=== design 1 ===
[config.mk]
export PLATFORM = sky130hd
export DESIGN_NAME = tiny_bus_arbiter
export DESIGN_NICKNAME = d
export VERILOG_FILES = /design/src/rtl/tiny_bus_arbiter_pkg.sv /design/src/rtl/tiny_rr_pick.sv /design/src/rtl/tiny_bus_arbiter.sv
export SDC_FILE = /design/constraint.sdc
export NUM_CORES = 1
export LEC_CHECK = 0
export CAP_MARGIN = 20
export CORE_MARGIN = 2
export CORE_UTILIZATION = 60
export DETAILED_ROUTE_END_ITERATION = 10
export DONT_BUFFER_PORTS = 1
export PLACE_DENSITY = 0.83
export SLEW_MARGIN = 5
export SYNTH_ARGS = -nofsm -noshare
export SYNTH_HDL_FRONTEND = slang
export SYNTH_SLANG_ARGS = --single-unit
[constraint.sdc]
create_clock -name clk -period 2.3 [get_ports clk]
set_clock_uncertainty 0.2 [all_clocks]
set_input_delay 0.46 -clock clk [delete_from_list [all_inputs] [get_ports clk]]
set_output_delay 0.46 -clock clk [all_outputs]
set_load 0.05 [all_outputs]
[src/rtl/tiny_bus_arbiter_pkg.sv]
// Shared types and constants for the two-requester RAM bus arbiter.
// Holds the access FSM state encoding, the ACCESS/DONE phase lengths and
// the 2-way round-robin pick helper used by tiny_rr_pick.
package tiny_bus_arbiter_pkg;

    typedef enum logic [1:0] {
        StIdle   = 2'd0,
        StAccess = 2'd1,
        StDone   = 2'd2
    } arb_state_e;

    // Number of cycles the strobe phase and the settle phase each last.
    localparam int unsigned ACCESS_CYCLES = 1;
    localparam int unsigned DONE_CYCLES   = 1;

    // Phase counter width and the terminal counts it compares against.
    localparam int unsigned CNT_W = 2;
    localparam logic [CNT_W-1:0] ACCESS_LAST = CNT_W'(ACCESS_CYCLES - 1);
    localparam logic [CNT_W-1:0] DONE_LAST   = CNT_W'(DONE_CYCLES - 1);

    // Returns the requester id to grant; only meaningful when a request exists.
    // With both requesting, the one not granted last wins.
    function automatic logic rr_pick(input logic req0, input logic req1, input logic last_id);
        logic id;
        if (req0 && req1) begin
            id = ~last_id;
        end else if (req1) begin
            id = 1'b1;
        end else begin
            id = 1'b0;
        end
        return id;
    endfunction

endpackage

[src/rtl/tiny_rr_pick.sv]
// Two-way round-robin pick: combinational grant selection plus the
// register remembering who was granted last. The bit only moves on a grant.
module tiny_rr_pick
    import tiny_bus_arbiter_pkg::*;
(
    input  logic clk,
    input  logic reset,
    input  logic i_req0,
    input  logic i_req1,
    input  logic i_grant_en,
    output logic o_valid,
    output logic o_id
);

    logic r_last_id;
    logic w_id;

    assign w_id    = rr_pick(i_req0, i_req1, r_last_id);
    assign o_valid = i_req0 | i_req1;
    assign o_id    = w_id;

    // Remember the last grantee; reset value 1 makes m0 win the first tie.
    always_ff @(posedge clk or posedge reset) begin
        if (reset) begin
            r_last_id <= 1'b1;
        end else if (i_grant_en && o_valid) begin
            r_last_id <= w_id;
        end
    end

endmodule

[src/rtl/tiny_bus_arbiter.sv]
// Two-requester arbiter in front of a shared code/data RAM bus.
// Each access runs IDLE -> ACCESS (one strobe cycle) -> DONE -> IDLE, with the
// grantee's ack and read data registered on the DONE->IDLE edge.
// Optional feature: define TINY_ARB_LOCK_EN to add m0_lock/m1_lock inputs that
// let a grantee keep the bus for back-to-back accesses while it keeps requesting.
module tiny_bus_arbiter
    import tiny_bus_arbiter_pkg::*;
#(
    parameter int unsigned ADDR_W = 8,
    parameter int unsigned DATA_W = 8
) (
    input  logic              clk,
    input  logic              reset,
    input  logic              m0_req,
    input  logic              m0_write,
    input  logic              m0_ramsel,
    input  logic [ADDR_W-1:0] m0_addr,
    input  logic [DATA_W-1:0] m0_wdata,
    output logic              m0_ack,
    output logic [DATA_W-1:0] m0_rdata,
    input  logic              m1_req,
    input  logic              m1_write,
    input  logic              m1_ramsel,
    input  logic [ADDR_W-1:0] m1_addr,
    input  logic [DATA_W-1:0] m1_wdata,
    output logic              m1_ack,
    output logic [DATA_W-1:0] m1_rdata,
`ifdef TINY_ARB_LOCK_EN
    input  logic              m0_lock,
    input  logic              m1_lock,
`endif
    output logic              read,
    output logic              write,
    output logic [ADDR_W-1:0] addr,
    output logic [DATA_W-1:0] wdata,
    output logic              ramsel,
    input  logic [DATA_W-1:0] rdata
);

    arb_state_e       r_state;
    arb_state_e       w_state_next;
    logic [CNT_W-1:0] r_cnt;
    logic [CNT_W-1:0] w_cnt_next;
    logic             w_start;
    logic             w_done;

    logic             w_req0;
    logic             w_req1;
    logic             w_gnt_valid;
    logic             w_gnt_id;

    logic              r_gnt_id;
    logic              r_write;
    logic              r_ramsel;
    logic [ADDR_W-1:0] r_addr;
    logic [DATA_W-1:0] r_wdata;
    logic              r_m0_ack;
    logic              r_m1_ack;
    logic [DATA_W-1:0] r_m0_rdata;
    logic [DATA_W-1:0] r_m1_rdata;

`ifdef TINY_ARB_LOCK_EN
    logic r_lock_valid;
    logic r_lock_id;

    // A held lock hides the other requester while the owner keeps requesting.
    always_comb begin
        w_req0 = m0_req && !(r_lock_valid && r_lock_id && m1_req);
        w_req1 = m1_req && !(r_lock_valid && !r_lock_id && m0_req);
    end

    // Capture the grantee's lock at grant; release once the owner stops asking.
    always_ff @(posedge clk or posedge reset) begin
        if (reset) begin
            r_lock_valid <= 1'b0;
            r_lock_id    <= 1'b0;
        end else if (w_start) begin
            r_lock_valid <= w_gnt_id ? m1_lock : m0_lock;
            r_lock_id    <= w_gnt_id;
        end else if (r_state == StIdle && r_lock_valid) begin
            if (r_lock_id ? !m1_req : !m0_req) begin
                r_lock_valid <= 1'b0;
            end
        end
    end
`else
    // Without locking the round-robin pick sees the raw requests.
    always_comb begin
        w_req0 = m0_req;
        w_req1 = m1_req;
    end
`endif

    tiny_rr_pick u_rr_pick (
        .clk        (clk),
        .reset      (reset),
        .i_req0     (w_req0),
        .i_req1     (w_req1),
        .i_grant_en (r_state == StIdle),
        .o_valid    (w_gnt_valid),
        .o_id       (w_gnt_id)
    );

    // FSM state and phase counter register.
    always_ff @(posedge clk or posedge reset) begin
        if (reset) begin
            r_state <= StIdle;
            r_cnt   <= '0;
        end else begin
            r_state <= w_state_next;
            r_cnt   <= w_cnt_next;
        end
    end

    // Next-state logic; w_start marks a grant, w_done the DONE->IDLE edge.
    always_comb begin
        w_state_next = r_state;
        w_cnt_next   = r_cnt;
        w_start      = 1'b0;
        w_done       = 1'b0;
        case (r_state)
            StIdle: begin
                if (w_gnt_valid) begin
                    w_state_next = StAccess;
                    w_cnt_next   = '0;
                    w_start      = 1'b1;
                end
            end
            StAccess: begin
                if (r_cnt == ACCESS_LAST) begin
                    w_state_next = StDone;
                    w_cnt_next   = '0;
                end else begin
                    w_cnt_next = r_cnt + 1'b1;
                end
            end
            StDone: begin
                if (r_cnt == DONE_LAST) begin
                    w_state_next = StIdle;
                    w_cnt_next   = '0;
                    w_done       = 1'b1;
                end else begin
                    w_cnt_next = r_cnt + 1'b1;
                end
            end
            default: begin
                w_state_next = StIdle;
                w_cnt_next   = '0;
            end
        endcase
    end

    // Latch the grantee and its command; held untouched through ACCESS and DONE.
    always_ff @(posedge clk or posedge reset) begin
        if (reset) begin
            r_gnt_id <= 1'b0;
            r_write  <= 1'b0;
            r_ramsel <= 1'b0;
            r_addr   <= '0;
            r_wdata  <= '0;
        end else if (w_start) begin
            r_gnt_id <= w_gnt_id;
            r_write  <= w_gnt_id ? m1_write  : m0_write;
            r_ramsel <= w_gnt_id ? m1_ramsel : m0_ramsel;
            r_addr   <= w_gnt_id ? m1_addr   : m0_addr;
            r_wdata  <= w_gnt_id ? m1_wdata  : m0_wdata;
        end
    end

    // One-cycle ack to the grantee and read-data capture at completion.
    always_ff @(posedge clk or posedge reset) begin
        if (reset) begin
            r_m0_ack   <= 1'b0;
            r_m1_ack   <= 1'b0;
            r_m0_rdata <= '0;
            r_m1_rdata <= '0;
        end else begin
            r_m0_ack <= w_done && !r_gnt_id;
            r_m1_ack <= w_done && r_gnt_id;
            if (w_done && !r_write) begin
                if (r_gnt_id) begin
                    r_m1_rdata <= rdata;
                end else begin
                    r_m0_rdata <= rdata;
                end
            end
        end
    end

    // Strobes decode straight from state so an async reset drops them at once.
    always_comb begin
        read  = (r_state == StAccess) && !r_write;
        write = (r_state == StAccess) && r_write;
    end

    assign addr     = r_addr;
    assign wdata    = r_wdata;
    assign ramsel   = r_ramsel;
    assign m0_ack   = r_m0_ack;
    assign m1_ack   = r_m1_ack;
    assign m0_rdata = r_m0_rdata;
    assign m1_rdata = r_m1_rdata;

endmodule

=== design 2 ===
File: src/rtl/clint_if.sv
// Signal bundle between the core (decode/EX/CSR file) and the clint trap sequencer.
// The core drives the master side; the clint itself connects through the slave side.
interface clint_if #(
  parameter int INT_W = 8
);
  logic [INT_W-1:0] int_flag;
  logic [31:0]      inst;
  logic [31:0]      inst_addr;
  logic             jump_flag;
  logic [31:0]      jump_addr;
  logic             ex_busy;
  logic [31:0]      csr_mtvec;
  logic [31:0]      csr_mepc;
  logic [31:0]      csr_mstatus;
  logic             csr_we;
  logic [11:0]      csr_waddr;
  logic [31:0]      csr_wdata;
  logic             hold_flag_int;
  logic             int_assert;
  logic [31:0]      int_addr;

  modport slave (
    input  int_flag, inst, inst_addr, jump_flag, jump_addr, ex_busy,
    input  csr_mtvec, csr_mepc, csr_mstatus,
    output csr_we, csr_waddr, csr_wdata, hold_flag_int, int_assert, int_addr
  );

  modport master (
    output int_flag, inst, inst_addr, jump_flag, jump_addr, ex_busy,
    output csr_mtvec, csr_mepc, csr_mstatus,
    input  csr_we, csr_waddr, csr_wdata, hold_flag_int, int_assert, int_addr
  );
endinterface

File: src/rtl/clint.sv
// Core-local interrupt/trap sequencer: freezes the pipeline, writes mepc/mstatus/mcause
// (or mstatus for mret), then redirects fetch. Define CLINT_ECALL_EN to decode ecall/ebreak.
module clint (
  input  logic     clk,
  input  logic     rst,
  clint_if.slave   bus
);

  localparam logic [31:0] INST_ECALL  = 32'h0000_0073;
  localparam logic [31:0] INST_EBREAK = 32'h0010_0073;
  localparam logic [31:0] INST_MRET   = 32'h3020_0073;
  localparam logic [31:0] CAUSE_IRQ   = 32'h8000_000B;
  localparam logic [11:0] ADDR_MSTATUS = 12'h300;
  localparam logic [11:0] ADDR_MEPC    = 12'h341;
  localparam logic [11:0] ADDR_MCAUSE  = 12'h342;

  typedef enum logic [2:0] {
    S_IDLE,
    S_MEPC,
    S_MSTATUS,
    S_MCAUSE,
    S_MRET,
    S_ASSERT
  } state_t;

  state_t      r_state;
  state_t      w_state_next;
  logic [31:0] r_pc;
  logic [31:0] r_cause;
  logic        r_mret;

  logic        w_ecall;
  logic        w_ebreak;
  logic        w_sync;
  logic        w_async;
  logic        w_idle;
  logic        w_trap;
  logic        w_mret_take;
  logic [31:0] w_mstatus;
  logic [31:0] w_trap_pc;
  logic [31:0] w_trap_cause;

  logic        w_csr_we;
  logic [11:0] w_csr_waddr;
  logic [31:0] w_csr_wdata;
  logic        w_hold;
  logic        w_int_assert;
  logic [31:0] w_int_addr;

`ifdef CLINT_ECALL_EN
  assign w_ecall  = (bus.inst == INST_ECALL);
  assign w_ebreak = (bus.inst == INST_EBREAK);
`else
  assign w_ecall  = 1'b0;
  assign w_ebreak = 1'b0;
`endif

  assign w_mstatus = bus.csr_mstatus;
  assign w_sync    = w_ecall | w_ebreak;
  assign w_async   = (|bus.int_flag) & w_mstatus[3] & ~bus.ex_busy;
  // Reset also gates detection so hold drops the moment rst rises.
  assign w_idle      = (r_state == S_IDLE) & ~rst;
  assign w_trap      = w_idle & (w_sync | w_async);
  assign w_mret_take = w_idle & ~w_sync & ~w_async & (bus.inst == INST_MRET);

  // An async irq returns to the redirect target if EX is jumping, so it isn't lost.
  assign w_trap_pc = w_sync ? bus.inst_addr :
                     (bus.jump_flag ? bus.jump_addr : bus.inst_addr);

`ifdef CLINT_ECALL_EN
  assign w_trap_cause = w_ecall  ? 32'd11 :
                        w_ebreak ? 32'd3  : CAUSE_IRQ;
`else
  assign w_trap_cause = CAUSE_IRQ;
`endif

  always_ff @(posedge clk or posedge rst) begin
    if (rst) begin
      r_state <= S_IDLE;
      r_pc    <= 32'h0;
      r_cause <= 32'h0;
      r_mret  <= 1'b0;
    end else begin
      r_state <= w_state_next;
      if (w_trap) begin
        r_pc    <= w_trap_pc;
        r_cause <= w_trap_cause;
        r_mret  <= 1'b0;
      end else if (w_mret_take) begin
        r_mret  <= 1'b1;
      end
    end
  end

  always_comb begin
    w_state_next = r_state;
    w_csr_we     = 1'b0;
    w_csr_waddr  = 12'h0;
    w_csr_wdata  = 32'h0;
    w_hold       = 1'b1;
    w_int_assert = 1'b0;
    w_int_addr   = 32'h0;
    case (r_state)
      S_IDLE: begin
        w_hold = w_trap | w_mret_take;
        if (w_trap) begin
          w_state_next = S_MEPC;
        end else if (w_mret_take) begin
          w_state_next = S_MRET;
        end
      end
      S_MEPC: begin
        w_csr_we     = 1'b1;
        w_csr_waddr  = ADDR_MEPC;
        w_csr_wdata  = r_pc;
        w_state_next = S_MSTATUS;
      end
      S_MSTATUS: begin
        w_csr_we     = 1'b1;
        w_csr_waddr  = ADDR_MSTATUS;
        w_csr_wdata  = {w_mstatus[31:8], w_mstatus[3], w_mstatus[6:4], 1'b0, w_mstatus[2:0]};
        w_state_next = S_MCAUSE;
      end
      S_MCAUSE: begin
        w_csr_we     = 1'b1;
        w_csr_waddr  = ADDR_MCAUSE;
        w_csr_wdata  = r_cause;
        w_state_next = S_ASSERT;
      end
      S_MRET: begin
        w_csr_we     = 1'b1;
        w_csr_waddr  = ADDR_MSTATUS;
        w_csr_wdata  = {w_mstatus[31:8], 1'b1, w_mstatus[6:4], w_mstatus[7], w_mstatus[2:0]};
        w_state_next = S_ASSERT;
      end
      S_ASSERT: begin
        w_int_assert = 1'b1;
        w_int_addr   = r_mret ? bus.csr_mepc : bus.csr_mtvec;
        w_state_next = S_IDLE;
      end
      default: begin
        w_hold       = 1'b0;
        w_state_next = S_IDLE;
      end
    endcase
  end

  assign bus.csr_we        = w_csr_we;
  assign bus.csr_waddr     = w_csr_waddr;
  assign bus.csr_wdata     = w_csr_wdata;
  assign bus.hold_flag_int = w_hold;
  assign bus.int_assert    = w_int_assert;
  assign bus.int_addr      = w_int_addr;

endmodule

File: src/flat_wrapper.sv
// flat-port wrapper written by rule: the top's interface ports become plain ports
module clint_flat 
  (clk, rst, bus_int_flag, bus_inst, bus_inst_addr, bus_jump_flag, bus_jump_addr, bus_ex_busy, bus_csr_mtvec, bus_csr_mepc, bus_csr_mstatus, bus_csr_we, bus_csr_waddr, bus_csr_wdata, bus_hold_flag_int, bus_int_assert, bus_int_addr);
  clint_if #(.INT_W(8)) bus_i ();
  input  logic clk;
  input  logic rst;
  input wire logic [$bits(bus_i.int_flag)-1:0] bus_int_flag;
  input wire logic [$bits(bus_i.inst)-1:0] bus_inst;
  input wire logic [$bits(bus_i.inst_addr)-1:0] bus_inst_addr;
  input wire logic [$bits(bus_i.jump_flag)-1:0] bus_jump_flag;
  input wire logic [$bits(bus_i.jump_addr)-1:0] bus_jump_addr;
  input wire logic [$bits(bus_i.ex_busy)-1:0] bus_ex_busy;
  input wire logic [$bits(bus_i.csr_mtvec)-1:0] bus_csr_mtvec;
  input wire logic [$bits(bus_i.csr_mepc)-1:0] bus_csr_mepc;
  input wire logic [$bits(bus_i.csr_mstatus)-1:0] bus_csr_mstatus;
  output wire logic [$bits(bus_i.csr_we)-1:0] bus_csr_we;
  output wire logic [$bits(bus_i.csr_waddr)-1:0] bus_csr_waddr;
  output wire logic [$bits(bus_i.csr_wdata)-1:0] bus_csr_wdata;
  output wire logic [$bits(bus_i.hold_flag_int)-1:0] bus_hold_flag_int;
  output wire logic [$bits(bus_i.int_assert)-1:0] bus_int_assert;
  output wire logic [$bits(bus_i.int_addr)-1:0] bus_int_addr;
  assign bus_i.int_flag = bus_int_flag;
  assign bus_i.inst = bus_inst;
  assign bus_i.inst_addr = bus_inst_addr;
  assign bus_i.jump_flag = bus_jump_flag;
  assign bus_i.jump_addr = bus_jump_addr;
  assign bus_i.ex_busy = bus_ex_busy;
  assign bus_i.csr_mtvec = bus_csr_mtvec;
  assign bus_i.csr_mepc = bus_csr_mepc;
  assign bus_i.csr_mstatus = bus_csr_mstatus;
  assign bus_csr_we = bus_i.csr_we;
  assign bus_csr_waddr = bus_i.csr_waddr;
  assign bus_csr_wdata = bus_i.csr_wdata;
  assign bus_hold_flag_int = bus_i.hold_flag_int;
  assign bus_int_assert = bus_i.int_assert;
  assign bus_int_addr = bus_i.int_addr;
  clint u_core (.clk(clk), .rst(rst), .bus(bus_i));
endmodule
File: config.mk
export PLATFORM = sky130hd
export DESIGN_NAME = clint_flat
export DESIGN_NICKNAME = d
export VERILOG_FILES = /design/src/rtl/clint_if.sv /design/src/rtl/clint.sv /design/src/flat_wrapper.sv
export SDC_FILE = /design/constraint.sdc
export NUM_CORES = 1
export LEC_CHECK = 0
export CAP_MARGIN = 15
export CORE_MARGIN = 10
export CORE_UTILIZATION = 30
export CTS_BUF_LIST = sky130_fd_sc_hd__clkbuf_16
export CTS_CLUSTER_SIZE = 40
export DETAILED_ROUTE_END_ITERATION = 10
export PLACE_DENSITY = 0.87
export SLEW_MARGIN = 5
export SYNTH_ARGS = -nofsm -noshare
export SYNTH_HDL_FRONTEND = slang
export SYNTH_SLANG_ARGS = --single-unit
File: constraint.sdc
create_clock -name clk -period 3.2 [get_ports clk]
set_input_delay 0.96 -clock clk [delete_from_list [all_inputs] [get_ports clk]]
set_output_delay 0.96 -clock clk [all_outputs]
set_load 0.02 [all_outputs]
=== design 3 ===
`config.mk`:
```
export PLATFORM = sky130hd
export DESIGN_NAME = pipe_ctrl_unit
export DESIGN_NICKNAME = d
export VERILOG_FILES = /design/src/rtl/pipe_ctrl_unit.sv
export SDC_FILE = /design/constraint.sdc
export NUM_CORES = 1
export LEC_CHECK = 0
export CAP_MARGIN = 20
export CORE_ASPECT_RATIO = 0.9
export CORE_MARGIN = 4
export CORE_UTILIZATION = 25
export CTS_BUF_LIST = sky130_fd_sc_hd__clkbuf_4 sky130_fd_sc_hd__clkbuf_8 sky130_fd_sc_hd__clkbuf_16
export DETAILED_ROUTE_END_ITERATION = 12
export PLACE_DENSITY = 0.55
export RECOVER_POWER = 100
export SKIP_LAST_GASP = 1
export SYNTH_ARGS = -nofsm -noshare
export SYNTH_HDL_FRONTEND = slang
export SYNTH_SLANG_ARGS = --single-unit
```
`constraint.sdc`:
```
create_clock -name clk -period 2.8 [get_ports clk]
set_clock_uncertainty 0.1 [all_clocks]
set_input_delay 0.56 -clock clk [delete_from_list [all_inputs] [get_ports clk]]
set_output_delay 0.56 -clock clk [all_outputs]
set_load 0.01 [all_outputs]
```
`src/rtl/pipe_ctrl_unit.sv`:
```
// pipe_ctrl_unit: RV32I decode, EX..WB control pipeline, load-use stall, flush and hold.
// Optional CTRL_ILLEGAL_EN: flags unknown opcodes on illegal_o and bubbles them.
module pipe_ctrl_unit #(
    parameter int CTRL_DEPTH = 3,
    parameter int RA_W       = 5,
    parameter int CW         = 13
) (
    input  logic                       clk,
    input  logic                       rst_n,
    input  logic                       id_valid_i,
    input  logic [6:0]                 id_opcode_i,
    input  logic [RA_W-1:0]            id_rs1_i,
    input  logic [RA_W-1:0]            id_rs2_i,
    input  logic [RA_W-1:0]            id_rd_i,
    input  logic                       flush_i,
    input  logic                       hold_i,
    output logic                       stall_o,
    output logic [CTRL_DEPTH*CW-1:0]   pipe_ctrl_o,
    output logic [CTRL_DEPTH*RA_W-1:0] pipe_rd_o,
    output logic [CTRL_DEPTH-1:0]      pipe_valid_o
`ifdef CTRL_ILLEGAL_EN
    ,
    output logic                       illegal_o
`endif
);
    logic [CW-1:0]   raw_ctrl, dec_ctrl;
    logic            rs1_use, rs2_use, bubble;
    logic [CW-1:0]   ctrl_q [CTRL_DEPTH];
    logic [CW-1:0]   ctrl_d [CTRL_DEPTH];
    logic [RA_W-1:0] rd_q   [CTRL_DEPTH];
    logic [RA_W-1:0] rd_d   [CTRL_DEPTH];
    logic [CTRL_DEPTH-1:0] valid_q, valid_d;

    // bit 12 regwrite .. bit 3 pcsrc, [2:0] aluop
    always_comb begin
        raw_ctrl = '0;
        rs1_use  = 1'b0;
        rs2_use  = 1'b0;
        case (id_opcode_i)
            7'b0110011: begin raw_ctrl = 13'h1001; rs1_use = 1'b1; rs2_use = 1'b1; end
            7'b0010011: begin raw_ctrl = 13'h1022; rs1_use = 1'b1; end
            7'b0000011: begin raw_ctrl = 13'h18A3; rs1_use = 1'b1; end
            7'b0100011: begin raw_ctrl = 13'h0424; rs1_use = 1'b1; rs2_use = 1'b1; end
            7'b1100011: begin raw_ctrl = 13'h0205; rs1_use = 1'b1; rs2_use = 1'b1; end
            7'b1101111: raw_ctrl = 13'h1146;
            7'b1100111: begin raw_ctrl = 13'h114E; rs1_use = 1'b1; end
            7'b0110111: raw_ctrl = 13'h1037;
            7'b0010111: raw_ctrl = 13'h1027;
            default:    raw_ctrl = '0;
        endcase
    end

    assign dec_ctrl = id_valid_i ? {raw_ctrl[12] & (id_rd_i != '0), raw_ctrl[11:0]} : '0;

    assign stall_o = id_valid_i & valid_q[0] & ctrl_q[0][11] & (rd_q[0] != '0) &
                     ((rs1_use & (rd_q[0] == id_rs1_i)) | (rs2_use & (rd_q[0] == id_rs2_i))) &
                     ~flush_i;

`ifdef CTRL_ILLEGAL_EN
    logic illegal_d, illegal_q;
    // every legal opcode has a non-zero aluop, so an all-zero raw bundle means unknown
    assign illegal_d = id_valid_i & (raw_ctrl == '0) & ~flush_i & ~hold_i;
    assign bubble    = flush_i | stall_o | illegal_d;
    assign illegal_o = illegal_q;
    always_ff @(posedge clk or negedge rst_n) begin
        if (!rst_n) illegal_q <= 1'b0;
        else        illegal_q <= illegal_d;
    end
`else
    assign bubble = flush_i | stall_o;
`endif

    always_comb begin
        ctrl_d[0]  = bubble ? '0 : dec_ctrl;
        rd_d[0]    = (bubble | ~id_valid_i) ? '0 : id_rd_i;
        valid_d[0] = id_valid_i & ~bubble;
        for (int k = 1; k < CTRL_DEPTH; k++) begin
            ctrl_d[k]  = ctrl_q[k-1];
            rd_d[k]    = rd_q[k-1];
            valid_d[k] = valid_q[k-1];
        end
    end

    always_ff @(posedge clk or negedge rst_n) begin
        if (!rst_n) begin
            ctrl_q  <= '{default: '0};
            rd_q    <= '{default: '0};
            valid_q <= '0;
        end else if (!hold_i) begin
            ctrl_q  <= ctrl_d;
            rd_q    <= rd_d;
            valid_q <= valid_d;
        end
    end

    for (genvar g = 0; g < CTRL_DEPTH; g++) begin : g_out
        assign pipe_ctrl_o[g*CW +: CW]   = ctrl_q[g];
        assign pipe_rd_o[g*RA_W +: RA_W] = rd_q[g];
    end
    assign pipe_valid_o = valid_q;
endmodule
```
Figure 1. Cell classes on the final placement (design 1).
The bar under the picture is 20 um long.
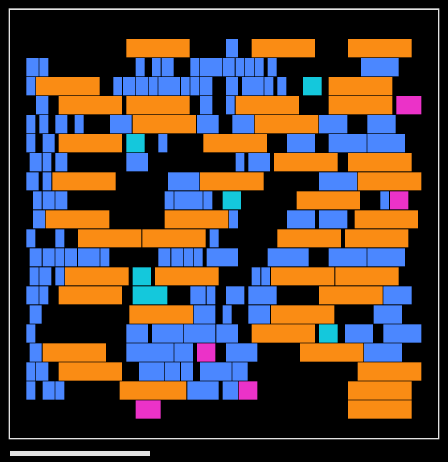
- other buffers and delay cells: magenta (cells 5)
- flops: orange (cells 42)
- combinational and other logic: blue (cells 124)
- clock drivers and dummy loads: cyan (cells 6)
proportion of cell area occupied by registers: 0.514
Layout Cell Area excl Fill: 2050 sq um

==> COMMIT_EDITMSG, design 1 <==
Refresh implementation metrics

* Routability Congestion: 0.774
* Critical Path Fanout Max: 3
- Minimum hold slack: 0.0283 ns
- Outcome: completed
- In the per-layer breakdown of the detailed-route log, met1 shows 1.44 mm.
- Per the run report, area growth between synthesis and finish was 4.20%.
* Clock network area share: 0.0251
* Worst EP required: 1.64 ns
- The transition time recorded at the tightest slew-check pin is 0.815 ns.
* Clock buffer count from CTS: 5
- In the routed layout, each cell is associated on average with a via count of 5.85.
- Non-clock inverters in the final layout number 5.
* Final min period: 2.16 ns
* Diodes inserted: 0
Figure 2. Cell classes on the final placement (design 3).
The bar under the picture is 20 um long.
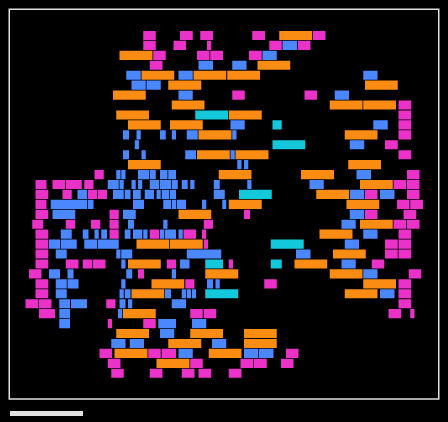
- clock drivers and dummy loads: cyan (cells 8)
- combinational and other logic: blue (cells 130)
- flops: orange (cells 51)
- other buffers and delay cells: magenta (cells 106)
Layout Cell Area excl Fill: 3590 sq um
Core Region: 10400 sq um
proportion of cell area occupied by registers: 0.355

==> COMMIT_EDITMSG, design 3 <==
Refresh implementation metrics

- After clock tree synthesis, the repair step resized 8 gates.
- Number of pins exceeding their max-slew limit in the final report: 28
- Critical Path Fanout Max: 3
* # Taps: 129
- Max-cap violations: 1
* Worst EP required: 2.14 ns
- According to the Yosys statistics, the synthesized design has a chip area of 2680 sq um.
- The checks that failed: capacitance limit, slew limit.
* WL met3: 330 um
- Summed negative setup slack over all endpoints: 0 ns
* Final min period: 2.67 ns
- Per the final layout report, the fraction of cells sized above drive strength 1 comes to 0.254.
- Initial antenna violation count: 0
* Routed vias/inst: 4.33
* Biggest area consumer among synthesized cells: dfrtp_1
- No sink is reached through more buffers than the 2 on the longest clock path.
- Of all the cell area in the finished design, the clock network holds 0.0432.
- The flow ran to the end, but the final reports show violations.
Figure 3. Routing congestion (design 2).
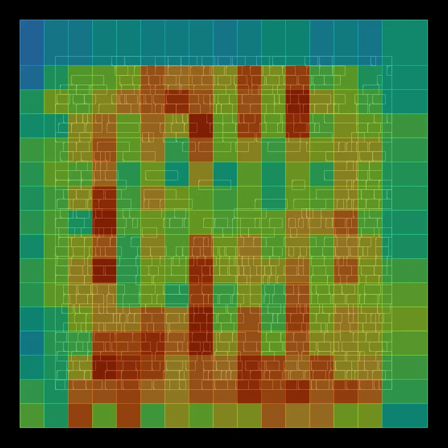
met3 GRT Util: 0.0606
met2 track utilization from global routing: 0.380
Total GRT Usage: 0.206
gr busiest metal: met2

Figure 4. Clock distribution (design 2).
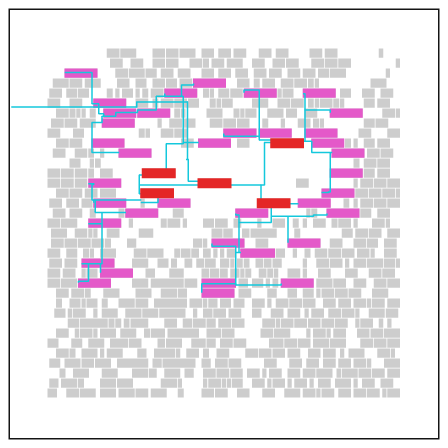
- flip-flops: magenta (count 37)
- clock wires: cyan (length 492 um)
- clock drivers: red (count 5)
- routed clock nets: 6
clk latency late pin: 0.27 ns

==> COMMIT_EDITMSG, design 2 <==
Refresh implementation metrics

- The layout report lists the multi-input gate area as 1830 sq um.
- Placed cells: 696
- Number of pins exceeding their max-slew limit in the final report: 0
- The register with the most flip-flops in the layout has 32 of them.
* Worst r2r src: u_core.r_state[1]
- Global Route met1 Usage: 0.228
- Count of yosys warnings during synthesis: 0
- The checks that failed: setup timing.
- For reference, the top logic cell family by area is multiplexers.
- The last timing report of the flow puts the setup violation total at 1.
* Area taken by flip-flops and latches: 928 sq um
- Floorplan row count: 35
- Sequence of cells on the critical path: clkdlybuf4s15_1, or4_4, nor3_2, nor4b_4, or4_4, buf_6
* Top cells by area: dfrtp_1 (33%), mux2i_1 (23%), nor2_1 (9.1%), a22o_1 (8.5%), a21oi_1 (6.3%)
* Total Nets Final: 800
- Summed instance area of the synthesized netlist: 2790 sq um
- Met1 WL: 5.73 mm
* # Taps: 111
- Crit Path Class: primary input to primary output
- Number of cells produced by synthesis: 321
* Layout Cell Area excl Fill: 6050 sq um
- Dividing the detail-routed wire length by the instance count gives 21.3 um.
* Non-clock buffer contribution to total cell area: 0.496
- Minimum setup slack in the final design: -0.0321 ns
- Summed negative setup slack over all endpoints: -0.0321 ns
- Outcome: complete, but fails checks
- Of the post-synthesis cell area, the dominant cell type holds 0.332.
* Clock network area share: 0.0219

=== design 4 ===
Figure 5. Supply network (design 4).
Pins as bars on the die edge. Tap cells in grey.
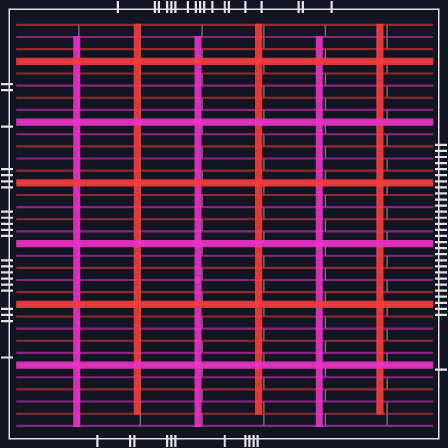

## config.mk

```make
export PLATFORM = sky130hd
export DESIGN_NAME = rf_wb_ctrl
export DESIGN_NICKNAME = d
export VERILOG_FILES = /design/src/rtl/rf_wb_ctrl.sv
export SDC_FILE = /design/constraint.sdc
export NUM_CORES = 1
export LEC_CHECK = 0
export CAP_MARGIN = 0
export CORE_MARGIN = 1
export CORE_UTILIZATION = 52
export DETAILED_ROUTE_END_ITERATION = 8
export PLACE_DENSITY = 0.82
export SLEW_MARGIN = 30
export SYNTH_ARGS = -nofsm -noshare
export SYNTH_HDL_FRONTEND = slang
export SYNTH_SLANG_ARGS = --single-unit
```

## constraint.sdc

```tcl
create_clock -name i_clk -period 2.7 [get_ports i_clk]
set_input_delay 0.27 -clock i_clk [delete_from_list [all_inputs] [get_ports i_clk]]
set_output_delay 0.27 -clock i_clk [all_outputs]
set_load 0.01 [all_outputs]
```

## src/rtl/rf_wb_ctrl.sv

```systemverilog
// Register-file writeback controller: merges ALU results with queued load data and tracks pending destinations.
// Optional build macro RF_WB_BYPASS_EN lets a load skip the empty FIFO straight to the write port.
module rf_wb_ctrl #(
  parameter int RW        = 16,
  parameter int REGNO     = 8,
  parameter int REGNO_LOG = 3,
  parameter int LQ_DEPTH  = 4
) (
  input  logic                 i_clk,
  input  logic                 i_rst_n,
  input  logic                 i_alu_valid,
  input  logic [REGNO_LOG-1:0] i_alu_sel,
  input  logic [RW-1:0]        i_alu_data,
  output logic                 o_alu_stall,
  input  logic                 i_mem_valid,
  output logic                 o_mem_ready,
  input  logic [REGNO_LOG-1:0] i_mem_sel,
  input  logic [RW-1:0]        i_mem_data,
  input  logic                 i_claim,
  input  logic [REGNO_LOG-1:0] i_claim_sel,
  output logic [REGNO-1:0]     o_pending,
  output logic [REGNO-1:0]     o_rf_ie,
  output logic                 o_rf_gie,
  output logic [RW-1:0]        o_rf_d
);

  localparam int PW = $clog2(LQ_DEPTH);
  localparam int CW = $clog2(LQ_DEPTH + 1);
  localparam int EW = REGNO_LOG + RW;
  localparam logic [REGNO-1:0] ONE_HOT0 = REGNO'(1);

  typedef enum logic [1:0] {SRC_IDLE, SRC_ALU, SRC_FIFO, SRC_BYP} src_t;

  src_t                 src;
  logic [EW-1:0]        lq [LQ_DEPTH];
  logic [PW-1:0]        wr_ptr, rd_ptr;
  logic [CW-1:0]        count, count_next;
  logic                 full_q, mem_ready_q;
  logic                 empty, push, pop, bypass;
  logic [REGNO_LOG-1:0] win_sel;
  logic [RW-1:0]        win_data;
  logic [REGNO-1:0]     commit_mask, claim_mask, pending_q, pending_next;
  logic [REGNO-1:0]     rf_ie_q;
  logic                 rf_gie_q;
  logic [RW-1:0]        rf_d_q;

  assign empty       = (count == '0);
  assign o_mem_ready = mem_ready_q;
  assign o_alu_stall = full_q & i_alu_valid;
  assign o_pending   = pending_q;
  assign o_rf_ie     = rf_ie_q;
  assign o_rf_gie    = rf_gie_q;
  assign o_rf_d      = rf_d_q;

  always_comb begin
    bypass = 1'b0;
`ifdef RF_WB_BYPASS_EN
    bypass = empty & ~i_alu_valid & i_mem_valid & mem_ready_q;
`else
    bypass = 1'b0;
`endif
  end

  assign push = i_mem_valid & mem_ready_q & ~bypass;

  // A full queue outranks the ALU so loads cannot be starved forever.
  always_comb begin
    src      = SRC_IDLE;
    win_sel  = '0;
    win_data = '0;
    if (full_q)           src = SRC_FIFO;
    else if (i_alu_valid) src = SRC_ALU;
    else if (!empty)      src = SRC_FIFO;
    else if (bypass)      src = SRC_BYP;
    case (src)
      SRC_ALU:  begin win_sel = i_alu_sel; win_data = i_alu_data; end
      SRC_FIFO: {win_sel, win_data} = lq[rd_ptr];
      SRC_BYP:  begin win_sel = i_mem_sel; win_data = i_mem_data; end
      default:  ;
    endcase
  end

  assign pop = (src == SRC_FIFO);

  always_comb begin
    count_next = count;
    case ({push, pop})
      2'b10:   count_next = count + CW'(1);
      2'b01:   count_next = count - CW'(1);
      default: count_next = count;
    endcase
  end

  always_comb begin
    commit_mask  = (src != SRC_IDLE) ? (ONE_HOT0 << win_sel) : '0;
    claim_mask   = i_claim ? (ONE_HOT0 << i_claim_sel) : '0;
    pending_next = (pending_q & ~commit_mask) | claim_mask;
  end

  always_ff @(posedge i_clk or negedge i_rst_n) begin
    if (!i_rst_n) begin
      wr_ptr      <= '0;
      rd_ptr      <= '0;
      count       <= '0;
      full_q      <= 1'b0;
      mem_ready_q <= 1'b0;
      pending_q   <= '0;
      rf_ie_q     <= '0;
      rf_gie_q    <= 1'b0;
      rf_d_q      <= '0;
    end else begin
      if (push) wr_ptr <= wr_ptr + PW'(1);
      if (pop)  rd_ptr <= rd_ptr + PW'(1);
      count       <= count_next;
      full_q      <= (count_next == CW'(LQ_DEPTH));
      mem_ready_q <= (count_next != CW'(LQ_DEPTH));
      pending_q   <= pending_next;
      if (src != SRC_IDLE) begin
        rf_ie_q  <= commit_mask;
        rf_gie_q <= 1'b1;
        rf_d_q   <= win_data;
      end else begin
        rf_ie_q  <= '0;
        rf_gie_q <= 1'b0;
      end
    end
  end

  always_ff @(posedge i_clk) begin
    if (push) lq[wr_ptr] <= {i_mem_sel, i_mem_data};
  end

endmodule

```

=== design 5 ===
<file path="config.mk">
export PLATFORM = sky130hd
export DESIGN_NAME = piso_serializer
export DESIGN_NICKNAME = d
export VERILOG_FILES = /design/src/rtl/piso_serializer_pkg.sv /design/src/rtl/piso_serializer.sv
export SDC_FILE = /design/constraint.sdc
export NUM_CORES = 1
export LEC_CHECK = 0
export ABC_AREA = 1
export CORE_ASPECT_RATIO = 0.7
export CORE_MARGIN = 2
export CORE_UTILIZATION = 35
export DETAILED_ROUTE_END_ITERATION = 7
export SLEW_MARGIN = 25
export SYNTH_ARGS = -nofsm -noshare
export SYNTH_HDL_FRONTEND = slang
export SYNTH_SLANG_ARGS = --single-unit
</file>
<file path="constraint.sdc">
create_clock -name clk -period 3.5 [get_ports clk]
set_input_delay 0.35 -clock clk [delete_from_list [all_inputs] [get_ports clk]]
set_output_delay 0.35 -clock clk [all_outputs]
set_load 0.01 [all_outputs]
</file>
<file path="src/rtl/piso_serializer_pkg.sv">
// Shared sequence-detector definitions: FSM encodings and default word width
// used by the serializer and the seq1010 benches.
package piso_serializer_pkg;

    typedef enum logic {
        IDLE  = 1'b0,
        SHIFT = 1'b1
    } state_t;

    localparam int DEFAULT_WIDTH = 8;

endpackage

</file>
<file path="src/rtl/piso_serializer.sv">
// Parallel-in serial-out serializer feeding the seq1010 detector. Words are
// accepted on load_valid && load_ready and emitted one bit per cycle.
module piso_serializer
    import piso_serializer_pkg::*;
#(
    parameter int WIDTH     = DEFAULT_WIDTH,
    parameter bit MSB_FIRST = 1'b1
) (
    input  logic             clk,
    input  logic             clr,
    input  logic [WIDTH-1:0] din,
    input  logic             load_valid,
    output logic             load_ready,
    output logic             dout,
    output logic             dout_valid,
    output logic             frame_last,
    output logic             state_dbg
);

    // Handshake: a word transfers at a rising edge where load_valid and
    // load_ready are both high; load_ready never depends on load_valid.

    localparam int CNT_W = $clog2(WIDTH);

    state_t           state;
    logic [WIDTH-1:0] sreg;
    logic [CNT_W-1:0] cnt;
    logic [WIDTH-1:0] sreg_shifted;

    function automatic logic out_bit(input logic [WIDTH-1:0] w);
        return MSB_FIRST ? w[WIDTH-1] : w[0];
    endfunction

    assign sreg_shifted = MSB_FIRST ? {sreg[WIDTH-2:0], 1'b0}
                                    : {1'b0, sreg[WIDTH-1:1]};

    // Ready in IDLE, or on the last bit of a frame so words chain without gaps.
    assign load_ready = (state == IDLE) || ((state == SHIFT) && (cnt == '0));
    assign state_dbg  = state;

    always_ff @(posedge clk) begin
        if (clr) begin
            state      <= IDLE;
            sreg       <= '0;
            cnt        <= '0;
            dout       <= 1'b0;
            dout_valid <= 1'b0;
            frame_last <= 1'b0;
        end else begin
            case (state)
                IDLE: begin
                    if (load_valid) begin
                        state      <= SHIFT;
                        sreg       <= din;
                        cnt        <= CNT_W'(WIDTH - 1);
                        dout       <= out_bit(din);
                        dout_valid <= 1'b1;
                        frame_last <= 1'b0;
                    end
                end
                SHIFT: begin
                    if (cnt != '0) begin
                        sreg       <= sreg_shifted;
                        cnt        <= cnt - 1'b1;
                        dout       <= out_bit(sreg_shifted);
                        dout_valid <= 1'b1;
                        frame_last <= (cnt == CNT_W'(1));
                    end else if (load_valid) begin
                        sreg       <= din;
                        cnt        <= CNT_W'(WIDTH - 1);
                        dout       <= out_bit(din);
                        dout_valid <= 1'b1;
                        frame_last <= 1'b0;
                    end else begin
                        state      <= IDLE;
                        dout       <= 1'b0;
                        dout_valid <= 1'b0;
                        frame_last <= 1'b0;
                    end
                end
                default: begin
                    state      <= IDLE;
                    dout       <= 1'b0;
                    dout_valid <= 1'b0;
                    frame_last <= 1'b0;
                end
            endcase
        end
    end

endmodule

</file>
=== design 6 ===
$ cat config.mk
export PLATFORM = sky130hd
export DESIGN_NAME = traffic_light_multi
export DESIGN_NICKNAME = d
export VERILOG_FILES = /design/src/rtl/traffic_light_multi.sv
export SDC_FILE = /design/constraint.sdc
export NUM_CORES = 1
export LEC_CHECK = 0
export CAP_MARGIN = 25
export CELL_PAD_IN_SITES_DETAIL_PLACEMENT = 1
export CELL_PAD_IN_SITES_GLOBAL_PLACEMENT = 1
export CORE_AREA = 2 2 74 76
export CTS_CLUSTER_SIZE = 10
export DETAILED_ROUTE_END_ITERATION = 12
export DIE_AREA = 0 0 76 78
export PLACE_DENSITY_LB_ADDON = 0.1
export SYNTH_ARGS = -nofsm -noshare
export SYNTH_HDL_FRONTEND = slang
export SYNTH_SLANG_ARGS = --single-unit
$ cat constraint.sdc
create_clock -name clk -period 2.75 [get_ports clk]
set_clock_uncertainty 0.2 [all_clocks]
set_input_delay 0.4125 -clock clk [delete_from_list [all_inputs] [get_ports clk]]
set_output_delay 0.4125 -clock clk [all_outputs]
set_load 0.01 [all_outputs]
$ cat src/rtl/traffic_light_multi.sv
// N-phase intersection controller: GREEN->YELLOW->ALL_RED round-robin paced by pulse_1s,
// with emergency preemption, flashing-red outage mode and optional walk lamps (`PED_WALK_EN).
module traffic_light_multi #(
  parameter int NUM_PH   = 3,
  parameter int PH_W     = 3,
  parameter int TMR_W    = 6,
  parameter int GREEN_S  = 10,
  parameter int YELLOW_S = 5,
  parameter int ALLRED_S = 2
) (
  input  logic              clk,
  input  logic              reset_n,
  input  logic              pulse_1s,
  input  logic              nmi_emergency_vehicle,
  input  logic [PH_W-1:0]   emg_phase,
  input  logic              nmi_power_outage,
  input  logic [NUM_PH-1:0] ped_req,
  output logic [NUM_PH-1:0] light_green,
  output logic [NUM_PH-1:0] light_yellow,
  output logic [NUM_PH-1:0] light_red,
  output logic [NUM_PH-1:0] ped_walk,
  output logic [PH_W-1:0]   cur_phase
);

  localparam logic [2:0] S_RESET  = 3'd0;
  localparam logic [2:0] S_GREEN  = 3'd1;
  localparam logic [2:0] S_YELLOW = 3'd2;
  localparam logic [2:0] S_ALLRED = 3'd3;
  localparam logic [2:0] S_FLASH  = 3'd4;

  logic [2:0]        st, st_d;
  logic [PH_W-1:0]   ph_d;
  logic [TMR_W-1:0]  timer, timer_d, load_val;
  logic              load, flash_togl, emg_vld, entering_green;
  logic [NUM_PH-1:0] green_d, yellow_d, red_d, ph_oh;

  // Out-of-range emergency phases are treated as no request at all.
  assign emg_vld = nmi_emergency_vehicle && ({1'b0, emg_phase} < (PH_W+1)'(NUM_PH));
  assign ph_oh   = {{(NUM_PH-1){1'b0}}, 1'b1} << ph_d;
  assign entering_green = (st_d == S_GREEN) && (st != S_GREEN);

  always_ff @(posedge clk) begin
    if (!reset_n) begin
      st           <= S_RESET;
      cur_phase    <= '0;
      timer        <= '0;
      flash_togl   <= 1'b0;
      light_green  <= '0;
      light_yellow <= '0;
      light_red    <= '0;
    end else if (pulse_1s) begin
      st           <= st_d;
      cur_phase    <= ph_d;
      timer        <= timer_d;
      flash_togl   <= ~flash_togl;
      light_green  <= green_d;
      light_yellow <= yellow_d;
      light_red    <= red_d;
    end
  end

  always_comb begin
    st_d     = st;
    ph_d     = cur_phase;
    load     = 1'b0;
    load_val = '0;
    if (st != S_RESET && nmi_power_outage) begin
      st_d = S_FLASH;
    end else begin
      case (st)
        S_RESET: begin
          st_d = S_GREEN; ph_d = '0; load = 1'b1; load_val = TMR_W'(GREEN_S);
        end
        S_GREEN:
          if (!(emg_vld && emg_phase == cur_phase) && (timer == '0 || emg_vld)) begin
            st_d = S_YELLOW; load = 1'b1; load_val = TMR_W'(YELLOW_S);
          end
        S_YELLOW:
          if (timer == '0) begin
            st_d = S_ALLRED; load = 1'b1; load_val = TMR_W'(ALLRED_S);
          end
        S_ALLRED:
          if (timer == '0) begin
            st_d = S_GREEN; load = 1'b1; load_val = TMR_W'(GREEN_S);
            if (emg_vld)                              ph_d = emg_phase;
            else if (cur_phase == PH_W'(NUM_PH - 1)) ph_d = '0;
            else                                      ph_d = cur_phase + 1'b1;
          end
        S_FLASH: begin
          st_d = S_ALLRED; load = 1'b1; load_val = TMR_W'(ALLRED_S);
        end
        default: st_d = S_RESET;
      endcase
    end
    if (load)              timer_d = load_val;
    else if (timer != '0)  timer_d = timer - 1'b1;
    else                   timer_d = timer;
  end

  // Lamps are decoded from the state being entered, so they change on the same pulse.
  always_comb begin
    green_d  = '0;
    yellow_d = '0;
    red_d    = '0;
    case (st_d)
      S_GREEN:  begin green_d  = ph_oh; red_d = ~ph_oh; end
      S_YELLOW: begin yellow_d = ph_oh; red_d = ~ph_oh; end
      S_ALLRED: red_d = '1;
      S_FLASH:  red_d = {NUM_PH{~flash_togl}};
      default:  red_d = '0;
    endcase
  end

`ifdef PED_WALK_EN
  logic [NUM_PH-1:0] latch, clr, walk_d;

  assign clr = (pulse_1s && entering_green) ? ph_oh : '0;

  always_comb begin
    walk_d = '0;
    if (st_d == S_GREEN) walk_d = entering_green ? (ph_oh & latch) : ped_walk;
  end

  // Requests seen on the serving edge stay latched for the next service of that phase.
  always_ff @(posedge clk) begin
    if (!reset_n) begin
      latch    <= '0;
      ped_walk <= '0;
    end else begin
      latch <= (latch & ~clr) | ped_req;
      if (pulse_1s) ped_walk <= walk_d;
    end
  end
`else
  logic unused_ped;
  assign unused_ped = ^ped_req ^ entering_green;
  assign ped_walk   = '0;
`endif

endmodule

Figure 6. Cell classes on the final placement (design 6).
The bar under the picture is 20 um long.
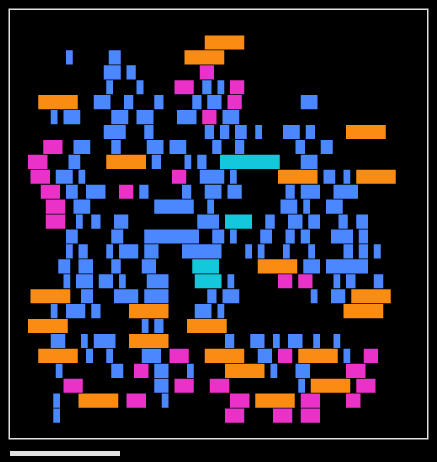
- clock drivers and dummy loads: cyan (cells 4)
- other buffers and delay cells: magenta (cells 31)
- flops: orange (cells 22)
- combinational and other logic: blue (cells 148)
floorplan row count: 26
Core Region: 5040 sq um
proportion of cell area occupied by registers: 0.236

==> COMMIT_EDITMSG, design 6 <==
Refresh implementation metrics

- The floorplan step records an initial core utilization of 0.295.
- TritonCTS built the clock tree.
- Of all power groups, the one with the highest power is registers.
* Uppermost layer routed: met4
- Setup slack on the worst reg-to-reg path comes out at 0.26 ns.
- Number of cells produced by synthesis: 182
* Count of yosys warnings during synthesis: 0
* WL met3: 137 um
- Global-route wire length before repair: 7.91 mm
- Per the final report, max-transition violations number 0.
- In the setup report, the worst path falls into the class flop to flop.
- Logic depth of the worst path, buffers included: 5
* Count of buffers inserted at the top-level ports: 19
- Reg-to-reg critical path endpoint: light_yellow[0]
- RePlAce ended its routability-driven mode at a weighted congestion of 0.767.
- The layout report gives the multi-input gate share of total cell area as 0.512.
- Hold bufs inserted after CTS: 0
* Number of cell instances after yosys synthesis: 182
- Routing resource usage on met1 recorded by global route was 0.222.
- Leading cell type by number of instances after synthesis: dfxtp_1
* IR Drop Worst-Case VDD: 0.206 mV
- Met1 WL: 2.17 mm
- Outcome: completed
- Sequential logic power: 363 uW
- The cell-mix breakdown from Yosys lists the compound-gate area share as 0.320.
- Final standard cell count with taps included and fillers excluded: 275
- Clock transition time at the flip-flop clock pins of the worst setup and hold paths: 0.10 ns
- The root buffer cell chosen for the clock tree is clkbuf_8.
* Hold Path Sink: light_green[1]
- Async SR Flop Fraction: 0
- Switching Power: 318 uW
* Number of warnings the tools reported: 29
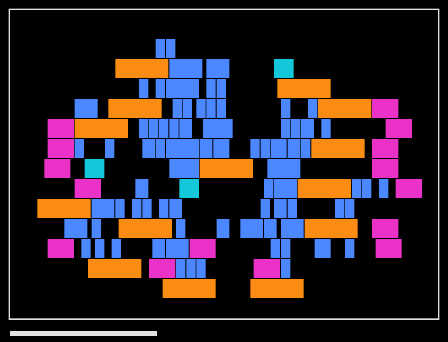
Figure 7: design 5, cell classes on the final placement.
The bar under the picture is 20 um long.
- flops: orange (cells 14)
- clock drivers: cyan (cells 3)
- combinational and other logic: blue (cells 78)
- other buffers and delay cells: magenta (cells 15)
final cell utilization of the core: 0.465
Core Region: 1900 sq um
proportion of cell area occupied by registers: 0.317

Figure 8. Sequential cells coloured by netlist name (design 5).
Other sequential cells in the stronger grey, the rest of the logic in the fainter grey.
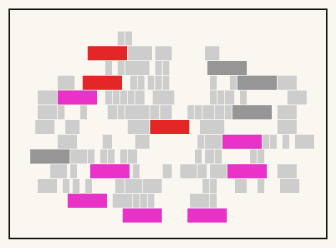
- `cnt`: red (sequential cells 3)
- `sreg`: magenta (sequential cells 7)
- not coloured: 4
area taken by flip-flops and latches: 280 sq um
sequential logic power: 182 uW

==> COMMIT_EDITMSG, design 5 <==
Refresh implementation metrics

- The power report lists the clock group at 89.0 uW.
* Global-route wire length before repair: 2.62 mm
- The share of total power dissipated in sequential elements is 0.517.
- Entering global routing, the biggest net connects 14 pins.
- Using the TritonRoute via totals, the vias-per-cell ratio works out to 4.89.
- Top pwr grp: registers
- Among the non-sequential cells, simple AND/OR/NAND/NOR gates take the most area.
- Per the timing report, the biggest fanout along the worst path comes to 13.
* # clock sinks: 14
- Gates resized during post-CTS repair numbered 0.
- The launch point of the critical path was reported as cnt[0].
- In the layout the tool counted multi-input logic cells amounting to 72.
- Slowest-stage cell, CP: clkdlybuf4s50_1
- Final min period: 2.11 ns
- Flop count: 14
* Commonest cells in the synthesized netlist: nand2_1 (38), dfxtp_1 (14), a21oi_2 (7), nand3_1 (7), nor2_1 (7)
- Looking at the clock tree report, the H-tree level count equals 1.
- The number of global-route vias before repair is 624.
- Number of pins exceeding their max-slew limit in the final report: 0
* Combinational share of power: 0.230
- Setup repair after global routing missed its margin: false
- Hold analysis shows the worst path with a depth of 2.
- Measured against the total synthesized area, the mux share comes to 0.
- On the critical path the largest part of the delay comes from buffers and inverters.
- In the post-route report, total wirelength is listed as 1.45 mm.
* Final HPWL DP: 1.05 mm
* Share of the final layout cell area in multi-input gates: 0.429
- For the worst setup path, the data required time is 3.15 ns.
- No sink is reached through more buffers than the 2 on the longest clock path.
- The report lists the cells along the critical path as inv_1, ha_1, nand2_4, nand2_4, clkdlybuf4s50_1.
- In the final layout, the share of cells above drive strength 1 is 0.145.
- After detailed routing, the wire length on met1 is 716 um.
- Share of power burned in the clock network: 0.253
* Minimum setup slack in the final design: 1.39 ns
* Worst rel slew slack: 0.668
- # Taps: 22
- Top Registers: sreg x7, cnt x3
* Reg2reg setup slack: 2.19 ns
- Summed standard-cell area reported by yosys: 721 sq um
* Count of yosys warnings during synthesis: 0
* Top cells by area: dfxtp_1 (39%), nand2_1 (20%), a21oi_2 (8.5%), ha_1 (5.2%), nand3_1 (4.9%)
* Number of ports placed on the die boundary: 16
- Buffers, non-clock: 15
- The internal portion of the total power is 249 uW.
- Averaged over all synthesized cells, the footprint is 7.51 sq um.
- In the hold report, the worst path ends at frame_last.
- For this run, the slowest stage of the critical path takes 0.56 ns.
- Layout Cell Area excl Fill: 885 sq um
- The routed design uses 117 um of met3 wire.
* Crit share post-route: 0.602
- STA shows the worst reg2reg path with a cell count of 6.
* Outcome: completed
- Data arrival at the endpoint of the critical path: 1.76 ns
- Max-cap violations: 0
- Nature of the critical path endpoint: primary output
* Chip area: 2440 sq um
- The first routing iteration left 19 violations.
- Counting flops per register, the top entry is sreg.
- Placed cells: 129
- Sequential share of the synthesized area: 0.389
- Most frequent cells in the layout: nand2_1 (38), clkdlybuf4s50_1 (15), dfxtp_1 (14)
- Biggest area consumer among synthesized cells: dfxtp_1
Figure 9. Routing congestion (design 4).
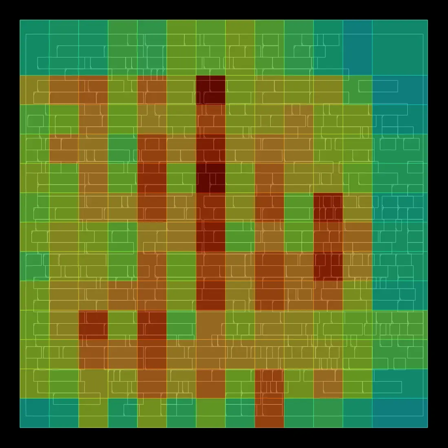
met3 GRT Util: 0.0727
met2 track utilization from global routing: 0.376
gr busiest metal: met2
Total GRT Usage: 0.224
final routed wire length divided by cell count: 20.1 um

About Figure 5:
- VSS: magenta
- VDD: red
- rows: 33
- met5 straps: 6
- met1 rails: 34
- signal pins: 81
IR Drop Worst-Case VDD: 0.695 mV
Core Region: 8380 sq um
die boundary width: 95.8 um
die height: 95.8 um

==> COMMIT_EDITMSG, design 4 <==
Refresh implementation metrics

- The data required time reported for the critical path is 3.07 ns.
- Setup violations remaining at the end of the flow were counted as 0.
* Clk power: 2180 uW
* Area taken by flip-flops and latches: 3330 sq um
- Deepest level of the CTS H-tree: 4
* Seq pwr share: 0.389
- Minimum hold slack: 0.305 ns
- On met1, the global router reports a usage of 0.270.
* Cell-internal power: 4980 uW
- Final worst clock skew: 0.00775 ns
* # clk buffers: 20
- Outcome: completed
* Buffers, non-clock: 92
* Overall routed net length: 9.41 mm
- The Yosys step of the flow raised 0 warnings.
- Warnings raised by the tools during the run amount to 29.
- GRT Residual Overflow: 0
* Summed instance area of the synthesized netlist: 4580 sq um
- 81 I/O pins were placed.
- According to the timing report, the arrival time at the worst endpoint equals 2.61 ns.
* Number of detailed-route iterations in the first pass: 6
* Top pwr grp: registers
- After clock tree synthesis, the flow added hold-fix buffers numbering 1.
* Final HPWL DP: 5.83 mm
- Flops & latches, synth: 118
* Worst r2r src: count[2]
* Adders+Majority by Area: 0.0180
* Initial antenna violation count: 0
- STA reports the tightest min-delay check as being of type primary input to asynchronous set/reset pin.
- The register with the most flip-flops in the layout has 76 of them.
* Flop count: 118
- TritonCTS clock tree: yes
* Chip area: 9180 sq um
* CTS Buffer Depth: 2
- For the final routed database, the setup TNS stands at 0 ns.
* Biggest area consumer among synthesized cells: edfxtp_1
* Non-clock buffer contribution to total cell area: 0.145
* Slowest-stage cell, CP: dfrtp_1
* Count of inverters other than clock inverters in the layout: 30
- Post-synth EDFFs: 76
- Final ANT Viol Nets: 0
- For reference, the top cells by area after synthesis are edfxtp_1 (50%), dfrtp_1 (23%), mux4_2 (5.4%), mux4_1 (4.6%), a222oi_1 (3.5%).

==> screenshots <==
Clock distribution.
panel A
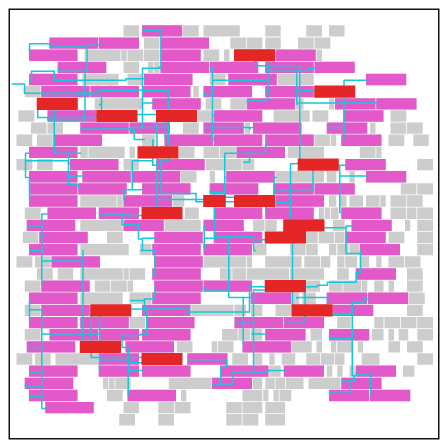
panel B
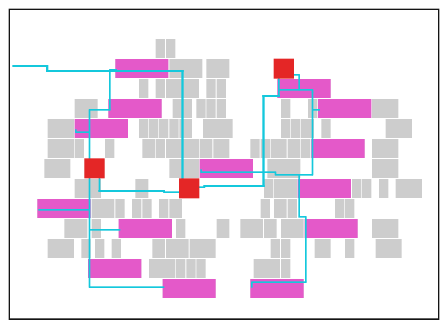
panel C
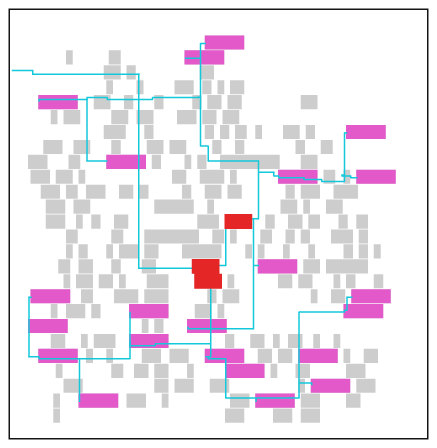
- most sequential cells: panel A
Panel C is design 6.
Panel B is design 5.
Panel A is design 4.

Key to panel B:
- flip-flops: magenta (count 14)
- clock wires: cyan (length 201 um)
- clock drivers: red (count 3)
- routed clock nets: 4


=== design 7 ===
Figure 10. Supply network (design 7).
Pins as bars on the die edge. Tap cells in grey.
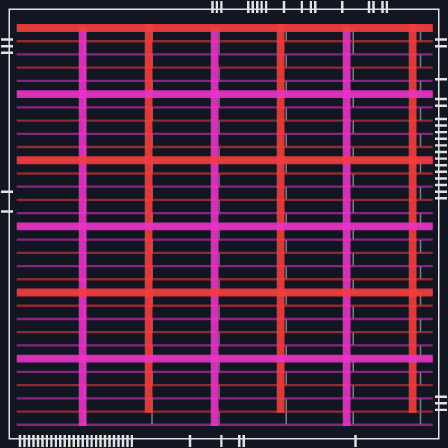

$ cat src/rtl/key_event_unit.sv
// key_event_unit: push-button front end on an Avalon-MM slave port.
// Per-key two-flop synchronisation and debounce, press/release edge-capture
// registers with write-1-to-clear, and a maskable registered level interrupt.
module key_event_unit #(
    parameter int N_KEYS          = 3,
    parameter int DEBOUNCE_CYCLES = 500000,
    parameter int CNT_W           = $clog2(DEBOUNCE_CYCLES)
) (
    input  logic              clk,
    input  logic              reset,
    input  logic [N_KEYS-1:0] keys_n,
    input  logic [1:0]        address,
    input  logic              read,
    input  logic              write,
    input  logic [31:0]       writedata,
    output logic [31:0]       readdata,
    output logic              irq
);
    localparam logic [CNT_W-1:0] CNT_MAX = CNT_W'(DEBOUNCE_CYCLES - 1);

    logic [N_KEYS-1:0] key_p0;
    logic [N_KEYS-1:0] key_p1;
    logic [N_KEYS-1:0] key_s;
    logic [CNT_W-1:0]  cnt [N_KEYS];
    logic [N_KEYS-1:0] stable;
    logic [N_KEYS-1:0] accept;
    logic [N_KEYS-1:0] press_evt;
    logic [N_KEYS-1:0] release_evt;
    logic [N_KEYS-1:0] mask_p;
    logic [N_KEYS-1:0] mask_r;
    logic [N_KEYS-1:0] press_cap;
    logic [N_KEYS-1:0] release_cap;
    logic [N_KEYS-1:0] clr_press;
    logic [N_KEYS-1:0] clr_release;
    logic              wr_mask;
    logic [31:0]       rd_mux;
    logic              unused_wd;

    // Synchroniser stages hold the raw active-low pin level (released = 1 on reset).
    always_ff @(posedge clk or posedge reset) begin
        if (reset) begin
            key_p0 <= '1;
            key_p1 <= '1;
        end else begin
            key_p0 <= keys_n;
            key_p1 <= key_p0;
        end
    end

    assign key_s = ~key_p1;

    // A new level is accepted on the edge where it has been seen for DEBOUNCE_CYCLES edges.
    always_comb begin
        accept = '0;
        for (int k = 0; k < N_KEYS; k++) begin
            accept[k] = (key_s[k] != stable[k]) && (cnt[k] == CNT_MAX);
        end
    end

    assign press_evt   = accept & ~stable;
    assign release_evt = accept & stable;

    // Debounce counters restart on any return to the stable level and on acceptance.
    always_ff @(posedge clk or posedge reset) begin
        if (reset) begin
            for (int k = 0; k < N_KEYS; k++) begin
                cnt[k] <= '0;
            end
            stable <= '0;
        end else begin
            for (int k = 0; k < N_KEYS; k++) begin
                if ((key_s[k] == stable[k]) || accept[k]) begin
                    cnt[k] <= '0;
                end else begin
                    cnt[k] <= cnt[k] + 1'b1;
                end
            end
            stable <= stable ^ accept;
        end
    end

    assign wr_mask     = write && (address == 2'd1);
    assign clr_press   = (write && (address == 2'd2)) ? writedata[N_KEYS-1:0] : '0;
    assign clr_release = (write && (address == 2'd3)) ? writedata[N_KEYS-1:0] : '0;
    assign unused_wd   = ^writedata;

    // Mask and capture registers; a capture event beats a clear on the same edge.
    always_ff @(posedge clk or posedge reset) begin
        if (reset) begin
            mask_p      <= '0;
            mask_r      <= '0;
            press_cap   <= '0;
            release_cap <= '0;
        end else begin
            if (wr_mask) begin
                mask_p <= writedata[N_KEYS-1:0];
                mask_r <= writedata[16 +: N_KEYS];
            end
            press_cap   <= (press_cap & ~clr_press) | press_evt;
            release_cap <= (release_cap & ~clr_release) | release_evt;
        end
    end

    // Read data selection; unused bits read as zero.
    always_comb begin
        rd_mux = '0;
        case (address)
            2'd0: rd_mux[N_KEYS-1:0] = stable;
            2'd1: begin
                rd_mux[N_KEYS-1:0]   = mask_p;
                rd_mux[16 +: N_KEYS] = mask_r;
            end
            2'd2:    rd_mux[N_KEYS-1:0] = press_cap;
            default: rd_mux[N_KEYS-1:0] = release_cap;
        endcase
    end

    // Registered read port (one cycle latency) and registered interrupt.
    always_ff @(posedge clk or posedge reset) begin
        if (reset) begin
            readdata <= '0;
            irq      <= 1'b0;
        end else begin
            if (read) begin
                readdata <= rd_mux;
            end
            irq <= |((press_cap & mask_p) | (release_cap & mask_r));
        end
    end

endmodule

$ cat config.mk
export PLATFORM = sky130hd
export DESIGN_NAME = key_event_unit
export DESIGN_NICKNAME = d
export VERILOG_FILES = /design/src/rtl/key_event_unit.sv
export SDC_FILE = /design/constraint.sdc
export NUM_CORES = 1
export LEC_CHECK = 0
export ABC_CLOCK_PERIOD_IN_PS = 4360
export CORE_MARGIN = 1
export CORE_UTILIZATION = 57
export CTS_CLUSTER_DIAMETER = 80
export CTS_CLUSTER_SIZE = 12
export DETAILED_ROUTE_END_ITERATION = 8
export GPL_TIMING_DRIVEN = 0
export PLACE_DENSITY = 0.89
export SYNTH_ARGS = -nofsm -noshare
export SYNTH_HDL_FRONTEND = slang
export SYNTH_SLANG_ARGS = --single-unit
$ cat constraint.sdc
create_clock -name clk -period 4.36 [get_ports clk]
set_input_delay 0.436 -clock clk [delete_from_list [all_inputs] [get_ports clk]]
set_output_delay 0.436 -clock clk [all_outputs]
set_load 0.005 [all_outputs]
=== design 8 ===
<file path="src/rtl/comb64_pkg.sv">
// comb64_pkg: shared constants and the sample-with-tag record used by the
// comb64 differentiator cascade.
package comb64_pkg;

    // Datapath width of the comb section (matches the integrator word).
    localparam int DATA_W = 64;

    // Legal parameter ranges.
    localparam int STAGES_MIN = 1;
    localparam int STAGES_MAX = 6;
    localparam int OW_MIN     = 8;
    localparam int OW_MAX     = 64;

    // One sample travelling down the cascade with its valid bit and channel tag.
    typedef struct packed {
        logic [DATA_W-1:0] data;
        logic              valid;
        logic              ch;
    } sample_t;

endpackage

</file>
<file path="src/rtl/comb64_if.sv">
// comb64_if: sample-in / sample-out bundle of the comb64 cascade.
// master = upstream/downstream environment, slave = the comb64 block.
interface comb64_if #(
    parameter int OW = 24
) ();
    logic signed [63:0]   d;
    logic                 dv;
    logic                 n;
    logic signed [OW-1:0] q;
    logic                 qv;
    logic                 qch;

    modport master (output d, dv, n, input q, qv, qch);
    modport slave  (input d, dv, n, output q, qv, qch);
endinterface

</file>
<file path="src/rtl/comb64_stage.sv">
// comb64_stage: one differentiator stage. Subtracts the previous sample of
// the same channel (1-deep delay for a single channel, 2-deep when two
// channels are interleaved). History only advances on a valid sample.
module comb64_stage
    import comb64_pkg::*;
(
    input  logic    clk,
    input  logic    rst,
    input  logic    n,
    input  sample_t x,
    output sample_t y
);

    logic signed [DATA_W-1:0] z1;
    logic signed [DATA_W-1:0] z2;
    logic signed [DATA_W-1:0] diff;

    // Modular difference against the same-channel predecessor.
    always_comb begin
        diff = $signed(x.data) - (n ? z2 : z1);
    end

    // Stage register plus delay line; advances only on valid samples.
    always_ff @(posedge clk) begin
        if (rst) begin
            z1 <= '0;
            z2 <= '0;
            y  <= '0;
        end else begin
            y.valid <= x.valid;
            if (x.valid) begin
                y.data <= diff;
                y.ch   <= x.ch;
                z2     <= z1;
                z1     <= x.data;
            end
        end
    end

endmodule

</file>
<file path="src/rtl/comb64.sv">
// comb64: STAGES-deep comb (differentiator) cascade, 64-bit modular
// arithmetic, 1 or 2 interleaved channels, reduced to the top OW bits.
// Optional build macro COMB64_ROUND_EN: round half up before truncation
// (with clamp on positive overflow) when OW < 64; otherwise plain truncation.
module comb64
    import comb64_pkg::*;
#(
    parameter int STAGES = 4,
    parameter int OW     = 24
) (
    input  logic     clk,
    input  logic     rst,
    comb64_if.slave  bus
);

    if (STAGES < STAGES_MIN || STAGES > STAGES_MAX || OW < OW_MIN || OW > OW_MAX) begin : g_bad_cfg
        $error("comb64: STAGES or OW out of range");
    end

`ifdef COMB64_ROUND_EN
    localparam int                RSH = (OW < DATA_W) ? (DATA_W - 1 - OW) : 0;
    localparam logic [DATA_W-1:0] RND = 64'd1 << RSH;

    // Round half up, clamping a positive value that the carry would flip negative.
    function automatic logic signed [OW-1:0] round_sat(input logic signed [DATA_W-1:0] x);
        logic [DATA_W-1:0] s;
        s = x + RND;
        if (!x[DATA_W-1] && s[DATA_W-1]) begin
            return {1'b0, {(OW-1){1'b1}}};
        end
        return s[DATA_W-1 -: OW];
    endfunction
`endif

    // Plain truncation to the top OW bits.
    function automatic logic signed [OW-1:0] trunc_q(input logic signed [DATA_W-1:0] x);
        return x[DATA_W-1 -: OW];
    endfunction

    function automatic logic signed [OW-1:0] reduce_q(input logic signed [DATA_W-1:0] x);
`ifdef COMB64_ROUND_EN
        if (OW < DATA_W) begin
            return round_sat(x);
        end
`endif
        return trunc_q(x);
    endfunction

    logic                 ch_cnt;
    sample_t              pipe [STAGES+1];
    logic signed [OW-1:0] q_o;
    logic                 qv_o;
    logic                 qch_o;

    // Input channel counter: alternates A/B per sample in two-channel mode.
    always_ff @(posedge clk) begin
        if (rst) begin
            ch_cnt <= 1'b0;
        end else if (!bus.n) begin
            ch_cnt <= 1'b0;
        end else if (bus.dv) begin
            ch_cnt <= ~ch_cnt;
        end
    end

    assign pipe[0] = '{data: bus.d, valid: bus.dv, ch: bus.n & ch_cnt};

    for (genvar i = 0; i < STAGES; i++) begin : g_stage
        comb64_stage u_stage (
            .clk (clk),
            .rst (rst),
            .n   (bus.n),
            .x   (pipe[i]),
            .y   (pipe[i+1])
        );
    end

    // Output register: width reduction, valid and channel tag.
    always_ff @(posedge clk) begin
        if (rst) begin
            q_o   <= '0;
            qv_o  <= 1'b0;
            qch_o <= 1'b0;
        end else begin
            qv_o  <= pipe[STAGES].valid;
            qch_o <= pipe[STAGES].ch;
            if (pipe[STAGES].valid) begin
                q_o <= reduce_q(pipe[STAGES].data);
            end
        end
    end

    assign bus.q   = q_o;
    assign bus.qv  = qv_o;
    assign bus.qch = qch_o;

endmodule

</file>
<file path="src/flat_wrapper.sv">
// flat-port wrapper written by rule: the top's interface ports become plain ports
module comb64_flat import comb64_pkg::*;
#(
    parameter int STAGES = 4,
    parameter int OW     = 24
)
  (clk, rst, bus_d, bus_dv, bus_n, bus_q, bus_qv, bus_qch);
  comb64_if #(.OW(OW)) bus_i ();
  input  logic clk;
  input  logic rst;
  input wire logic [$bits(bus_i.d)-1:0] bus_d;
  input wire logic [$bits(bus_i.dv)-1:0] bus_dv;
  input wire logic [$bits(bus_i.n)-1:0] bus_n;
  output wire logic [$bits(bus_i.q)-1:0] bus_q;
  output wire logic [$bits(bus_i.qv)-1:0] bus_qv;
  output wire logic [$bits(bus_i.qch)-1:0] bus_qch;
  assign bus_i.d = bus_d;
  assign bus_i.dv = bus_dv;
  assign bus_i.n = bus_n;
  assign bus_q = bus_i.q;
  assign bus_qv = bus_i.qv;
  assign bus_qch = bus_i.qch;
  comb64 #(.STAGES(STAGES), .OW(OW)) u_core (.clk(clk), .rst(rst), .bus(bus_i));
endmodule
</file>
<file path="config.mk">
export PLATFORM = sky130hd
export DESIGN_NAME = comb64_flat
export DESIGN_NICKNAME = d
export VERILOG_FILES = /design/src/rtl/comb64_pkg.sv /design/src/rtl/comb64_if.sv /design/src/rtl/comb64_stage.sv /design/src/rtl/comb64.sv /design/src/flat_wrapper.sv
export SDC_FILE = /design/constraint.sdc
export NUM_CORES = 2
export LEC_CHECK = 0
export CAP_MARGIN = 20
export CORE_MARGIN = 2
export CORE_UTILIZATION = 40
export CTS_CLUSTER_DIAMETER = 30
export DETAILED_ROUTE_END_ITERATION = 12
export PLACE_DENSITY = 0.52
export SYNTH_ARGS = -nofsm -noshare
export SYNTH_HDL_FRONTEND = slang
export SYNTH_HIERARCHICAL = 1
export SYNTH_SLANG_ARGS = --single-unit
</file>
<file path="constraint.sdc">
create_clock -name clk -period 5.91 [get_ports clk]
set_input_delay 1.182 -clock clk [delete_from_list [all_inputs] [get_ports clk]]
set_output_delay 1.182 -clock clk [all_outputs]
set_load 0.05 [all_outputs]
</file>
=== design 9 ===
<file path="src/rtl/dshift_seq.sv">
// Command sequencer for a bidirectional DEPTH-word shift chain: pulls len words
// from an upstream stream, then presents the assembled vector downstream.
module dshift_seq #(
    parameter int unsigned DW    = 16,
    parameter int unsigned DEPTH = 4,
    parameter int unsigned CW    = 3
) (
    input  logic                  clk,
    input  logic                  rst,
    input  logic                  start,
    input  logic                  dir,
    input  logic [CW-1:0]         len,
    input  logic                  abort,
    output logic                  busy,
    output logic                  err,
    input  logic                  in_valid,
    output logic                  in_ready,
    input  logic [DW-1:0]         in_data,
    output logic                  out_valid,
    input  logic                  out_ready,
    output logic [DW*DEPTH-1:0]   dout,
    output logic                  done
);

    localparam int unsigned VW = DW * DEPTH;
    localparam logic [CW-1:0] DEPTH_C = CW'(DEPTH);

    typedef enum logic [1:0] {
        IDLE = 2'd0,
        FILL = 2'd1,
        HOLD = 2'd2
    } state_t;

    state_t        r_state;
    logic          r_dir;
    logic [CW-1:0] r_len;
    logic [CW-1:0] r_count;

    logic [CW-1:0] w_count_nxt;
    logic          w_len_ok;
    logic          w_beat;

    assign w_count_nxt = r_count + CW'(1);
    assign w_len_ok    = (len != '0) && (len <= DEPTH_C);
    assign w_beat      = in_valid && in_ready;

    // Single-process FSM; every output is a flop updated alongside the state.
    always_ff @(posedge clk) begin
        if (rst) begin
            r_state   <= IDLE;
            r_dir     <= 1'b0;
            r_len     <= '0;
            r_count   <= '0;
            dout      <= '0;
            busy      <= 1'b0;
            err       <= 1'b0;
            in_ready  <= 1'b0;
            out_valid <= 1'b0;
            done      <= 1'b0;
        end else begin
            err  <= 1'b0;
            done <= 1'b0;
            case (r_state)
                IDLE: begin
                    if (start) begin
                        if (w_len_ok) begin
                            r_dir    <= dir;
                            r_len    <= len;
                            r_count  <= '0;
                            dout     <= '0;
                            r_state  <= FILL;
                            busy     <= 1'b1;
                            in_ready <= 1'b1;
                        end else begin
                            err <= 1'b1;
                        end
                    end
                end
                FILL: begin
                    if (abort) begin
                        // A beat coincident with abort is consumed but not stored.
                        r_state  <= IDLE;
                        busy     <= 1'b0;
                        in_ready <= 1'b0;
                    end else if (w_beat) begin
                        if (r_dir) begin
                            dout <= {in_data, dout[VW-1:DW]};
                        end else begin
                            dout <= {dout[VW-DW-1:0], in_data};
                        end
                        r_count <= w_count_nxt;
                        if (w_count_nxt == r_len) begin
                            r_state   <= HOLD;
                            in_ready  <= 1'b0;
                            out_valid <= 1'b1;
                        end
                    end
                end
                HOLD: begin
                    if (abort) begin
                        r_state   <= IDLE;
                        busy      <= 1'b0;
                        out_valid <= 1'b0;
                    end else if (out_ready) begin
                        r_state   <= IDLE;
                        busy      <= 1'b0;
                        out_valid <= 1'b0;
                        done      <= 1'b1;
                    end
                end
                default: begin
                    r_state   <= IDLE;
                    busy      <= 1'b0;
                    in_ready  <= 1'b0;
                    out_valid <= 1'b0;
                end
            endcase
        end
    end

endmodule

</file>
<file path="config.mk">
export PLATFORM = sky130hd
export DESIGN_NAME = dshift_seq
export DESIGN_NICKNAME = d
export VERILOG_FILES = /design/src/rtl/dshift_seq.sv
export SDC_FILE = /design/constraint.sdc
export NUM_CORES = 1
export LEC_CHECK = 0
export ABC_AREA = 1
export CAP_MARGIN = 20
export CORE_UTILIZATION = 54
export CTS_CLUSTER_DIAMETER = 80
export DETAILED_ROUTE_END_ITERATION = 10
export HOLD_SLACK_MARGIN = 0.03
export PLACE_DENSITY = 0.85
export RECOVER_POWER = 25
export SYNTH_ARGS = -nofsm -noshare
export SYNTH_HDL_FRONTEND = slang
export SYNTH_SLANG_ARGS = --single-unit
</file>
<file path="constraint.sdc">
create_clock -name clk -period 3.3 [get_ports clk]
set_input_delay 0.66 -clock clk [delete_from_list [all_inputs] [get_ports clk]]
set_output_delay 0.66 -clock clk [all_outputs]
set_load 0.005 [all_outputs]
</file>
Figure 11. Sequential cells coloured by netlist name (design 9).
Other sequential cells in the stronger grey, the rest of the logic in the fainter grey.
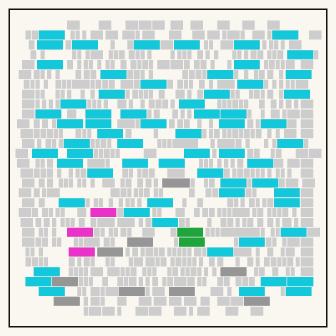
- `r_count`: magenta (sequential cells 3)
- `dout`: cyan (sequential cells 64; where spread over the die)
- `r_state`: green (sequential cells 2)
- not coloured: 9
proportion of cell area occupied by registers: 0.313
area taken by flip-flops and latches: 1560 sq um
sequential logic power: 1280 uW
final cell utilization of the core: 0.723

==> COMMIT_EDITMSG, design 9 <==
Refresh implementation metrics

- In the detailed route, the total length drawn on met3 is 569 um.
- The flow ran to the end, and the final reports show no timing, DRC or antenna violations.
- For met3 alone, demand over resource in global routing was 0.0550.
- Uppermost layer routed: met4
* Max-cap violations: 0
- Between the synthesized netlist and the finished layout, the area growth was recorded as 27.7%.
* Top pwr grp: registers
* Crit Path Class: primary input to flop
- For this run, the slowest stage of the critical path takes 0.80 ns.
- Leading cell type by number of instances after synthesis: nor2_1
- The endpoint of the worst hold path is reported as out_valid.
- Die boundary width: 87.1 um
* Summed standard-cell area reported by yosys: 3910 sq um
* Top cell family by delay on the critical path: buffers and inverters
- Initial Utilization: 0.567
* # Taps: 96
* Adders+Majority by Area: 0.00320
- Count of cells along the worst register-to-register path: 8
- The commonest register cell is dfxtp_1.
* Met2 wirelength from detailed routing: 4.96 mm
Figure 12. Sequential cells coloured by netlist name (design 7).
Other sequential cells in the stronger grey, the rest of the logic in the fainter grey.
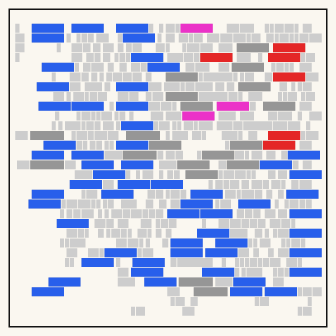
- `readdata`: red (sequential cells 6; where north-east)
- `cnt`: blue (sequential cells 57; where spread over the die)
- `mask_p`: magenta (sequential cells 3)
sequential logic power: 834 uW
proportion of cell area occupied by registers: 0.442

## Picture notes: Figure 10
- VSS: magenta
- VDD: red
- met4 straps: 6
- tap cells: 96
- signal pins: 74
- met5 straps: 6
Core Region: 6980 sq um
IR Drop Worst-Case VDD: 0.219 mV

==> COMMIT_EDITMSG, design 7 <==
Refresh implementation metrics

- The cell-mix breakdown from Yosys lists the XOR/XNOR area share as 0.0831.
* Worst min-delay path category: flop to flop
- Looking at the gate-level netlist, the highest instance count belongs to dfrtp_1.
* Summed instance area of the synthesized netlist: 4220 sq um
- Max-cap violations: 0
- Synth mux share: 0.0400
- Cells on Worst Hold Path: 0
- Non-clock buffer contribution to total cell area: 0.0959
* # clock sinks: 85
- Share of power burned in the clock network: 0.343
* Floorplan row count: 30
* Diodes inserted: 0
- The largest registers in the layout are cnt x57, readdata x6.
* Count of buffers inserted at the top-level ports: 19
- Number of cell instances after yosys synthesis: 410
- Dividing the synthesized area by the synthesized cell count gives 10.3 sq um.
* Final routed wire length divided by cell count: 14.0 um
- Worst rel slew slack: 0.465
* Post-Place Worst Slack: 2.05 ns
* Total GRT Usage: 0.223
* Hold violation total from the final report: 0
* Sequential share of the synthesized area: 0.506
- The synthesis report lists the most area-consuming cells as dfrtp_1 (47%), xor2_1 (4.8%), buf_4 (4.6%), nor2_1 (4.4%), dfstp_2 (3.7%).
* Hold bufs inserted after CTS: 0
- Looking at the post-CTS report, the setup buffer insertion count equals 0.
- Clock buffers in the final layout number 9.
- Post-synthesis share of cell area spent on and, or, nand and nor gates: 0.204
- Hold Path Sink: key_p1[0]
- Sum of buffers and inverters on the critical path: 1
* Final HPWL DP: 5.66 mm
- Per the OpenROAD power report, switching power amounts to 366 uW.
* Cell class with the largest area share: sequential cells
* Met2 track utilization from global routing: 0.371
- Of the total synthesized cell area, the portion taken by AND-OR and OR-AND cells is 0.0644.
- Per the log, the first TritonRoute iteration ended with a DRC count of 150.
* Worst stage delay on the critical path: 0.66 ns
- Highest Clock Rate: 0.420 GHz
* Count of yosys warnings during synthesis: 0
- Routed vias/inst: 5.45
- The end-of-flow timing check tallies setup violations at 0.
- The first global-routing pass estimated 13.3 mm of wire.
* Top pwr grp: registers
- In this run, power in the clock network comes to 497 uW.
- Initial antenna violation count: 0
* Logic depth of the worst path, buffers included: 6
* Routability Congestion: 0.856
- Buffers, non-clock: 58
* Setup repair after global routing missed its margin: false
- Clock tree synthesis inserted a total of 9 buffers.
- Count of cells along the worst register-to-register path: 6
* Number of flip-flops in the largest register: 57
- Final cell utilization of the core: 0.691
- Post-synth EDFFs: 0
- Worst min-delay path startpoint: key_p0[0]
- The run finished with clean final reports.
- The stat command in Yosys gives a chip area of 4220 sq um.
- The H-tree was split into 3 levels.
- Per the detail_route log, the uppermost layer with routed signals is met4.
- Hold timing on the final database bottoms out at a slack of 0.361 ns.
Figure 13. Routing congestion (design 8).
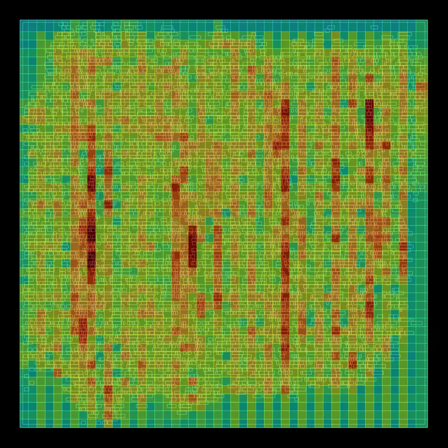
Global Route met1 Usage: 0.266
final cell utilization of the core: 0.478
met3 GRT Util: 0.0304

==> COMMIT_EDITMSG, design 8 <==
Refresh implementation metrics

- Met2 wirelength from detailed routing: 43.2 mm
* Non-clock buffer contribution to total cell area: 0.0256
- After layout, the inverter instance count without clock inverters stands at 75.
- Setup repair after global routing left no endpoint under its margin.
* Count of buffers inserted at the top-level ports: 93
* Outcome: completed
- Final standard cell count with taps included and fillers excluded: 6493
- The number of maximum-capacitance violations recorded for the run is 0.
* Worst stage delay on the critical path: 0.73 ns
- The worst pin sits at a relative slew slack of 0.313.
* Final worst clock skew: 0.0425 ns
* Worst r2r src: u_core/g_stage[3].u_stage/z1[0]
* Startpoint Class: primary input
* Number of warnings the tools reported: 62
* Sequential logic power: 5750 uW
* # clock sinks: 763
- Launching instance or port of the critical path: bus_n
- Diodes inserted: 0
- Seq pwr share: 0.262

=== design 10 ===
Figure 14. Routing congestion (design 10).
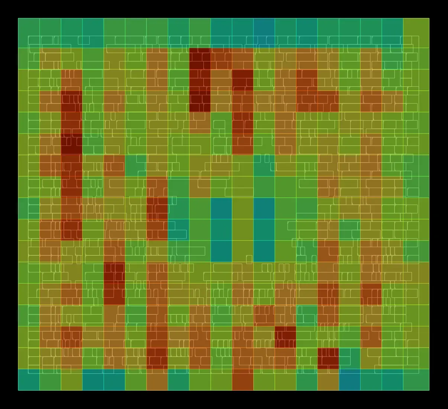

==> src/rtl/mem_port_arbiter.sv <==
`default_nettype none
// ============================================================================
// mem_port_arbiter: fetch/data arbiter for one single-port memory, data-first
// with a bounded run of data grants while a fetch waits.   Revision 1.0
// ============================================================================
module mem_port_arbiter #(
  parameter int MAX_CONSEC = 4
) (
  input  logic        clk,
  input  logic        rst,
  input  logic        if_req,
  input  logic [31:0] if_addr,
  output logic        if_ready,
  output logic [31:0] if_rdata,
  input  logic        d_req,
  input  logic        d_we,
  input  logic [31:0] d_addr,
  input  logic [31:0] d_wdata,
  input  logic [3:0]  d_wstrb,
  output logic        d_ready,
  output logic [31:0] d_rdata,
  output logic        mem_req,
  output logic        mem_we,
  output logic [31:0] mem_addr,
  output logic [31:0] mem_wdata,
  output logic [3:0]  mem_wstrb,
  input  logic        mem_ack,
  input  logic [31:0] mem_rdata,
  output logic        busy
);
  localparam logic [3:0] c_max_consec = 4'(MAX_CONSEC);

  typedef enum logic [1:0] {
    IDLE    = 2'd0,
    IF_WAIT = 2'd1,
    D_WAIT  = 2'd2,
    DONE    = 2'd3
  } state_t;

  state_t      state_q, state_d;
  logic        mem_req_q, mem_req_d;
  logic        mem_we_q, mem_we_d;
  logic [31:0] mem_addr_q, mem_addr_d;
  logic [31:0] mem_wdata_q, mem_wdata_d;
  logic [3:0]  mem_wstrb_q, mem_wstrb_d;
  logic        if_ready_q, if_ready_d;
  logic        d_ready_q, d_ready_d;
  logic [31:0] if_rdata_q, if_rdata_d;
  logic [31:0] d_rdata_q, d_rdata_d;
  logic [3:0]  consec_q, consec_d;
  logic        fetch_starved;

  // A waiting fetch overrides the data port once the data run hits its limit.
  assign fetch_starved = if_req && (consec_q == c_max_consec);

  always_comb begin
    state_d     = state_q;
    mem_req_d   = mem_req_q;
    mem_we_d    = mem_we_q;
    mem_addr_d  = mem_addr_q;
    mem_wdata_d = mem_wdata_q;
    mem_wstrb_d = mem_wstrb_q;
    if_ready_d  = 1'b0;
    d_ready_d   = 1'b0;
    if_rdata_d  = if_rdata_q;
    d_rdata_d   = d_rdata_q;
    consec_d    = consec_q;
    case (state_q)
      IDLE: begin
        if (d_req && !fetch_starved) begin
          state_d     = D_WAIT;
          mem_req_d   = 1'b1;
          mem_we_d    = d_we;
          mem_addr_d  = d_addr;
          mem_wdata_d = d_wdata;
          mem_wstrb_d = d_wstrb;
          if (consec_q < c_max_consec) consec_d = consec_q + 4'd1;
        end else if (if_req) begin
          state_d     = IF_WAIT;
          mem_req_d   = 1'b1;
          mem_we_d    = 1'b0;
          mem_addr_d  = if_addr;
          mem_wdata_d = 32'd0;
          mem_wstrb_d = 4'd0;
          consec_d    = 4'd0;
        end
      end
      IF_WAIT: begin
        if (mem_ack) begin
          state_d    = DONE;
          mem_req_d  = 1'b0;
          if_ready_d = 1'b1;
          if_rdata_d = mem_rdata;
        end
      end
      D_WAIT: begin
        if (mem_ack) begin
          state_d   = DONE;
          mem_req_d = 1'b0;
          d_ready_d = 1'b1;
          if (!mem_we_q) d_rdata_d = mem_rdata;
        end
      end
      // DONE never grants, so a requester can drop req after its ready pulse.
      DONE:    state_d = IDLE;
      default: state_d = IDLE;
    endcase
  end

  always_ff @(posedge clk or posedge rst) begin
    if (rst) begin
      state_q     <= IDLE;
      mem_req_q   <= 1'b0;
      mem_we_q    <= 1'b0;
      mem_addr_q  <= 32'd0;
      mem_wdata_q <= 32'd0;
      mem_wstrb_q <= 4'd0;
      if_ready_q  <= 1'b0;
      d_ready_q   <= 1'b0;
      if_rdata_q  <= 32'd0;
      d_rdata_q   <= 32'd0;
      consec_q    <= 4'd0;
    end else begin
      state_q     <= state_d;
      mem_req_q   <= mem_req_d;
      mem_we_q    <= mem_we_d;
      mem_addr_q  <= mem_addr_d;
      mem_wdata_q <= mem_wdata_d;
      mem_wstrb_q <= mem_wstrb_d;
      if_ready_q  <= if_ready_d;
      d_ready_q   <= d_ready_d;
      if_rdata_q  <= if_rdata_d;
      d_rdata_q   <= d_rdata_d;
      consec_q    <= consec_d;
    end
  end

  assign mem_req   = mem_req_q;
  assign mem_we    = mem_we_q;
  assign mem_addr  = mem_addr_q;
  assign mem_wdata = mem_wdata_q;
  assign mem_wstrb = mem_wstrb_q;
  assign if_ready  = if_ready_q;
  assign if_rdata  = if_rdata_q;
  assign d_ready   = d_ready_q;
  assign d_rdata   = d_rdata_q;
  assign busy      = (state_q != IDLE);

endmodule
`default_nettype wire

==> config.mk <==
export PLATFORM = sky130hd
export DESIGN_NAME = mem_port_arbiter
export DESIGN_NICKNAME = d
export VERILOG_FILES = /design/src/rtl/mem_port_arbiter.sv
export SDC_FILE = /design/constraint.sdc
export NUM_CORES = 1
export LEC_CHECK = 0
export CORE_ASPECT_RATIO = 0.9
export CORE_MARGIN = 3
export CORE_UTILIZATION = 42
export DETAILED_ROUTE_END_ITERATION = 6
export GPL_ROUTABILITY_DRIVEN = 1
export GPL_TIMING_DRIVEN = 0
export HOLD_SLACK_MARGIN = 0.02
export PLACE_DENSITY = 0.81
export SYNTH_ARGS = -nofsm -noshare
export SYNTH_HDL_FRONTEND = slang
export SYNTH_SLANG_ARGS = --single-unit
export TNS_END_PERCENT = 10
==> constraint.sdc <==
create_clock -name clk -period 5.97 [get_ports clk]
set_clock_uncertainty 0.05 [all_clocks]
set_input_delay 1.194 -clock clk [delete_from_list [all_inputs] [get_ports clk]]
set_output_delay 1.194 -clock clk [all_outputs]
set_load 0.01 [all_outputs]
=== design 11 ===
`src/rtl/alu_reservation_station.sv`:
```
// alu_reservation_station
//
// Reservation station in front of the ALU. Dispatched ALU, branch and JALR ops
// are held here until both operands are available. Missing operands are filled
// in by snooping the common data bus (CDB). The oldest fully-ready op goes to
// a registered valid/ready output stage.
//
// Ports
//   clk_i, rst_ni           clock, asynchronous active-low reset
//   flush_i                 synchronous flush of all entries and the output stage
//   dispatch_*              dispatch request (valid/ready) with opcode, operands
//                           (value, valid, producer tag), immediate, pc, dest tag
//   cdb_valid_i/tag_i/value_i  result broadcast snooped for operand wakeup
//   issue_valid_o/ready_i   output stage handshake toward the ALU
//   issue_*_o               fields of the op held in the output stage
module alu_reservation_station #(
    parameter int DatapathWidth     = 32,
    parameter int AluOperationWidth = 5,
    parameter int TagWidth          = 3,
    parameter int NumEntries        = 4
) (
    input  logic                         clk_i,
    input  logic                         rst_ni,
    input  logic                         flush_i,

    input  logic                         dispatch_valid_i,
    output logic                         dispatch_ready_o,
    input  logic [AluOperationWidth-1:0] dispatch_operation_i,
    input  logic [DatapathWidth-1:0]     dispatch_op1_i,
    input  logic                         dispatch_op1_valid_i,
    input  logic [TagWidth-1:0]          dispatch_op1_tag_i,
    input  logic [DatapathWidth-1:0]     dispatch_op2_i,
    input  logic                         dispatch_op2_valid_i,
    input  logic [TagWidth-1:0]          dispatch_op2_tag_i,
    input  logic [DatapathWidth-1:0]     dispatch_immediate_i,
    input  logic [DatapathWidth-1:0]     dispatch_pc_i,
    input  logic [TagWidth-1:0]          dispatch_dest_tag_i,

    input  logic                         cdb_valid_i,
    input  logic [TagWidth-1:0]          cdb_tag_i,
    input  logic [DatapathWidth-1:0]     cdb_value_i,

    output logic                         issue_valid_o,
    input  logic                         issue_ready_i,
    output logic [AluOperationWidth-1:0] issue_operation_o,
    output logic [DatapathWidth-1:0]     issue_operand1_o,
    output logic [DatapathWidth-1:0]     issue_operand2_o,
    output logic [DatapathWidth-1:0]     issue_immediate_o,
    output logic [DatapathWidth-1:0]     issue_pc_o,
    output logic [TagWidth-1:0]          issue_dest_tag_o
);

    localparam logic [NumEntries-1:0] OneLsb = {{(NumEntries-1){1'b0}}, 1'b1};

    // Per-entry state gathered from the generate blocks.
    logic [NumEntries-1:0]        busy_vec;
    logic [NumEntries-1:0]        ready_vec;
    logic [NumEntries-1:0]        alloc_vec;
    logic [NumEntries-1:0]        issue_sel_vec;
    logic [NumEntries-1:0]        issue_take_vec;
    logic [AluOperationWidth-1:0] entry_operation [NumEntries];
    logic [DatapathWidth-1:0]     entry_op1       [NumEntries];
    logic [DatapathWidth-1:0]     entry_op2       [NumEntries];
    logic [DatapathWidth-1:0]     entry_imm       [NumEntries];
    logic [DatapathWidth-1:0]     entry_pc        [NumEntries];
    logic [TagWidth-1:0]          entry_dest      [NumEntries];

    logic                         dispatch_fire;
    logic                         issue_load;

    // Operand values as they will be written on dispatch, with the CDB bypass.
    logic                         disp_op1_wake, disp_op2_wake;
    logic                         disp_op1_valid, disp_op2_valid;
    logic [DatapathWidth-1:0]     disp_op1_value, disp_op2_value;

    // Output stage registers.
    logic                         issue_valid_reg;
    logic [AluOperationWidth-1:0] issue_operation_reg;
    logic [DatapathWidth-1:0]     issue_operand1_reg;
    logic [DatapathWidth-1:0]     issue_operand2_reg;
    logic [DatapathWidth-1:0]     issue_immediate_reg;
    logic [DatapathWidth-1:0]     issue_pc_reg;
    logic [TagWidth-1:0]          issue_dest_tag_reg;

    // Fields of the selected entry.
    logic [AluOperationWidth-1:0] sel_operation;
    logic [DatapathWidth-1:0]     sel_op1, sel_op2, sel_imm, sel_pc;
    logic [TagWidth-1:0]          sel_dest;

    assign dispatch_ready_o = |(~busy_vec);
    assign dispatch_fire    = dispatch_valid_i && dispatch_ready_o;

    // Lowest free index: x & -x with x = ~busy, and -x = busy + 1.
    assign alloc_vec = (~busy_vec) & (busy_vec + OneLsb);

    assign disp_op1_wake  = !dispatch_op1_valid_i && cdb_valid_i && (dispatch_op1_tag_i == cdb_tag_i);
    assign disp_op2_wake  = !dispatch_op2_valid_i && cdb_valid_i && (dispatch_op2_tag_i == cdb_tag_i);
    assign disp_op1_valid = dispatch_op1_valid_i || disp_op1_wake;
    assign disp_op2_valid = dispatch_op2_valid_i || disp_op2_wake;
    assign disp_op1_value = disp_op1_wake ? cdb_value_i : dispatch_op1_i;
    assign disp_op2_value = disp_op2_wake ? cdb_value_i : dispatch_op2_i;

    assign issue_load     = (!issue_valid_reg || issue_ready_i) && (|ready_vec);
    assign issue_take_vec = issue_sel_vec & {NumEntries{issue_load}};

    for (genvar gi = 0; gi < NumEntries; gi++) begin : g_entry
        logic                         busy_reg;
        logic                         op1_valid_reg, op2_valid_reg;
        logic [AluOperationWidth-1:0] operation_reg;
        logic [DatapathWidth-1:0]     op1_reg, op2_reg, imm_reg, pc_reg;
        logic [TagWidth-1:0]          op1_tag_reg, op2_tag_reg, dest_reg;
        // age_reg[j] set means this entry is older than entry j.
        logic [NumEntries-1:0]        age_reg;
        logic                         alloc;
        logic                         op1_wake, op2_wake;

        assign alloc    = dispatch_fire && alloc_vec[gi];
        assign op1_wake = busy_reg && !op1_valid_reg && cdb_valid_i && (op1_tag_reg == cdb_tag_i);
        assign op2_wake = busy_reg && !op2_valid_reg && cdb_valid_i && (op2_tag_reg == cdb_tag_i);

        always_ff @(posedge clk_i or negedge rst_ni) begin
            if (!rst_ni) begin
                busy_reg      <= 1'b0;
                op1_valid_reg <= 1'b0;
                op2_valid_reg <= 1'b0;
                operation_reg <= '0;
                op1_reg       <= '0;
                op2_reg       <= '0;
                imm_reg       <= '0;
                pc_reg        <= '0;
                op1_tag_reg   <= '0;
                op2_tag_reg   <= '0;
                dest_reg      <= '0;
                age_reg       <= '0;
            end else if (flush_i) begin
                busy_reg      <= 1'b0;
                op1_valid_reg <= 1'b0;
                op2_valid_reg <= 1'b0;
            end else if (alloc) begin
                busy_reg      <= 1'b1;
                operation_reg <= dispatch_operation_i;
                op1_reg       <= disp_op1_value;
                op1_valid_reg <= disp_op1_valid;
                op1_tag_reg   <= dispatch_op1_tag_i;
                op2_reg       <= disp_op2_value;
                op2_valid_reg <= disp_op2_valid;
                op2_tag_reg   <= dispatch_op2_tag_i;
                imm_reg       <= dispatch_immediate_i;
                pc_reg        <= dispatch_pc_i;
                dest_reg      <= dispatch_dest_tag_i;
                // The new entry is younger than everyone.
                age_reg       <= '0;
            end else begin
                if (issue_take_vec[gi]) begin
                    busy_reg <= 1'b0;
                end
                if (op1_wake) begin
                    op1_reg       <= cdb_value_i;
                    op1_valid_reg <= 1'b1;
                end
                if (op2_wake) begin
                    op2_reg       <= cdb_value_i;
                    op2_valid_reg <= 1'b1;
                end
                // Whoever is being allocated elsewhere becomes younger than us.
                if (dispatch_fire) begin
                    age_reg <= age_reg | alloc_vec;
                end
            end
        end

        assign busy_vec[gi]  = busy_reg;
        assign ready_vec[gi] = busy_reg && op1_valid_reg && op2_valid_reg;
        // Oldest ready: older than every other ready entry (self bit forced).
        assign issue_sel_vec[gi] = ready_vec[gi] && (&(age_reg | ~ready_vec | (OneLsb << gi)));

        assign entry_operation[gi] = operation_reg;
        assign entry_op1[gi]       = op1_reg;
        assign entry_op2[gi]       = op2_reg;
        assign entry_imm[gi]       = imm_reg;
        assign entry_pc[gi]        = pc_reg;
        assign entry_dest[gi]      = dest_reg;
    end

    // issue_sel_vec is one-hot or zero, so a simple scan is enough.
    always_comb begin
        sel_operation = '0;
        sel_op1       = '0;
        sel_op2       = '0;
        sel_imm       = '0;
        sel_pc        = '0;
        sel_dest      = '0;
        for (int i = 0; i < NumEntries; i++) begin
            if (issue_sel_vec[i]) begin
                sel_operation = entry_operation[i];
                sel_op1       = entry_op1[i];
                sel_op2       = entry_op2[i];
                sel_imm       = entry_imm[i];
                sel_pc        = entry_pc[i];
                sel_dest      = entry_dest[i];
            end
        end
    end

    always_ff @(posedge clk_i or negedge rst_ni) begin
        if (!rst_ni) begin
            issue_valid_reg     <= 1'b0;
            issue_operation_reg <= '0;
            issue_operand1_reg  <= '0;
            issue_operand2_reg  <= '0;
            issue_immediate_reg <= '0;
            issue_pc_reg        <= '0;
            issue_dest_tag_reg  <= '0;
        end else if (flush_i) begin
            issue_valid_reg <= 1'b0;
        end else if (issue_load) begin
            issue_valid_reg     <= 1'b1;
            issue_operation_reg <= sel_operation;
            issue_operand1_reg  <= sel_op1;
            issue_operand2_reg  <= sel_op2;
            issue_immediate_reg <= sel_imm;
            issue_pc_reg        <= sel_pc;
            issue_dest_tag_reg  <= sel_dest;
        end else if (issue_ready_i) begin
            issue_valid_reg <= 1'b0;
        end
    end

    assign issue_valid_o     = issue_valid_reg;
    assign issue_operation_o = issue_operation_reg;
    assign issue_operand1_o  = issue_operand1_reg;
    assign issue_operand2_o  = issue_operand2_reg;
    assign issue_immediate_o = issue_immediate_reg;
    assign issue_pc_o        = issue_pc_reg;
    assign issue_dest_tag_o  = issue_dest_tag_reg;

endmodule
```
`config.mk`:
```
export PLATFORM = sky130hd
export DESIGN_NAME = alu_reservation_station
export DESIGN_NICKNAME = d
export VERILOG_FILES = /design/src/rtl/alu_reservation_station.sv
export SDC_FILE = /design/constraint.sdc
export NUM_CORES = 1
export LEC_CHECK = 0
export ABC_AREA = 1
export ABC_CLOCK_PERIOD_IN_PS = 2950
export CAP_MARGIN = 40
export CORE_MARGIN = 3
export CORE_UTILIZATION = 50
export CTS_CLUSTER_SIZE = 16
export DETAILED_ROUTE_END_ITERATION = 7
export HOLD_SLACK_MARGIN = 0.12
export PLACE_DENSITY = 0.72
export SYNTH_ARGS = -nofsm -noshare
export SYNTH_HDL_FRONTEND = slang
export SYNTH_SLANG_ARGS = --single-unit
```
`constraint.sdc`:
```
create_clock -name clk_i -period 2.95 [get_ports clk_i]
set_input_delay 0.7375 -clock clk_i [delete_from_list [all_inputs] [get_ports clk_i]]
set_output_delay 0.7375 -clock clk_i [all_outputs]
set_load 0.005 [all_outputs]
```
=== design 12 ===
--- src/rtl/memory_ram_param_if.sv ---
// memory_ram_param_if: access, clear and read-back signals of the parametrised single-port RAM.
// The master drives accesses and clear; the slave returns registered data, valid strobe and busy.
interface memory_ram_param_if #(
   parameter int DATA_W = 16,
   parameter int ADDR_W = 4
);
   logic                  en;
   logic                  wen;
   logic [DATA_W/8-1:0]   be;
   logic [ADDR_W-1:0]     address;
   logic [DATA_W-1:0]     din;
   logic                  clr;
   logic [DATA_W-1:0]     out;
   logic                  out_valid;
   logic                  busy;

   modport master (
      output en, wen, be, address, din, clr,
      input  out, out_valid, busy
   );

   modport slave (
      input  en, wen, be, address, din, clr,
      output out, out_valid, busy
   );
endinterface

--- src/rtl/memory_ram_param.sv ---
// memory_ram_param: single-port RAM with byte enables and clear sweep; read latency 1, or 2 with MEM_RAM_OUT_REG_EN.
// No backpressure: any access presented while busy (or alongside clr) is silently dropped.
module memory_ram_param #(
   parameter int DATA_W      = 16,
   parameter int ADDR_W      = 4,
   parameter int WRITE_FIRST = 0
) (
   input logic               clk,
   input logic               rst,
   memory_ram_param_if.slave bus
);
   localparam int DEPTH = 1 << ADDR_W;
   localparam int LANES = DATA_W / 8;

   typedef enum logic {IDLE, CLEAR} state_t;

   state_t            state;
   logic [ADDR_W-1:0] cnt;
   logic [DATA_W-1:0] mem [DEPTH];
   logic [DATA_W-1:0] merged;
   logic [DATA_W-1:0] rd_dat;
   logic              rd_vld;
   logic              busy_q;
   logic              acc;

   // clr has priority over a same-cycle access
   assign acc = (state == IDLE) && !bus.clr && bus.en;

   always_comb begin
      merged = mem[bus.address];
      for (int i = 0; i < LANES; i++) begin
         if (bus.be[i]) merged[8*i +: 8] = bus.din[8*i +: 8];
      end
   end

   // array is never reset; rst only stops any write on its edge
   always_ff @(posedge clk) begin
      if (!rst) begin
         if (state == CLEAR)
            mem[cnt] <= '0;
         else if (acc && bus.wen)
            mem[bus.address] <= merged;
      end
   end

   always_ff @(posedge clk) begin
      if (rst) begin
         state  <= IDLE;
         cnt    <= '0;
         rd_dat <= '0;
         rd_vld <= 1'b0;
         busy_q <= 1'b0;
      end else begin
         rd_vld <= 1'b0;
         case (state)
            IDLE: begin
               if (bus.clr) begin
                  state  <= CLEAR;
                  busy_q <= 1'b1;
               end else if (acc && !bus.wen) begin
                  rd_dat <= mem[bus.address];
                  rd_vld <= 1'b1;
               end else if (acc && (WRITE_FIRST != 0)) begin
                  rd_dat <= merged;
                  rd_vld <= 1'b1;
               end
            end
            CLEAR: begin
               cnt <= cnt + 1'b1;
               if (cnt == {ADDR_W{1'b1}}) begin
                  state  <= IDLE;
                  busy_q <= 1'b0;
               end
            end
            default: state <= IDLE;
         endcase
      end
   end

   assign bus.busy = busy_q;

`ifdef MEM_RAM_OUT_REG_EN
   logic [DATA_W-1:0] out_q;
   logic              vld_q;

   always_ff @(posedge clk) begin
      if (rst) begin
         out_q <= '0;
         vld_q <= 1'b0;
      end else begin
         vld_q <= rd_vld;
         if (rd_vld) out_q <= rd_dat;
      end
   end

   assign bus.out       = out_q;
   assign bus.out_valid = vld_q;
`else
   assign bus.out       = rd_dat;
   assign bus.out_valid = rd_vld;
`endif
endmodule
--- src/flat_wrapper.sv ---
// flat-port wrapper written by rule: the top's interface ports become plain ports
module memory_ram_param_flat 
#(
   parameter int DATA_W      = 16,
   parameter int ADDR_W      = 4,
   parameter int WRITE_FIRST = 0
)
  (clk, rst, bus_en, bus_wen, bus_be, bus_address, bus_din, bus_clr, bus_out, bus_out_valid, bus_busy);
  memory_ram_param_if #(.DATA_W(DATA_W), .ADDR_W(ADDR_W)) bus_i ();
  input logic clk;
  input logic rst;
  input wire logic [$bits(bus_i.en)-1:0] bus_en;
  input wire logic [$bits(bus_i.wen)-1:0] bus_wen;
  input wire logic [$bits(bus_i.be)-1:0] bus_be;
  input wire logic [$bits(bus_i.address)-1:0] bus_address;
  input wire logic [$bits(bus_i.din)-1:0] bus_din;
  input wire logic [$bits(bus_i.clr)-1:0] bus_clr;
  output wire logic [$bits(bus_i.out)-1:0] bus_out;
  output wire logic [$bits(bus_i.out_valid)-1:0] bus_out_valid;
  output wire logic [$bits(bus_i.busy)-1:0] bus_busy;
  assign bus_i.en = bus_en;
  assign bus_i.wen = bus_wen;
  assign bus_i.be = bus_be;
  assign bus_i.address = bus_address;
  assign bus_i.din = bus_din;
  assign bus_i.clr = bus_clr;
  assign bus_out = bus_i.out;
  assign bus_out_valid = bus_i.out_valid;
  assign bus_busy = bus_i.busy;
  memory_ram_param #(.DATA_W(DATA_W), .ADDR_W(ADDR_W), .WRITE_FIRST(WRITE_FIRST)) u_core (.clk(clk), .rst(rst), .bus(bus_i));
endmodule
--- config.mk ---
export PLATFORM = sky130hd
export DESIGN_NAME = memory_ram_param_flat
export DESIGN_NICKNAME = d
export VERILOG_FILES = /design/src/rtl/memory_ram_param_if.sv /design/src/rtl/memory_ram_param.sv /design/src/flat_wrapper.sv
export SDC_FILE = /design/constraint.sdc
export NUM_CORES = 1
export LEC_CHECK = 0
export CAP_MARGIN = 20
export CORE_MARGIN = 1
export CORE_UTILIZATION = 50
export DETAILED_ROUTE_END_ITERATION = 16
export PLACE_DENSITY = 0.68
export SLEW_MARGIN = 10
export SYNTH_ARGS = -nofsm -noshare
export SYNTH_HDL_FRONTEND = slang
export SYNTH_SLANG_ARGS = --single-unit
export TNS_END_PERCENT = 1
--- constraint.sdc ---
create_clock -name clk -period 7 [get_ports clk]
set_input_delay 1.05 -clock clk [delete_from_list [all_inputs] [get_ports clk]]
set_output_delay 1.05 -clock clk [all_outputs]
set_load 0.02 [all_outputs]
Figure 15. Routing congestion (design 12).
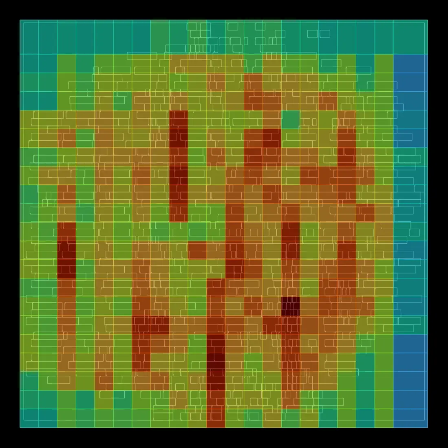
met3 GRT Util: 0.0261
Total GRT Usage: 0.220
gr busiest metal: met2
final cell utilization of the core: 0.586

==> COMMIT_EDITMSG, design 12 <==
Refresh implementation metrics

- Worst min-delay path startpoint: u_core.bus.out[15]
- Final routed wire length divided by cell count: 24.4 um
- Placed cells: 930
- The fraction of cell area in multi-input combinational cells is reported as 0.206.
- The worst setup path is captured at a flop.
- Once detailed placement completed, the half-perimeter wirelength came to 14.8 mm.
- The run finished with clean final reports.
* Syn Nets: 648
- Clock network power for this build is 1540 uW.
- Core Region: 21800 sq um
- Excluding fillers, the count of instances in the completed layout stands at 982.
- Gates resized during post-CTS repair numbered 0.
* Reg-to-reg critical path endpoint: u_core.mem[12][7]
- STA shows the worst reg2reg path with a cell count of 5.
- Biggest area consumer among synthesized cells: edfxtp_1
* Worst EP required: 7.22 ns
- The setup path with the least slack is of type primary input to flop.
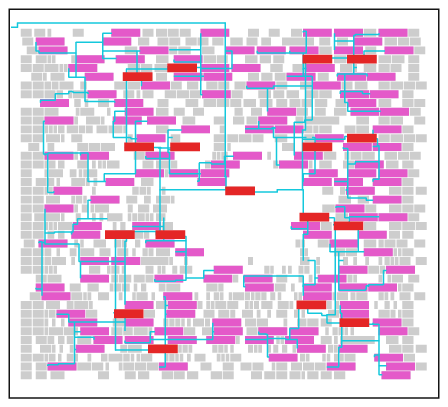
Figure 16: design 10, clock distribution.
- clock drivers: red (count 17)
- clock wires: cyan (length 1700 um)
- flip-flops: magenta (count 142)
- routed clock nets: 18
clk latency late pin: 0.42 ns
Clk power: 1030 uW
share of power burned in the clock network: 0.201

Figure 17. Cell classes on the final placement (design 10).
The bar under the picture is 50 um long.
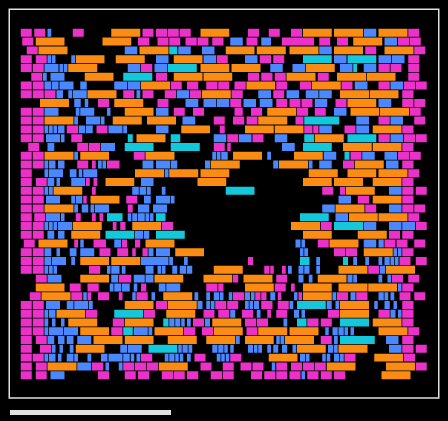
- other buffers and delay cells: magenta (cells 316)
- combinational and other logic: blue (cells 344)
- flops: orange (cells 142)
- clock drivers and dummy loads: cyan (cells 32)
proportion of cell area occupied by registers: 0.368
final cell utilization of the core: 0.704

## Picture notes: Figure 14
met2 track utilization from global routing: 0.403
final routed wire length divided by cell count: 17.8 um
Global Route met1 Usage: 0.282

==> COMMIT_EDITMSG, design 10 <==
Refresh implementation metrics

- Sum of buffers and inverters on the critical path: 3
- GRT Residual Overflow: 0
* Minimum setup slack in the final design: 2.92 ns
- The worst hold path belongs to the class flop to flop.
- Sequential share of the synthesized area: 0.586
- Remaining DRCs: 0
* Outcome: completed
* CTS Buffer Depth: 2
- Synthesis produced a netlist with a net count of 670.
- Per the layout area report, the register area comes to 3550 sq um.
- The initial antenna violation count is 0.
* Adders+Majority by Area: 0.0103
* Post-synth EDFFs: 0
- Count of buffers inserted at the top-level ports: 274
- The detailed placer reported the number of placed instances as 991.
- Per the repair_timing log after CTS, setup buffers inserted total 0.
- In this design, the stage delay of the slowest critical-path cell is 0.60 ns.
- The cell-mix breakdown from Yosys lists the compound-gate area share as 0.110.
* Startpoint Class: flop
- Of all the cell area in the finished design, non-clock buffers hold 0.308.
- Synthesized area divided by synthesized cell count: 11.5 sq um
- Power density relative to cell area: 533 nW/um^2
- Critical Path Fanout Max: 4
* # Taps: 189
- Critical path capture point: busy
* Summed instance area of the synthesized netlist: 6060 sq um
- Synth mux share: 0.122
- # clock sinks: 142
- Number of cells produced by synthesis: 527
- Among the non-sequential cells, simple AND/OR/NAND/NOR gates take the most area.
- The number of cells on the worst hold path is listed as 2.
- Per the CTS log, the maximum H-tree level is 4.
- Of all the cell area in the finished design, the clock network holds 0.0604.
- Combinational cell area excluding buffers and inverters: 2260 sq um
* Post-Place Worst Slack: 2.73 ns
* Crit Path Class: flop to primary output
* Number of pins exceeding their max-slew limit in the final report: 0
* Data arrival at the endpoint of the critical path: 1.80 ns
- Cell class with the largest area share: sequential cells
* Chip area: 15900 sq um
- Diodes inserted: 0
* Final ANT Viol Nets: 0
* Most frequent cells in the layout: clkdlybuf4s50_1 (274), dfrtp_1 (142), nand2_1 (140)
- In this run, post-CTS hold repair placed 0 buffers.
- Sequential logic power: 1720 uW
- In this run the cell area measured after placement is 9070 sq um.
* Most common cell on crit path: inv_1
- TritonCTS clock tree: yes
- The critical path crosses 4 cells after its start point.
- Biggest area consumer among synthesized cells: dfrtp_1
- Met1 WL: 7.21 mm
- Most common flop cell mapped by yosys: dfrtp_1
* Routed vias/inst: 5.10
- Launching instance or port of the critical path: state_q[0]
* Die boundary width: 133 um
* Number of detailed-route iterations in the first pass: 5
Figure 18. Signal wires on met4 (design 11).
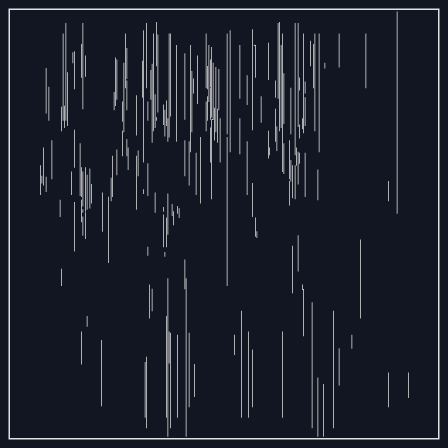
- main direction: vertical
- wire length on this layer: 5880 um
- share of all routed wire: 4.7%
- nets with wire on the layer: 127
- longest straight run: 131 um
detailed-route via count: 35.9k
overall routed net length: 125 mm

==> COMMIT_EDITMSG, design 11 <==
Refresh implementation metrics

- Die height: 278 um
- Setup-failing EPs final: 0
* AND-OR/OR-AND share of the synthesized area: 0.136
- Share of power burned in the clock network: 0.373
- Total GRT Usage: 0.319
- Wire segments on met2 add up to 56.1 mm in the final route.
- Hold violation total from the final report: 0
- Diodes inserted: 3
- Cell-internal power: 19300 uW
- Per the detail_route log, the uppermost layer with routed signals is met5.
* Power density relative to cell area: 598 nW/um^2
- Port buffering added 322 buffers.
- For this block, the initial DRC count from the detailed router was 4136.
- Overall Power: 26800 uW
- Non-clock buffer contribution to total cell area: 0.123
- The library cell used most frequently in the layout, excluding fill and tap cells, is nand2_1.
- Final HPWL DP: 76.3 mm
* Count of fill cells added during filler insertion: 6578
- Remaining DRCs: 0
- The share of total power dissipated in sequential elements is 0.481.
* Minimum setup slack in the final design: 0.202 ns
- In the final routed layout, each cell accounts on average for 19.7 um.
- Initial Utilization: 0.506
- Crit Path Class: flop to primary output
- Entering global routing, the biggest net connects 139 pins.
- The flow ran to the end, and the final reports show no timing, DRC or antenna violations.
* GRT Residual Overflow: 0
- Summed instance area of the synthesized netlist: 37100 sq um
- Worst r2r src: g_entry[2].busy_reg
* Transition at the pin with the smallest max-transition slack: 0.884 ns
* Crit share post-route: 0.931
- The area growth from synthesis to layout is 21.0%.
- Number of setup buffers added after CTS: 0
- Setup repair after global routing left no endpoint under its margin.
- Floorplan row count: 99
- Number of detailed-route iterations in the first pass: 8
* Worst min-delay path category: flop to flop
- Per STA, the startpoint of the critical path is g_entry[0].busy_reg.
- Number of cell instances after yosys synthesis: 5102
* Largest family of logic cells by area: simple AND/OR/NAND/NOR gates
- Core Region: 73200 sq um
- Synth cell types: 26
- Minimum hold slack: 0.475 ns
* Commonest cells in the synthesized netlist: nand2_1 (1553), dfrtp_1 (729), a21oi_1 (665)
- For this run, the detailed router reports a per-instance via density of 5.65.
* Summed negative setup slack over all endpoints: 0 ns
- The number of gates resized after CTS was 0.
* Combinational share of power: 0.146
- According to the tapcell log, the count of inserted taps is 959.
- Per the OpenROAD timing report, the critical path contains 4 cells.
- Final ANT Viol Nets: 0
- Per STA, the worst path is made up of nand2_1, inv_2, nand3_1, clkdlybuf4s50_1.
- Top cells by area: dfrtp_1 (49%), nand2_1 (16%), a21oi_1 (9.0%), nand3_1 (6.4%), nor2_1 (5.6%)
* Number of multi-input combinational cells: 3632
- Clock transition time at the flip-flop clock pins of the worst setup and hold paths: 0.06 ns
* Post-Place Worst Slack: -0.0254 ns
- Per the layout area report, the combinational fraction of cell area is 0.352.

=== design 13 ===
## src/rtl/ascon_pkg.sv

```systemverilog
// rtl/ascon_pkg.sv - shared constants, state encoding and helpers for the Ascon hash core
package ascon_pkg;

  localparam logic [63:0] IV_HASH  = 64'h00400c0000000100;
  localparam logic [63:0] IV_HASHA = 64'h00400c0400000100;
  localparam logic [63:0] IV_XOF   = 64'h00400c0000000000;

  localparam int MODE_HASH  = 0;
  localparam int MODE_HASHA = 1;
  localparam int MODE_XOF   = 2;

  localparam int P_A = 12;

  typedef enum logic [2:0] {
    ST_IDLE,
    ST_INIT,
    ST_ABSORB,
    ST_PERM_B,
    ST_PERM_PAD,
    ST_PERM_A,
    ST_SQUEEZE,
    ST_PERM_SQ
  } state_t;

  // Round constant for absolute round index 0..11 (p^b starts at 12-b).
  function automatic logic [7:0] round_const(input logic [3:0] idx);
    case (idx)
      4'd0:    return 8'hf0;
      4'd1:    return 8'he1;
      4'd2:    return 8'hd2;
      4'd3:    return 8'hc3;
      4'd4:    return 8'hb4;
      4'd5:    return 8'ha5;
      4'd6:    return 8'h96;
      4'd7:    return 8'h87;
      4'd8:    return 8'h78;
      4'd9:    return 8'h69;
      4'd10:   return 8'h5a;
      4'd11:   return 8'h4b;
      default: return 8'h00;
    endcase
  endfunction

  function automatic logic [63:0] ror64(input logic [63:0] x, input int n);
    return (x >> n) | (x << (64 - n));
  endfunction

endpackage

```

## src/rtl/ascon_round.sv

```systemverilog
// rtl/ascon_round.sv - one combinational Ascon permutation round
module ascon_round
  import ascon_pkg::*;
(
  input  logic [319:0] i_state,
  input  logic [3:0]   i_round,
  output logic [319:0] o_state
);

  logic [63:0] w_x0, w_x1, w_x2, w_x3, w_x4;
  logic [63:0] w_a0, w_a2, w_a4;
  logic [63:0] w_t0, w_t1, w_t2, w_t3, w_t4;
  logic [63:0] w_b0, w_b1, w_b2, w_b3, w_b4;
  logic [63:0] w_s0, w_s1, w_s2, w_s3, w_s4;

  assign {w_x0, w_x1, w_x2, w_x3, w_x4} = i_state;

  // Constant addition folded into the S-box input mixing (x2 ^= c, then x2 ^= x1).
  assign w_a0 = w_x0 ^ w_x4;
  assign w_a2 = w_x2 ^ {56'd0, round_const(i_round)} ^ w_x1;
  assign w_a4 = w_x4 ^ w_x3;

  // Chi-like core of the bitsliced 5-bit S-box.
  assign w_t0 = ~w_a0 & w_x1;
  assign w_t1 = ~w_x1 & w_a2;
  assign w_t2 = ~w_a2 & w_x3;
  assign w_t3 = ~w_x3 & w_a4;
  assign w_t4 = ~w_a4 & w_a0;

  assign w_b0 = w_a0 ^ w_t1;
  assign w_b1 = w_x1 ^ w_t2;
  assign w_b2 = w_a2 ^ w_t3;
  assign w_b3 = w_x3 ^ w_t4;
  assign w_b4 = w_a4 ^ w_t0;

  assign w_s0 = w_b0 ^ w_b4;
  assign w_s1 = w_b1 ^ w_b0;
  assign w_s2 = ~w_b2;
  assign w_s3 = w_b3 ^ w_b2;
  assign w_s4 = w_b4;

  // Per-word linear diffusion layer.
  assign o_state = {
    w_s0 ^ ror64(w_s0, 19) ^ ror64(w_s0, 28),
    w_s1 ^ ror64(w_s1, 61) ^ ror64(w_s1, 39),
    w_s2 ^ ror64(w_s2, 1)  ^ ror64(w_s2, 6),
    w_s3 ^ ror64(w_s3, 10) ^ ror64(w_s3, 17),
    w_s4 ^ ror64(w_s4, 7)  ^ ror64(w_s4, 41)
  };

endmodule

```

## src/rtl/ascon_hash_core.sv

```systemverilog
// rtl/ascon_hash_core.sv - Ascon-Hash/Hasha/Xof engine with stream absorb and squeeze
module ascon_hash_core
  import ascon_pkg::*;
#(
  parameter int BW     = 64,
  parameter int UNROLL = 1,
  parameter int MODE   = 0
) (
  input  logic          clk,
  input  logic          rstn,
  input  logic          start,
  input  logic [7:0]    xof_words,
  input  logic          in_valid,
  output logic          in_ready,
  input  logic [BW-1:0] in_data,
  input  logic [3:0]    in_bytes,
  input  logic          in_last,
  output logic          out_valid,
  input  logic          out_ready,
  output logic [BW-1:0] out_data,
  output logic          out_last,
  output logic          busy
);

  // UNROLL must divide the round count of the selected variant (8 for Hasha).
  localparam int P_B = (MODE == MODE_HASH || MODE == MODE_XOF) ? P_A : 8;
  localparam logic [63:0] IV = (MODE == MODE_HASHA) ? IV_HASHA :
                               (MODE == MODE_XOF)   ? IV_XOF   : IV_HASH;

  state_t       r_state, w_next;
  logic [319:0] r_s;
  logic [3:0]   r_round;
  logic [8:0]   r_remaining;

  logic [319:0] w_chain [UNROLL+1];
  logic [4:0]   w_round_sum;
  logic         w_perm_last;
  logic         w_is_perm;
  logic         w_full;
  logic [63:0]  w_mask, w_pad, w_absorb;
  logic [8:0]   w_words;
  logic [3:0]   w_round_start;

  assign w_chain[0] = r_s;
  for (genvar j = 0; j < UNROLL; j++) begin : g_round
    ascon_round u_round (
      .i_state (w_chain[j]),
      .i_round (r_round + 4'(j)),
      .o_state (w_chain[j+1])
    );
  end

  assign w_round_sum = 5'(r_round) + 5'(UNROLL);
  assign w_perm_last = (w_round_sum == 5'd12);
  assign w_is_perm   = (r_state == ST_INIT) || (r_state == ST_PERM_B) || (r_state == ST_PERM_PAD) ||
                       (r_state == ST_PERM_A) || (r_state == ST_PERM_SQ);

  // A non-last block is always treated as full, whatever in_bytes says.
  assign w_full   = !in_last || (in_bytes >= 4'd8);
  assign w_mask   = ~(64'hffff_ffff_ffff_ffff >> {in_bytes[2:0], 3'b000});
  assign w_pad    = 64'h8000_0000_0000_0000 >> {in_bytes[2:0], 3'b000};
  assign w_absorb = w_full ? 64'(in_data) : ((64'(in_data) & w_mask) ^ w_pad);

  assign w_words       = (MODE == MODE_XOF) ? ((xof_words == 8'd0) ? 9'd256 : {1'b0, xof_words}) : 9'd4;
  assign w_round_start = (w_next == ST_PERM_B || w_next == ST_PERM_PAD || w_next == ST_PERM_SQ) ?
                         4'(12 - P_B) : 4'(12 - P_A);

  assign out_data = out_valid ? BW'(r_s[319:256]) : '0;
  assign out_last = out_valid && (r_remaining == 9'd1);
  assign busy     = (r_state != ST_IDLE);

  // FSM state register.
  always_ff @(posedge clk or negedge rstn) begin
    if (!rstn) r_state <= ST_IDLE;
    else       r_state <= w_next;
  end

  // Next-state decode and stream handshake outputs.
  always_comb begin
    w_next    = r_state;
    in_ready  = 1'b0;
    out_valid = 1'b0;
    case (r_state)
      ST_IDLE:     if (start) w_next = ST_INIT;
      ST_INIT:     if (w_perm_last) w_next = ST_ABSORB;
      ST_ABSORB: begin
        in_ready = 1'b1;
        if (in_valid) w_next = !in_last ? ST_PERM_B : (w_full ? ST_PERM_PAD : ST_PERM_A);
      end
      ST_PERM_B:   if (w_perm_last) w_next = ST_ABSORB;
      ST_PERM_PAD: if (w_perm_last) w_next = ST_PERM_A;
      ST_PERM_A:   if (w_perm_last) w_next = ST_SQUEEZE;
      ST_SQUEEZE: begin
        out_valid = 1'b1;
        if (out_ready) w_next = (r_remaining > 9'd1) ? ST_PERM_SQ : ST_IDLE;
      end
      ST_PERM_SQ:  if (w_perm_last) w_next = ST_SQUEEZE;
      default:     w_next = ST_IDLE;
    endcase
  end

  // Sponge state, round counter and remaining digest words.
  always_ff @(posedge clk or negedge rstn) begin
    if (!rstn) begin
      r_s         <= '0;
      r_round     <= '0;
      r_remaining <= '0;
    end else begin
      if (r_state != w_next) r_round <= w_round_start;
      else if (w_is_perm)    r_round <= w_round_sum[3:0];
      case (r_state)
        ST_IDLE: begin
          if (start) begin
            r_s         <= {IV, 256'd0};
            r_remaining <= w_words;
          end
        end
        ST_ABSORB: begin
          if (in_valid) r_s[319:256] <= r_s[319:256] ^ w_absorb;
        end
        ST_SQUEEZE: begin
          if (out_ready && r_remaining > 9'd1) r_remaining <= r_remaining - 9'd1;
        end
        ST_PERM_PAD: begin
          r_s <= w_chain[UNROLL];
          if (w_perm_last) r_s[319:256] <= w_chain[UNROLL][319:256] ^ 64'h8000_0000_0000_0000;
        end
        default: begin
          if (w_is_perm) r_s <= w_chain[UNROLL];
        end
      endcase
    end
  end

endmodule
```

## config.mk

```make
export PLATFORM = sky130hd
export DESIGN_NAME = ascon_hash_core
export DESIGN_NICKNAME = d
export VERILOG_FILES = /design/src/rtl/ascon_pkg.sv /design/src/rtl/ascon_round.sv /design/src/rtl/ascon_hash_core.sv
export SDC_FILE = /design/constraint.sdc
export NUM_CORES = 1
export LEC_CHECK = 0
export ABC_CLOCK_PERIOD_IN_PS = 2800
export CAP_MARGIN = 25
export CORE_ASPECT_RATIO = 0.7
export CORE_MARGIN = 3
export CORE_UTILIZATION = 55
export DETAILED_ROUTE_END_ITERATION = 16
export PLACE_DENSITY = 0.75
export SYNTH_ARGS = -nofsm -noshare
export SYNTH_HDL_FRONTEND = slang
export SYNTH_SLANG_ARGS = --single-unit
```

## constraint.sdc

```tcl
create_clock -name clk -period 2.8 [get_ports clk]
set_input_delay 0.56 -clock clk [delete_from_list [all_inputs] [get_ports clk]]
set_output_delay 0.56 -clock clk [all_outputs]
set_load 0.02 [all_outputs]
```

Figure 19. Supply network (design 13).
Pins as bars on the die edge. Tap cells in grey.
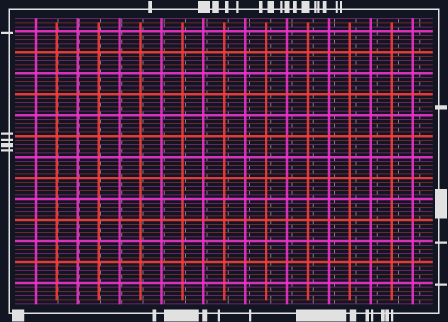
- VSS: magenta
- VDD: red
- met1 rails: 69
- rows: 68
- met5 straps: 13
- signal pins: 150
Core Region: 50100 sq um
die boundary width: 277 um
die height: 196 um

Figure 20. Clock distribution (design 13).
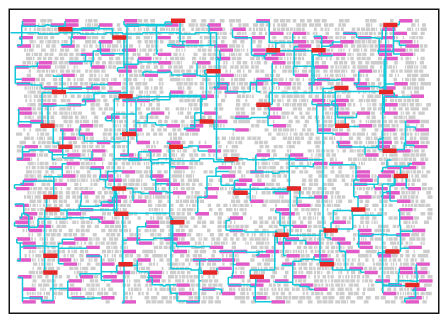
- flip-flops: magenta (count 336)
- clock wires: cyan (length 5580 um)
- clock drivers: red (count 39)
- routed clock nets: 40
clk latency late pin: 0.59 ns
final worst clock skew: 0.0286 ns

Figure 21. Routing congestion (design 13).
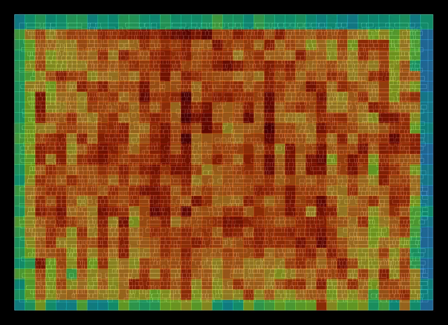
final cell utilization of the core: 0.688
gr busiest metal: met2

==> COMMIT_EDITMSG <==
Refresh implementation metrics

- Worst rel slew slack: 0.307
- Hold Path Sink: r_s[247]
- Dividing the detail-routed via count by the number of cells gives 6.07.
- Outcome: completed
* Number of warnings the tools reported: 35
* Most frequent cells in the layout: xnor2_1 (828), nand2_1 (395), dfrtp_1 (334)
* Share of the final layout cell area in multi-input gates: 0.548
- The DRC violation total left in the routed layout is recorded as 0.
- Summing all flip-flop and latch instances after layout gives 8410 sq um.
* Clock root cell: clkbuf_16
- Final ANT Viol Nets: 0
* Total GRT Usage: 0.447
- # Taps: 665
* Initial antenna violation count: 2
- In the synthesized netlist the async set-or-reset flop fraction comes to 1.00.
- Critical path capture point: out_data[22]
- TritonCTS clock tree: yes
- The placed instances occupy a cell area of 33100 sq um.
- The area recorded from the Yosys report for this design is 28400 sq um.
- Global Route met1 Usage: 0.593
* Starting DRC count in detailed routing: 3630
- The most critical setup path has its startpoint at r_state[0].
- The post-CTS hold buffer count recorded in the log is 1.
- Flop count: 336
* Global-route wire length before repair: 176 mm
- AND-OR/OR-AND share of the synthesized area: 0.109
* Clock network area share: 0.0360
* Top cell family by delay on the critical path: buffers and inverters
- In this run, the synthesized area fraction spent on xor and xnor cells is recorded as 0.365.
- Worst stage delay on the critical path: 0.61 ns
- The floorplan step records an initial core utilization of 0.566.
- Commonest cells in the synthesized netlist: xnor2_1 (833), nand2_1 (395), dfrtp_1 (336)


==> layout pictures side by side <==
Supply network.
Pins as bars on the die edge. Tap cells in grey.
picture 1
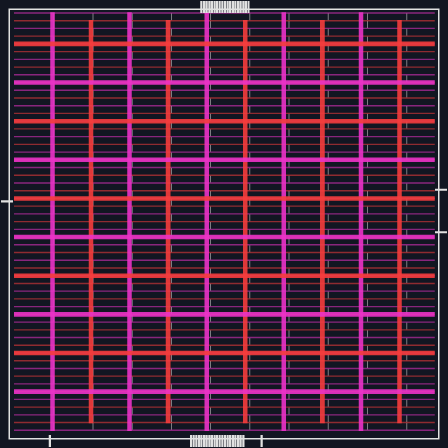
picture 2
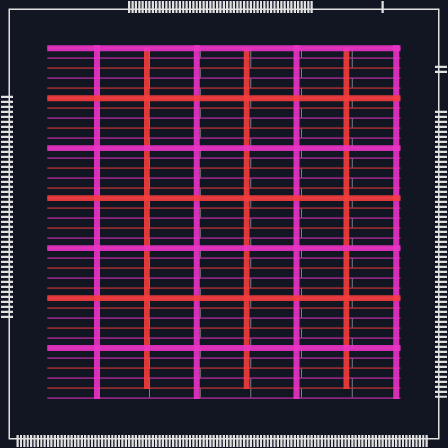
picture 3
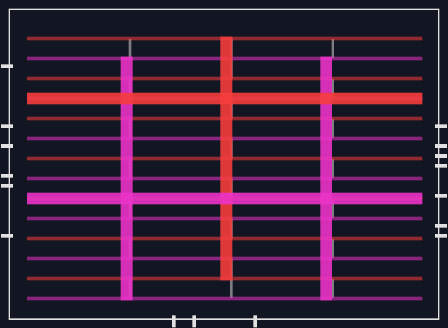
picture 4
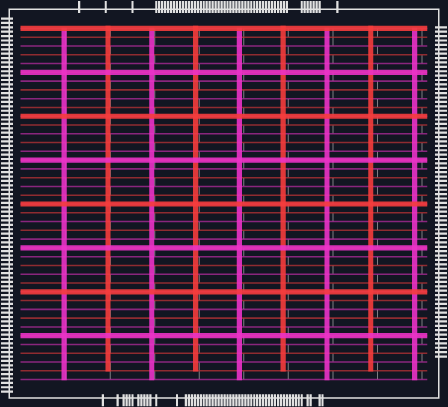
picture 5
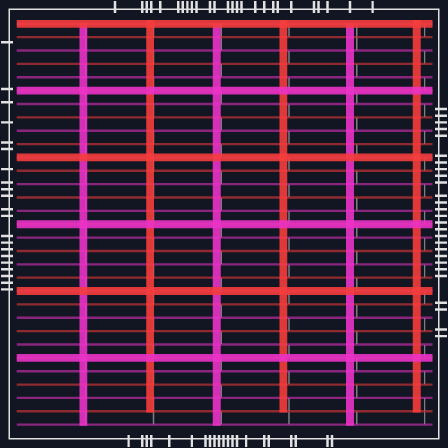
picture 6
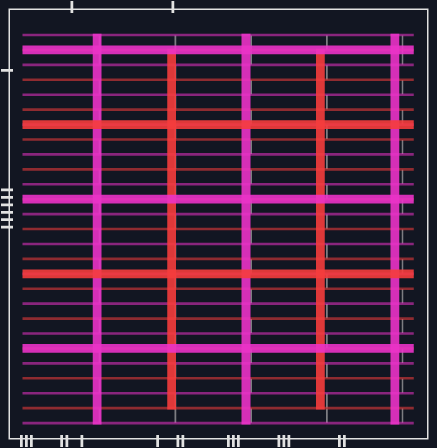
Design 10 is picture 4.
Design 9 is picture 5.
Design 12 is picture 1.
Design 6 is picture 6.
Design 2 is picture 2.
Design 5 is picture 3.
The one with the smallest die is picture 3.
The one with the largest die is picture 1.


==> gallery <==
Sequential cells coloured by netlist name.
(a)
Other sequential cells in the stronger grey, the rest of the logic in the fainter grey.
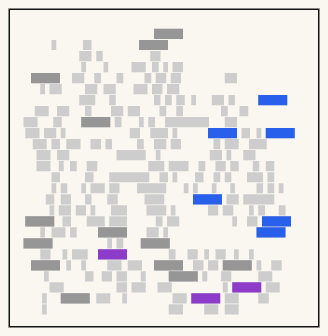
(b)
Other sequential cells in the stronger grey, the rest of the logic in the fainter grey.
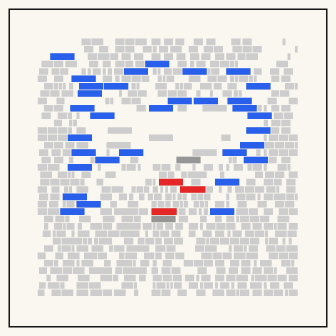
(c)
Other cells in grey.
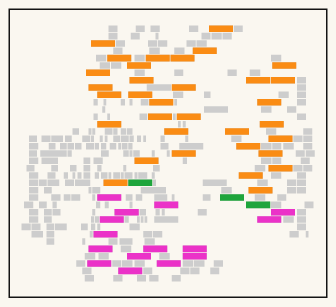
(d)
Other sequential cells in the stronger grey, the rest of the logic in the fainter grey.
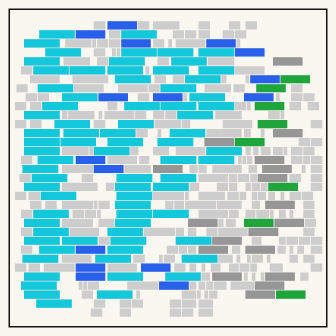
(e)
Other sequential cells in the stronger grey, the rest of the logic in the fainter grey.
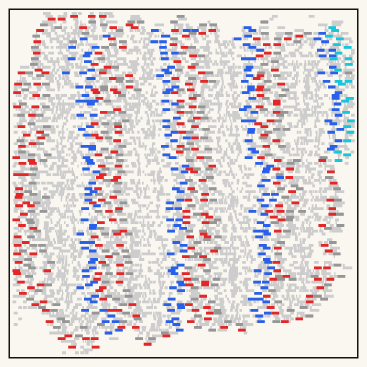
(f)
Other sequential cells in the stronger grey, the rest of the logic in the fainter grey.
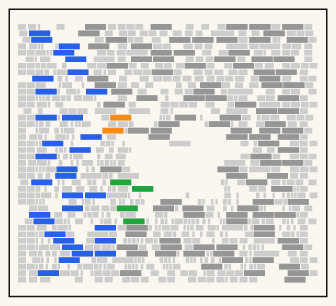
(a) is design 6.
(b) is design 2.
(f) is design 10.
(c) is design 3.
(d) is design 4.
(e) is design 8.
The one with the fewest sequential cells is (a).
The one with the most sequential cells is (e).

Power figures rest on the tool's default switching activity, not on a simulated workload.
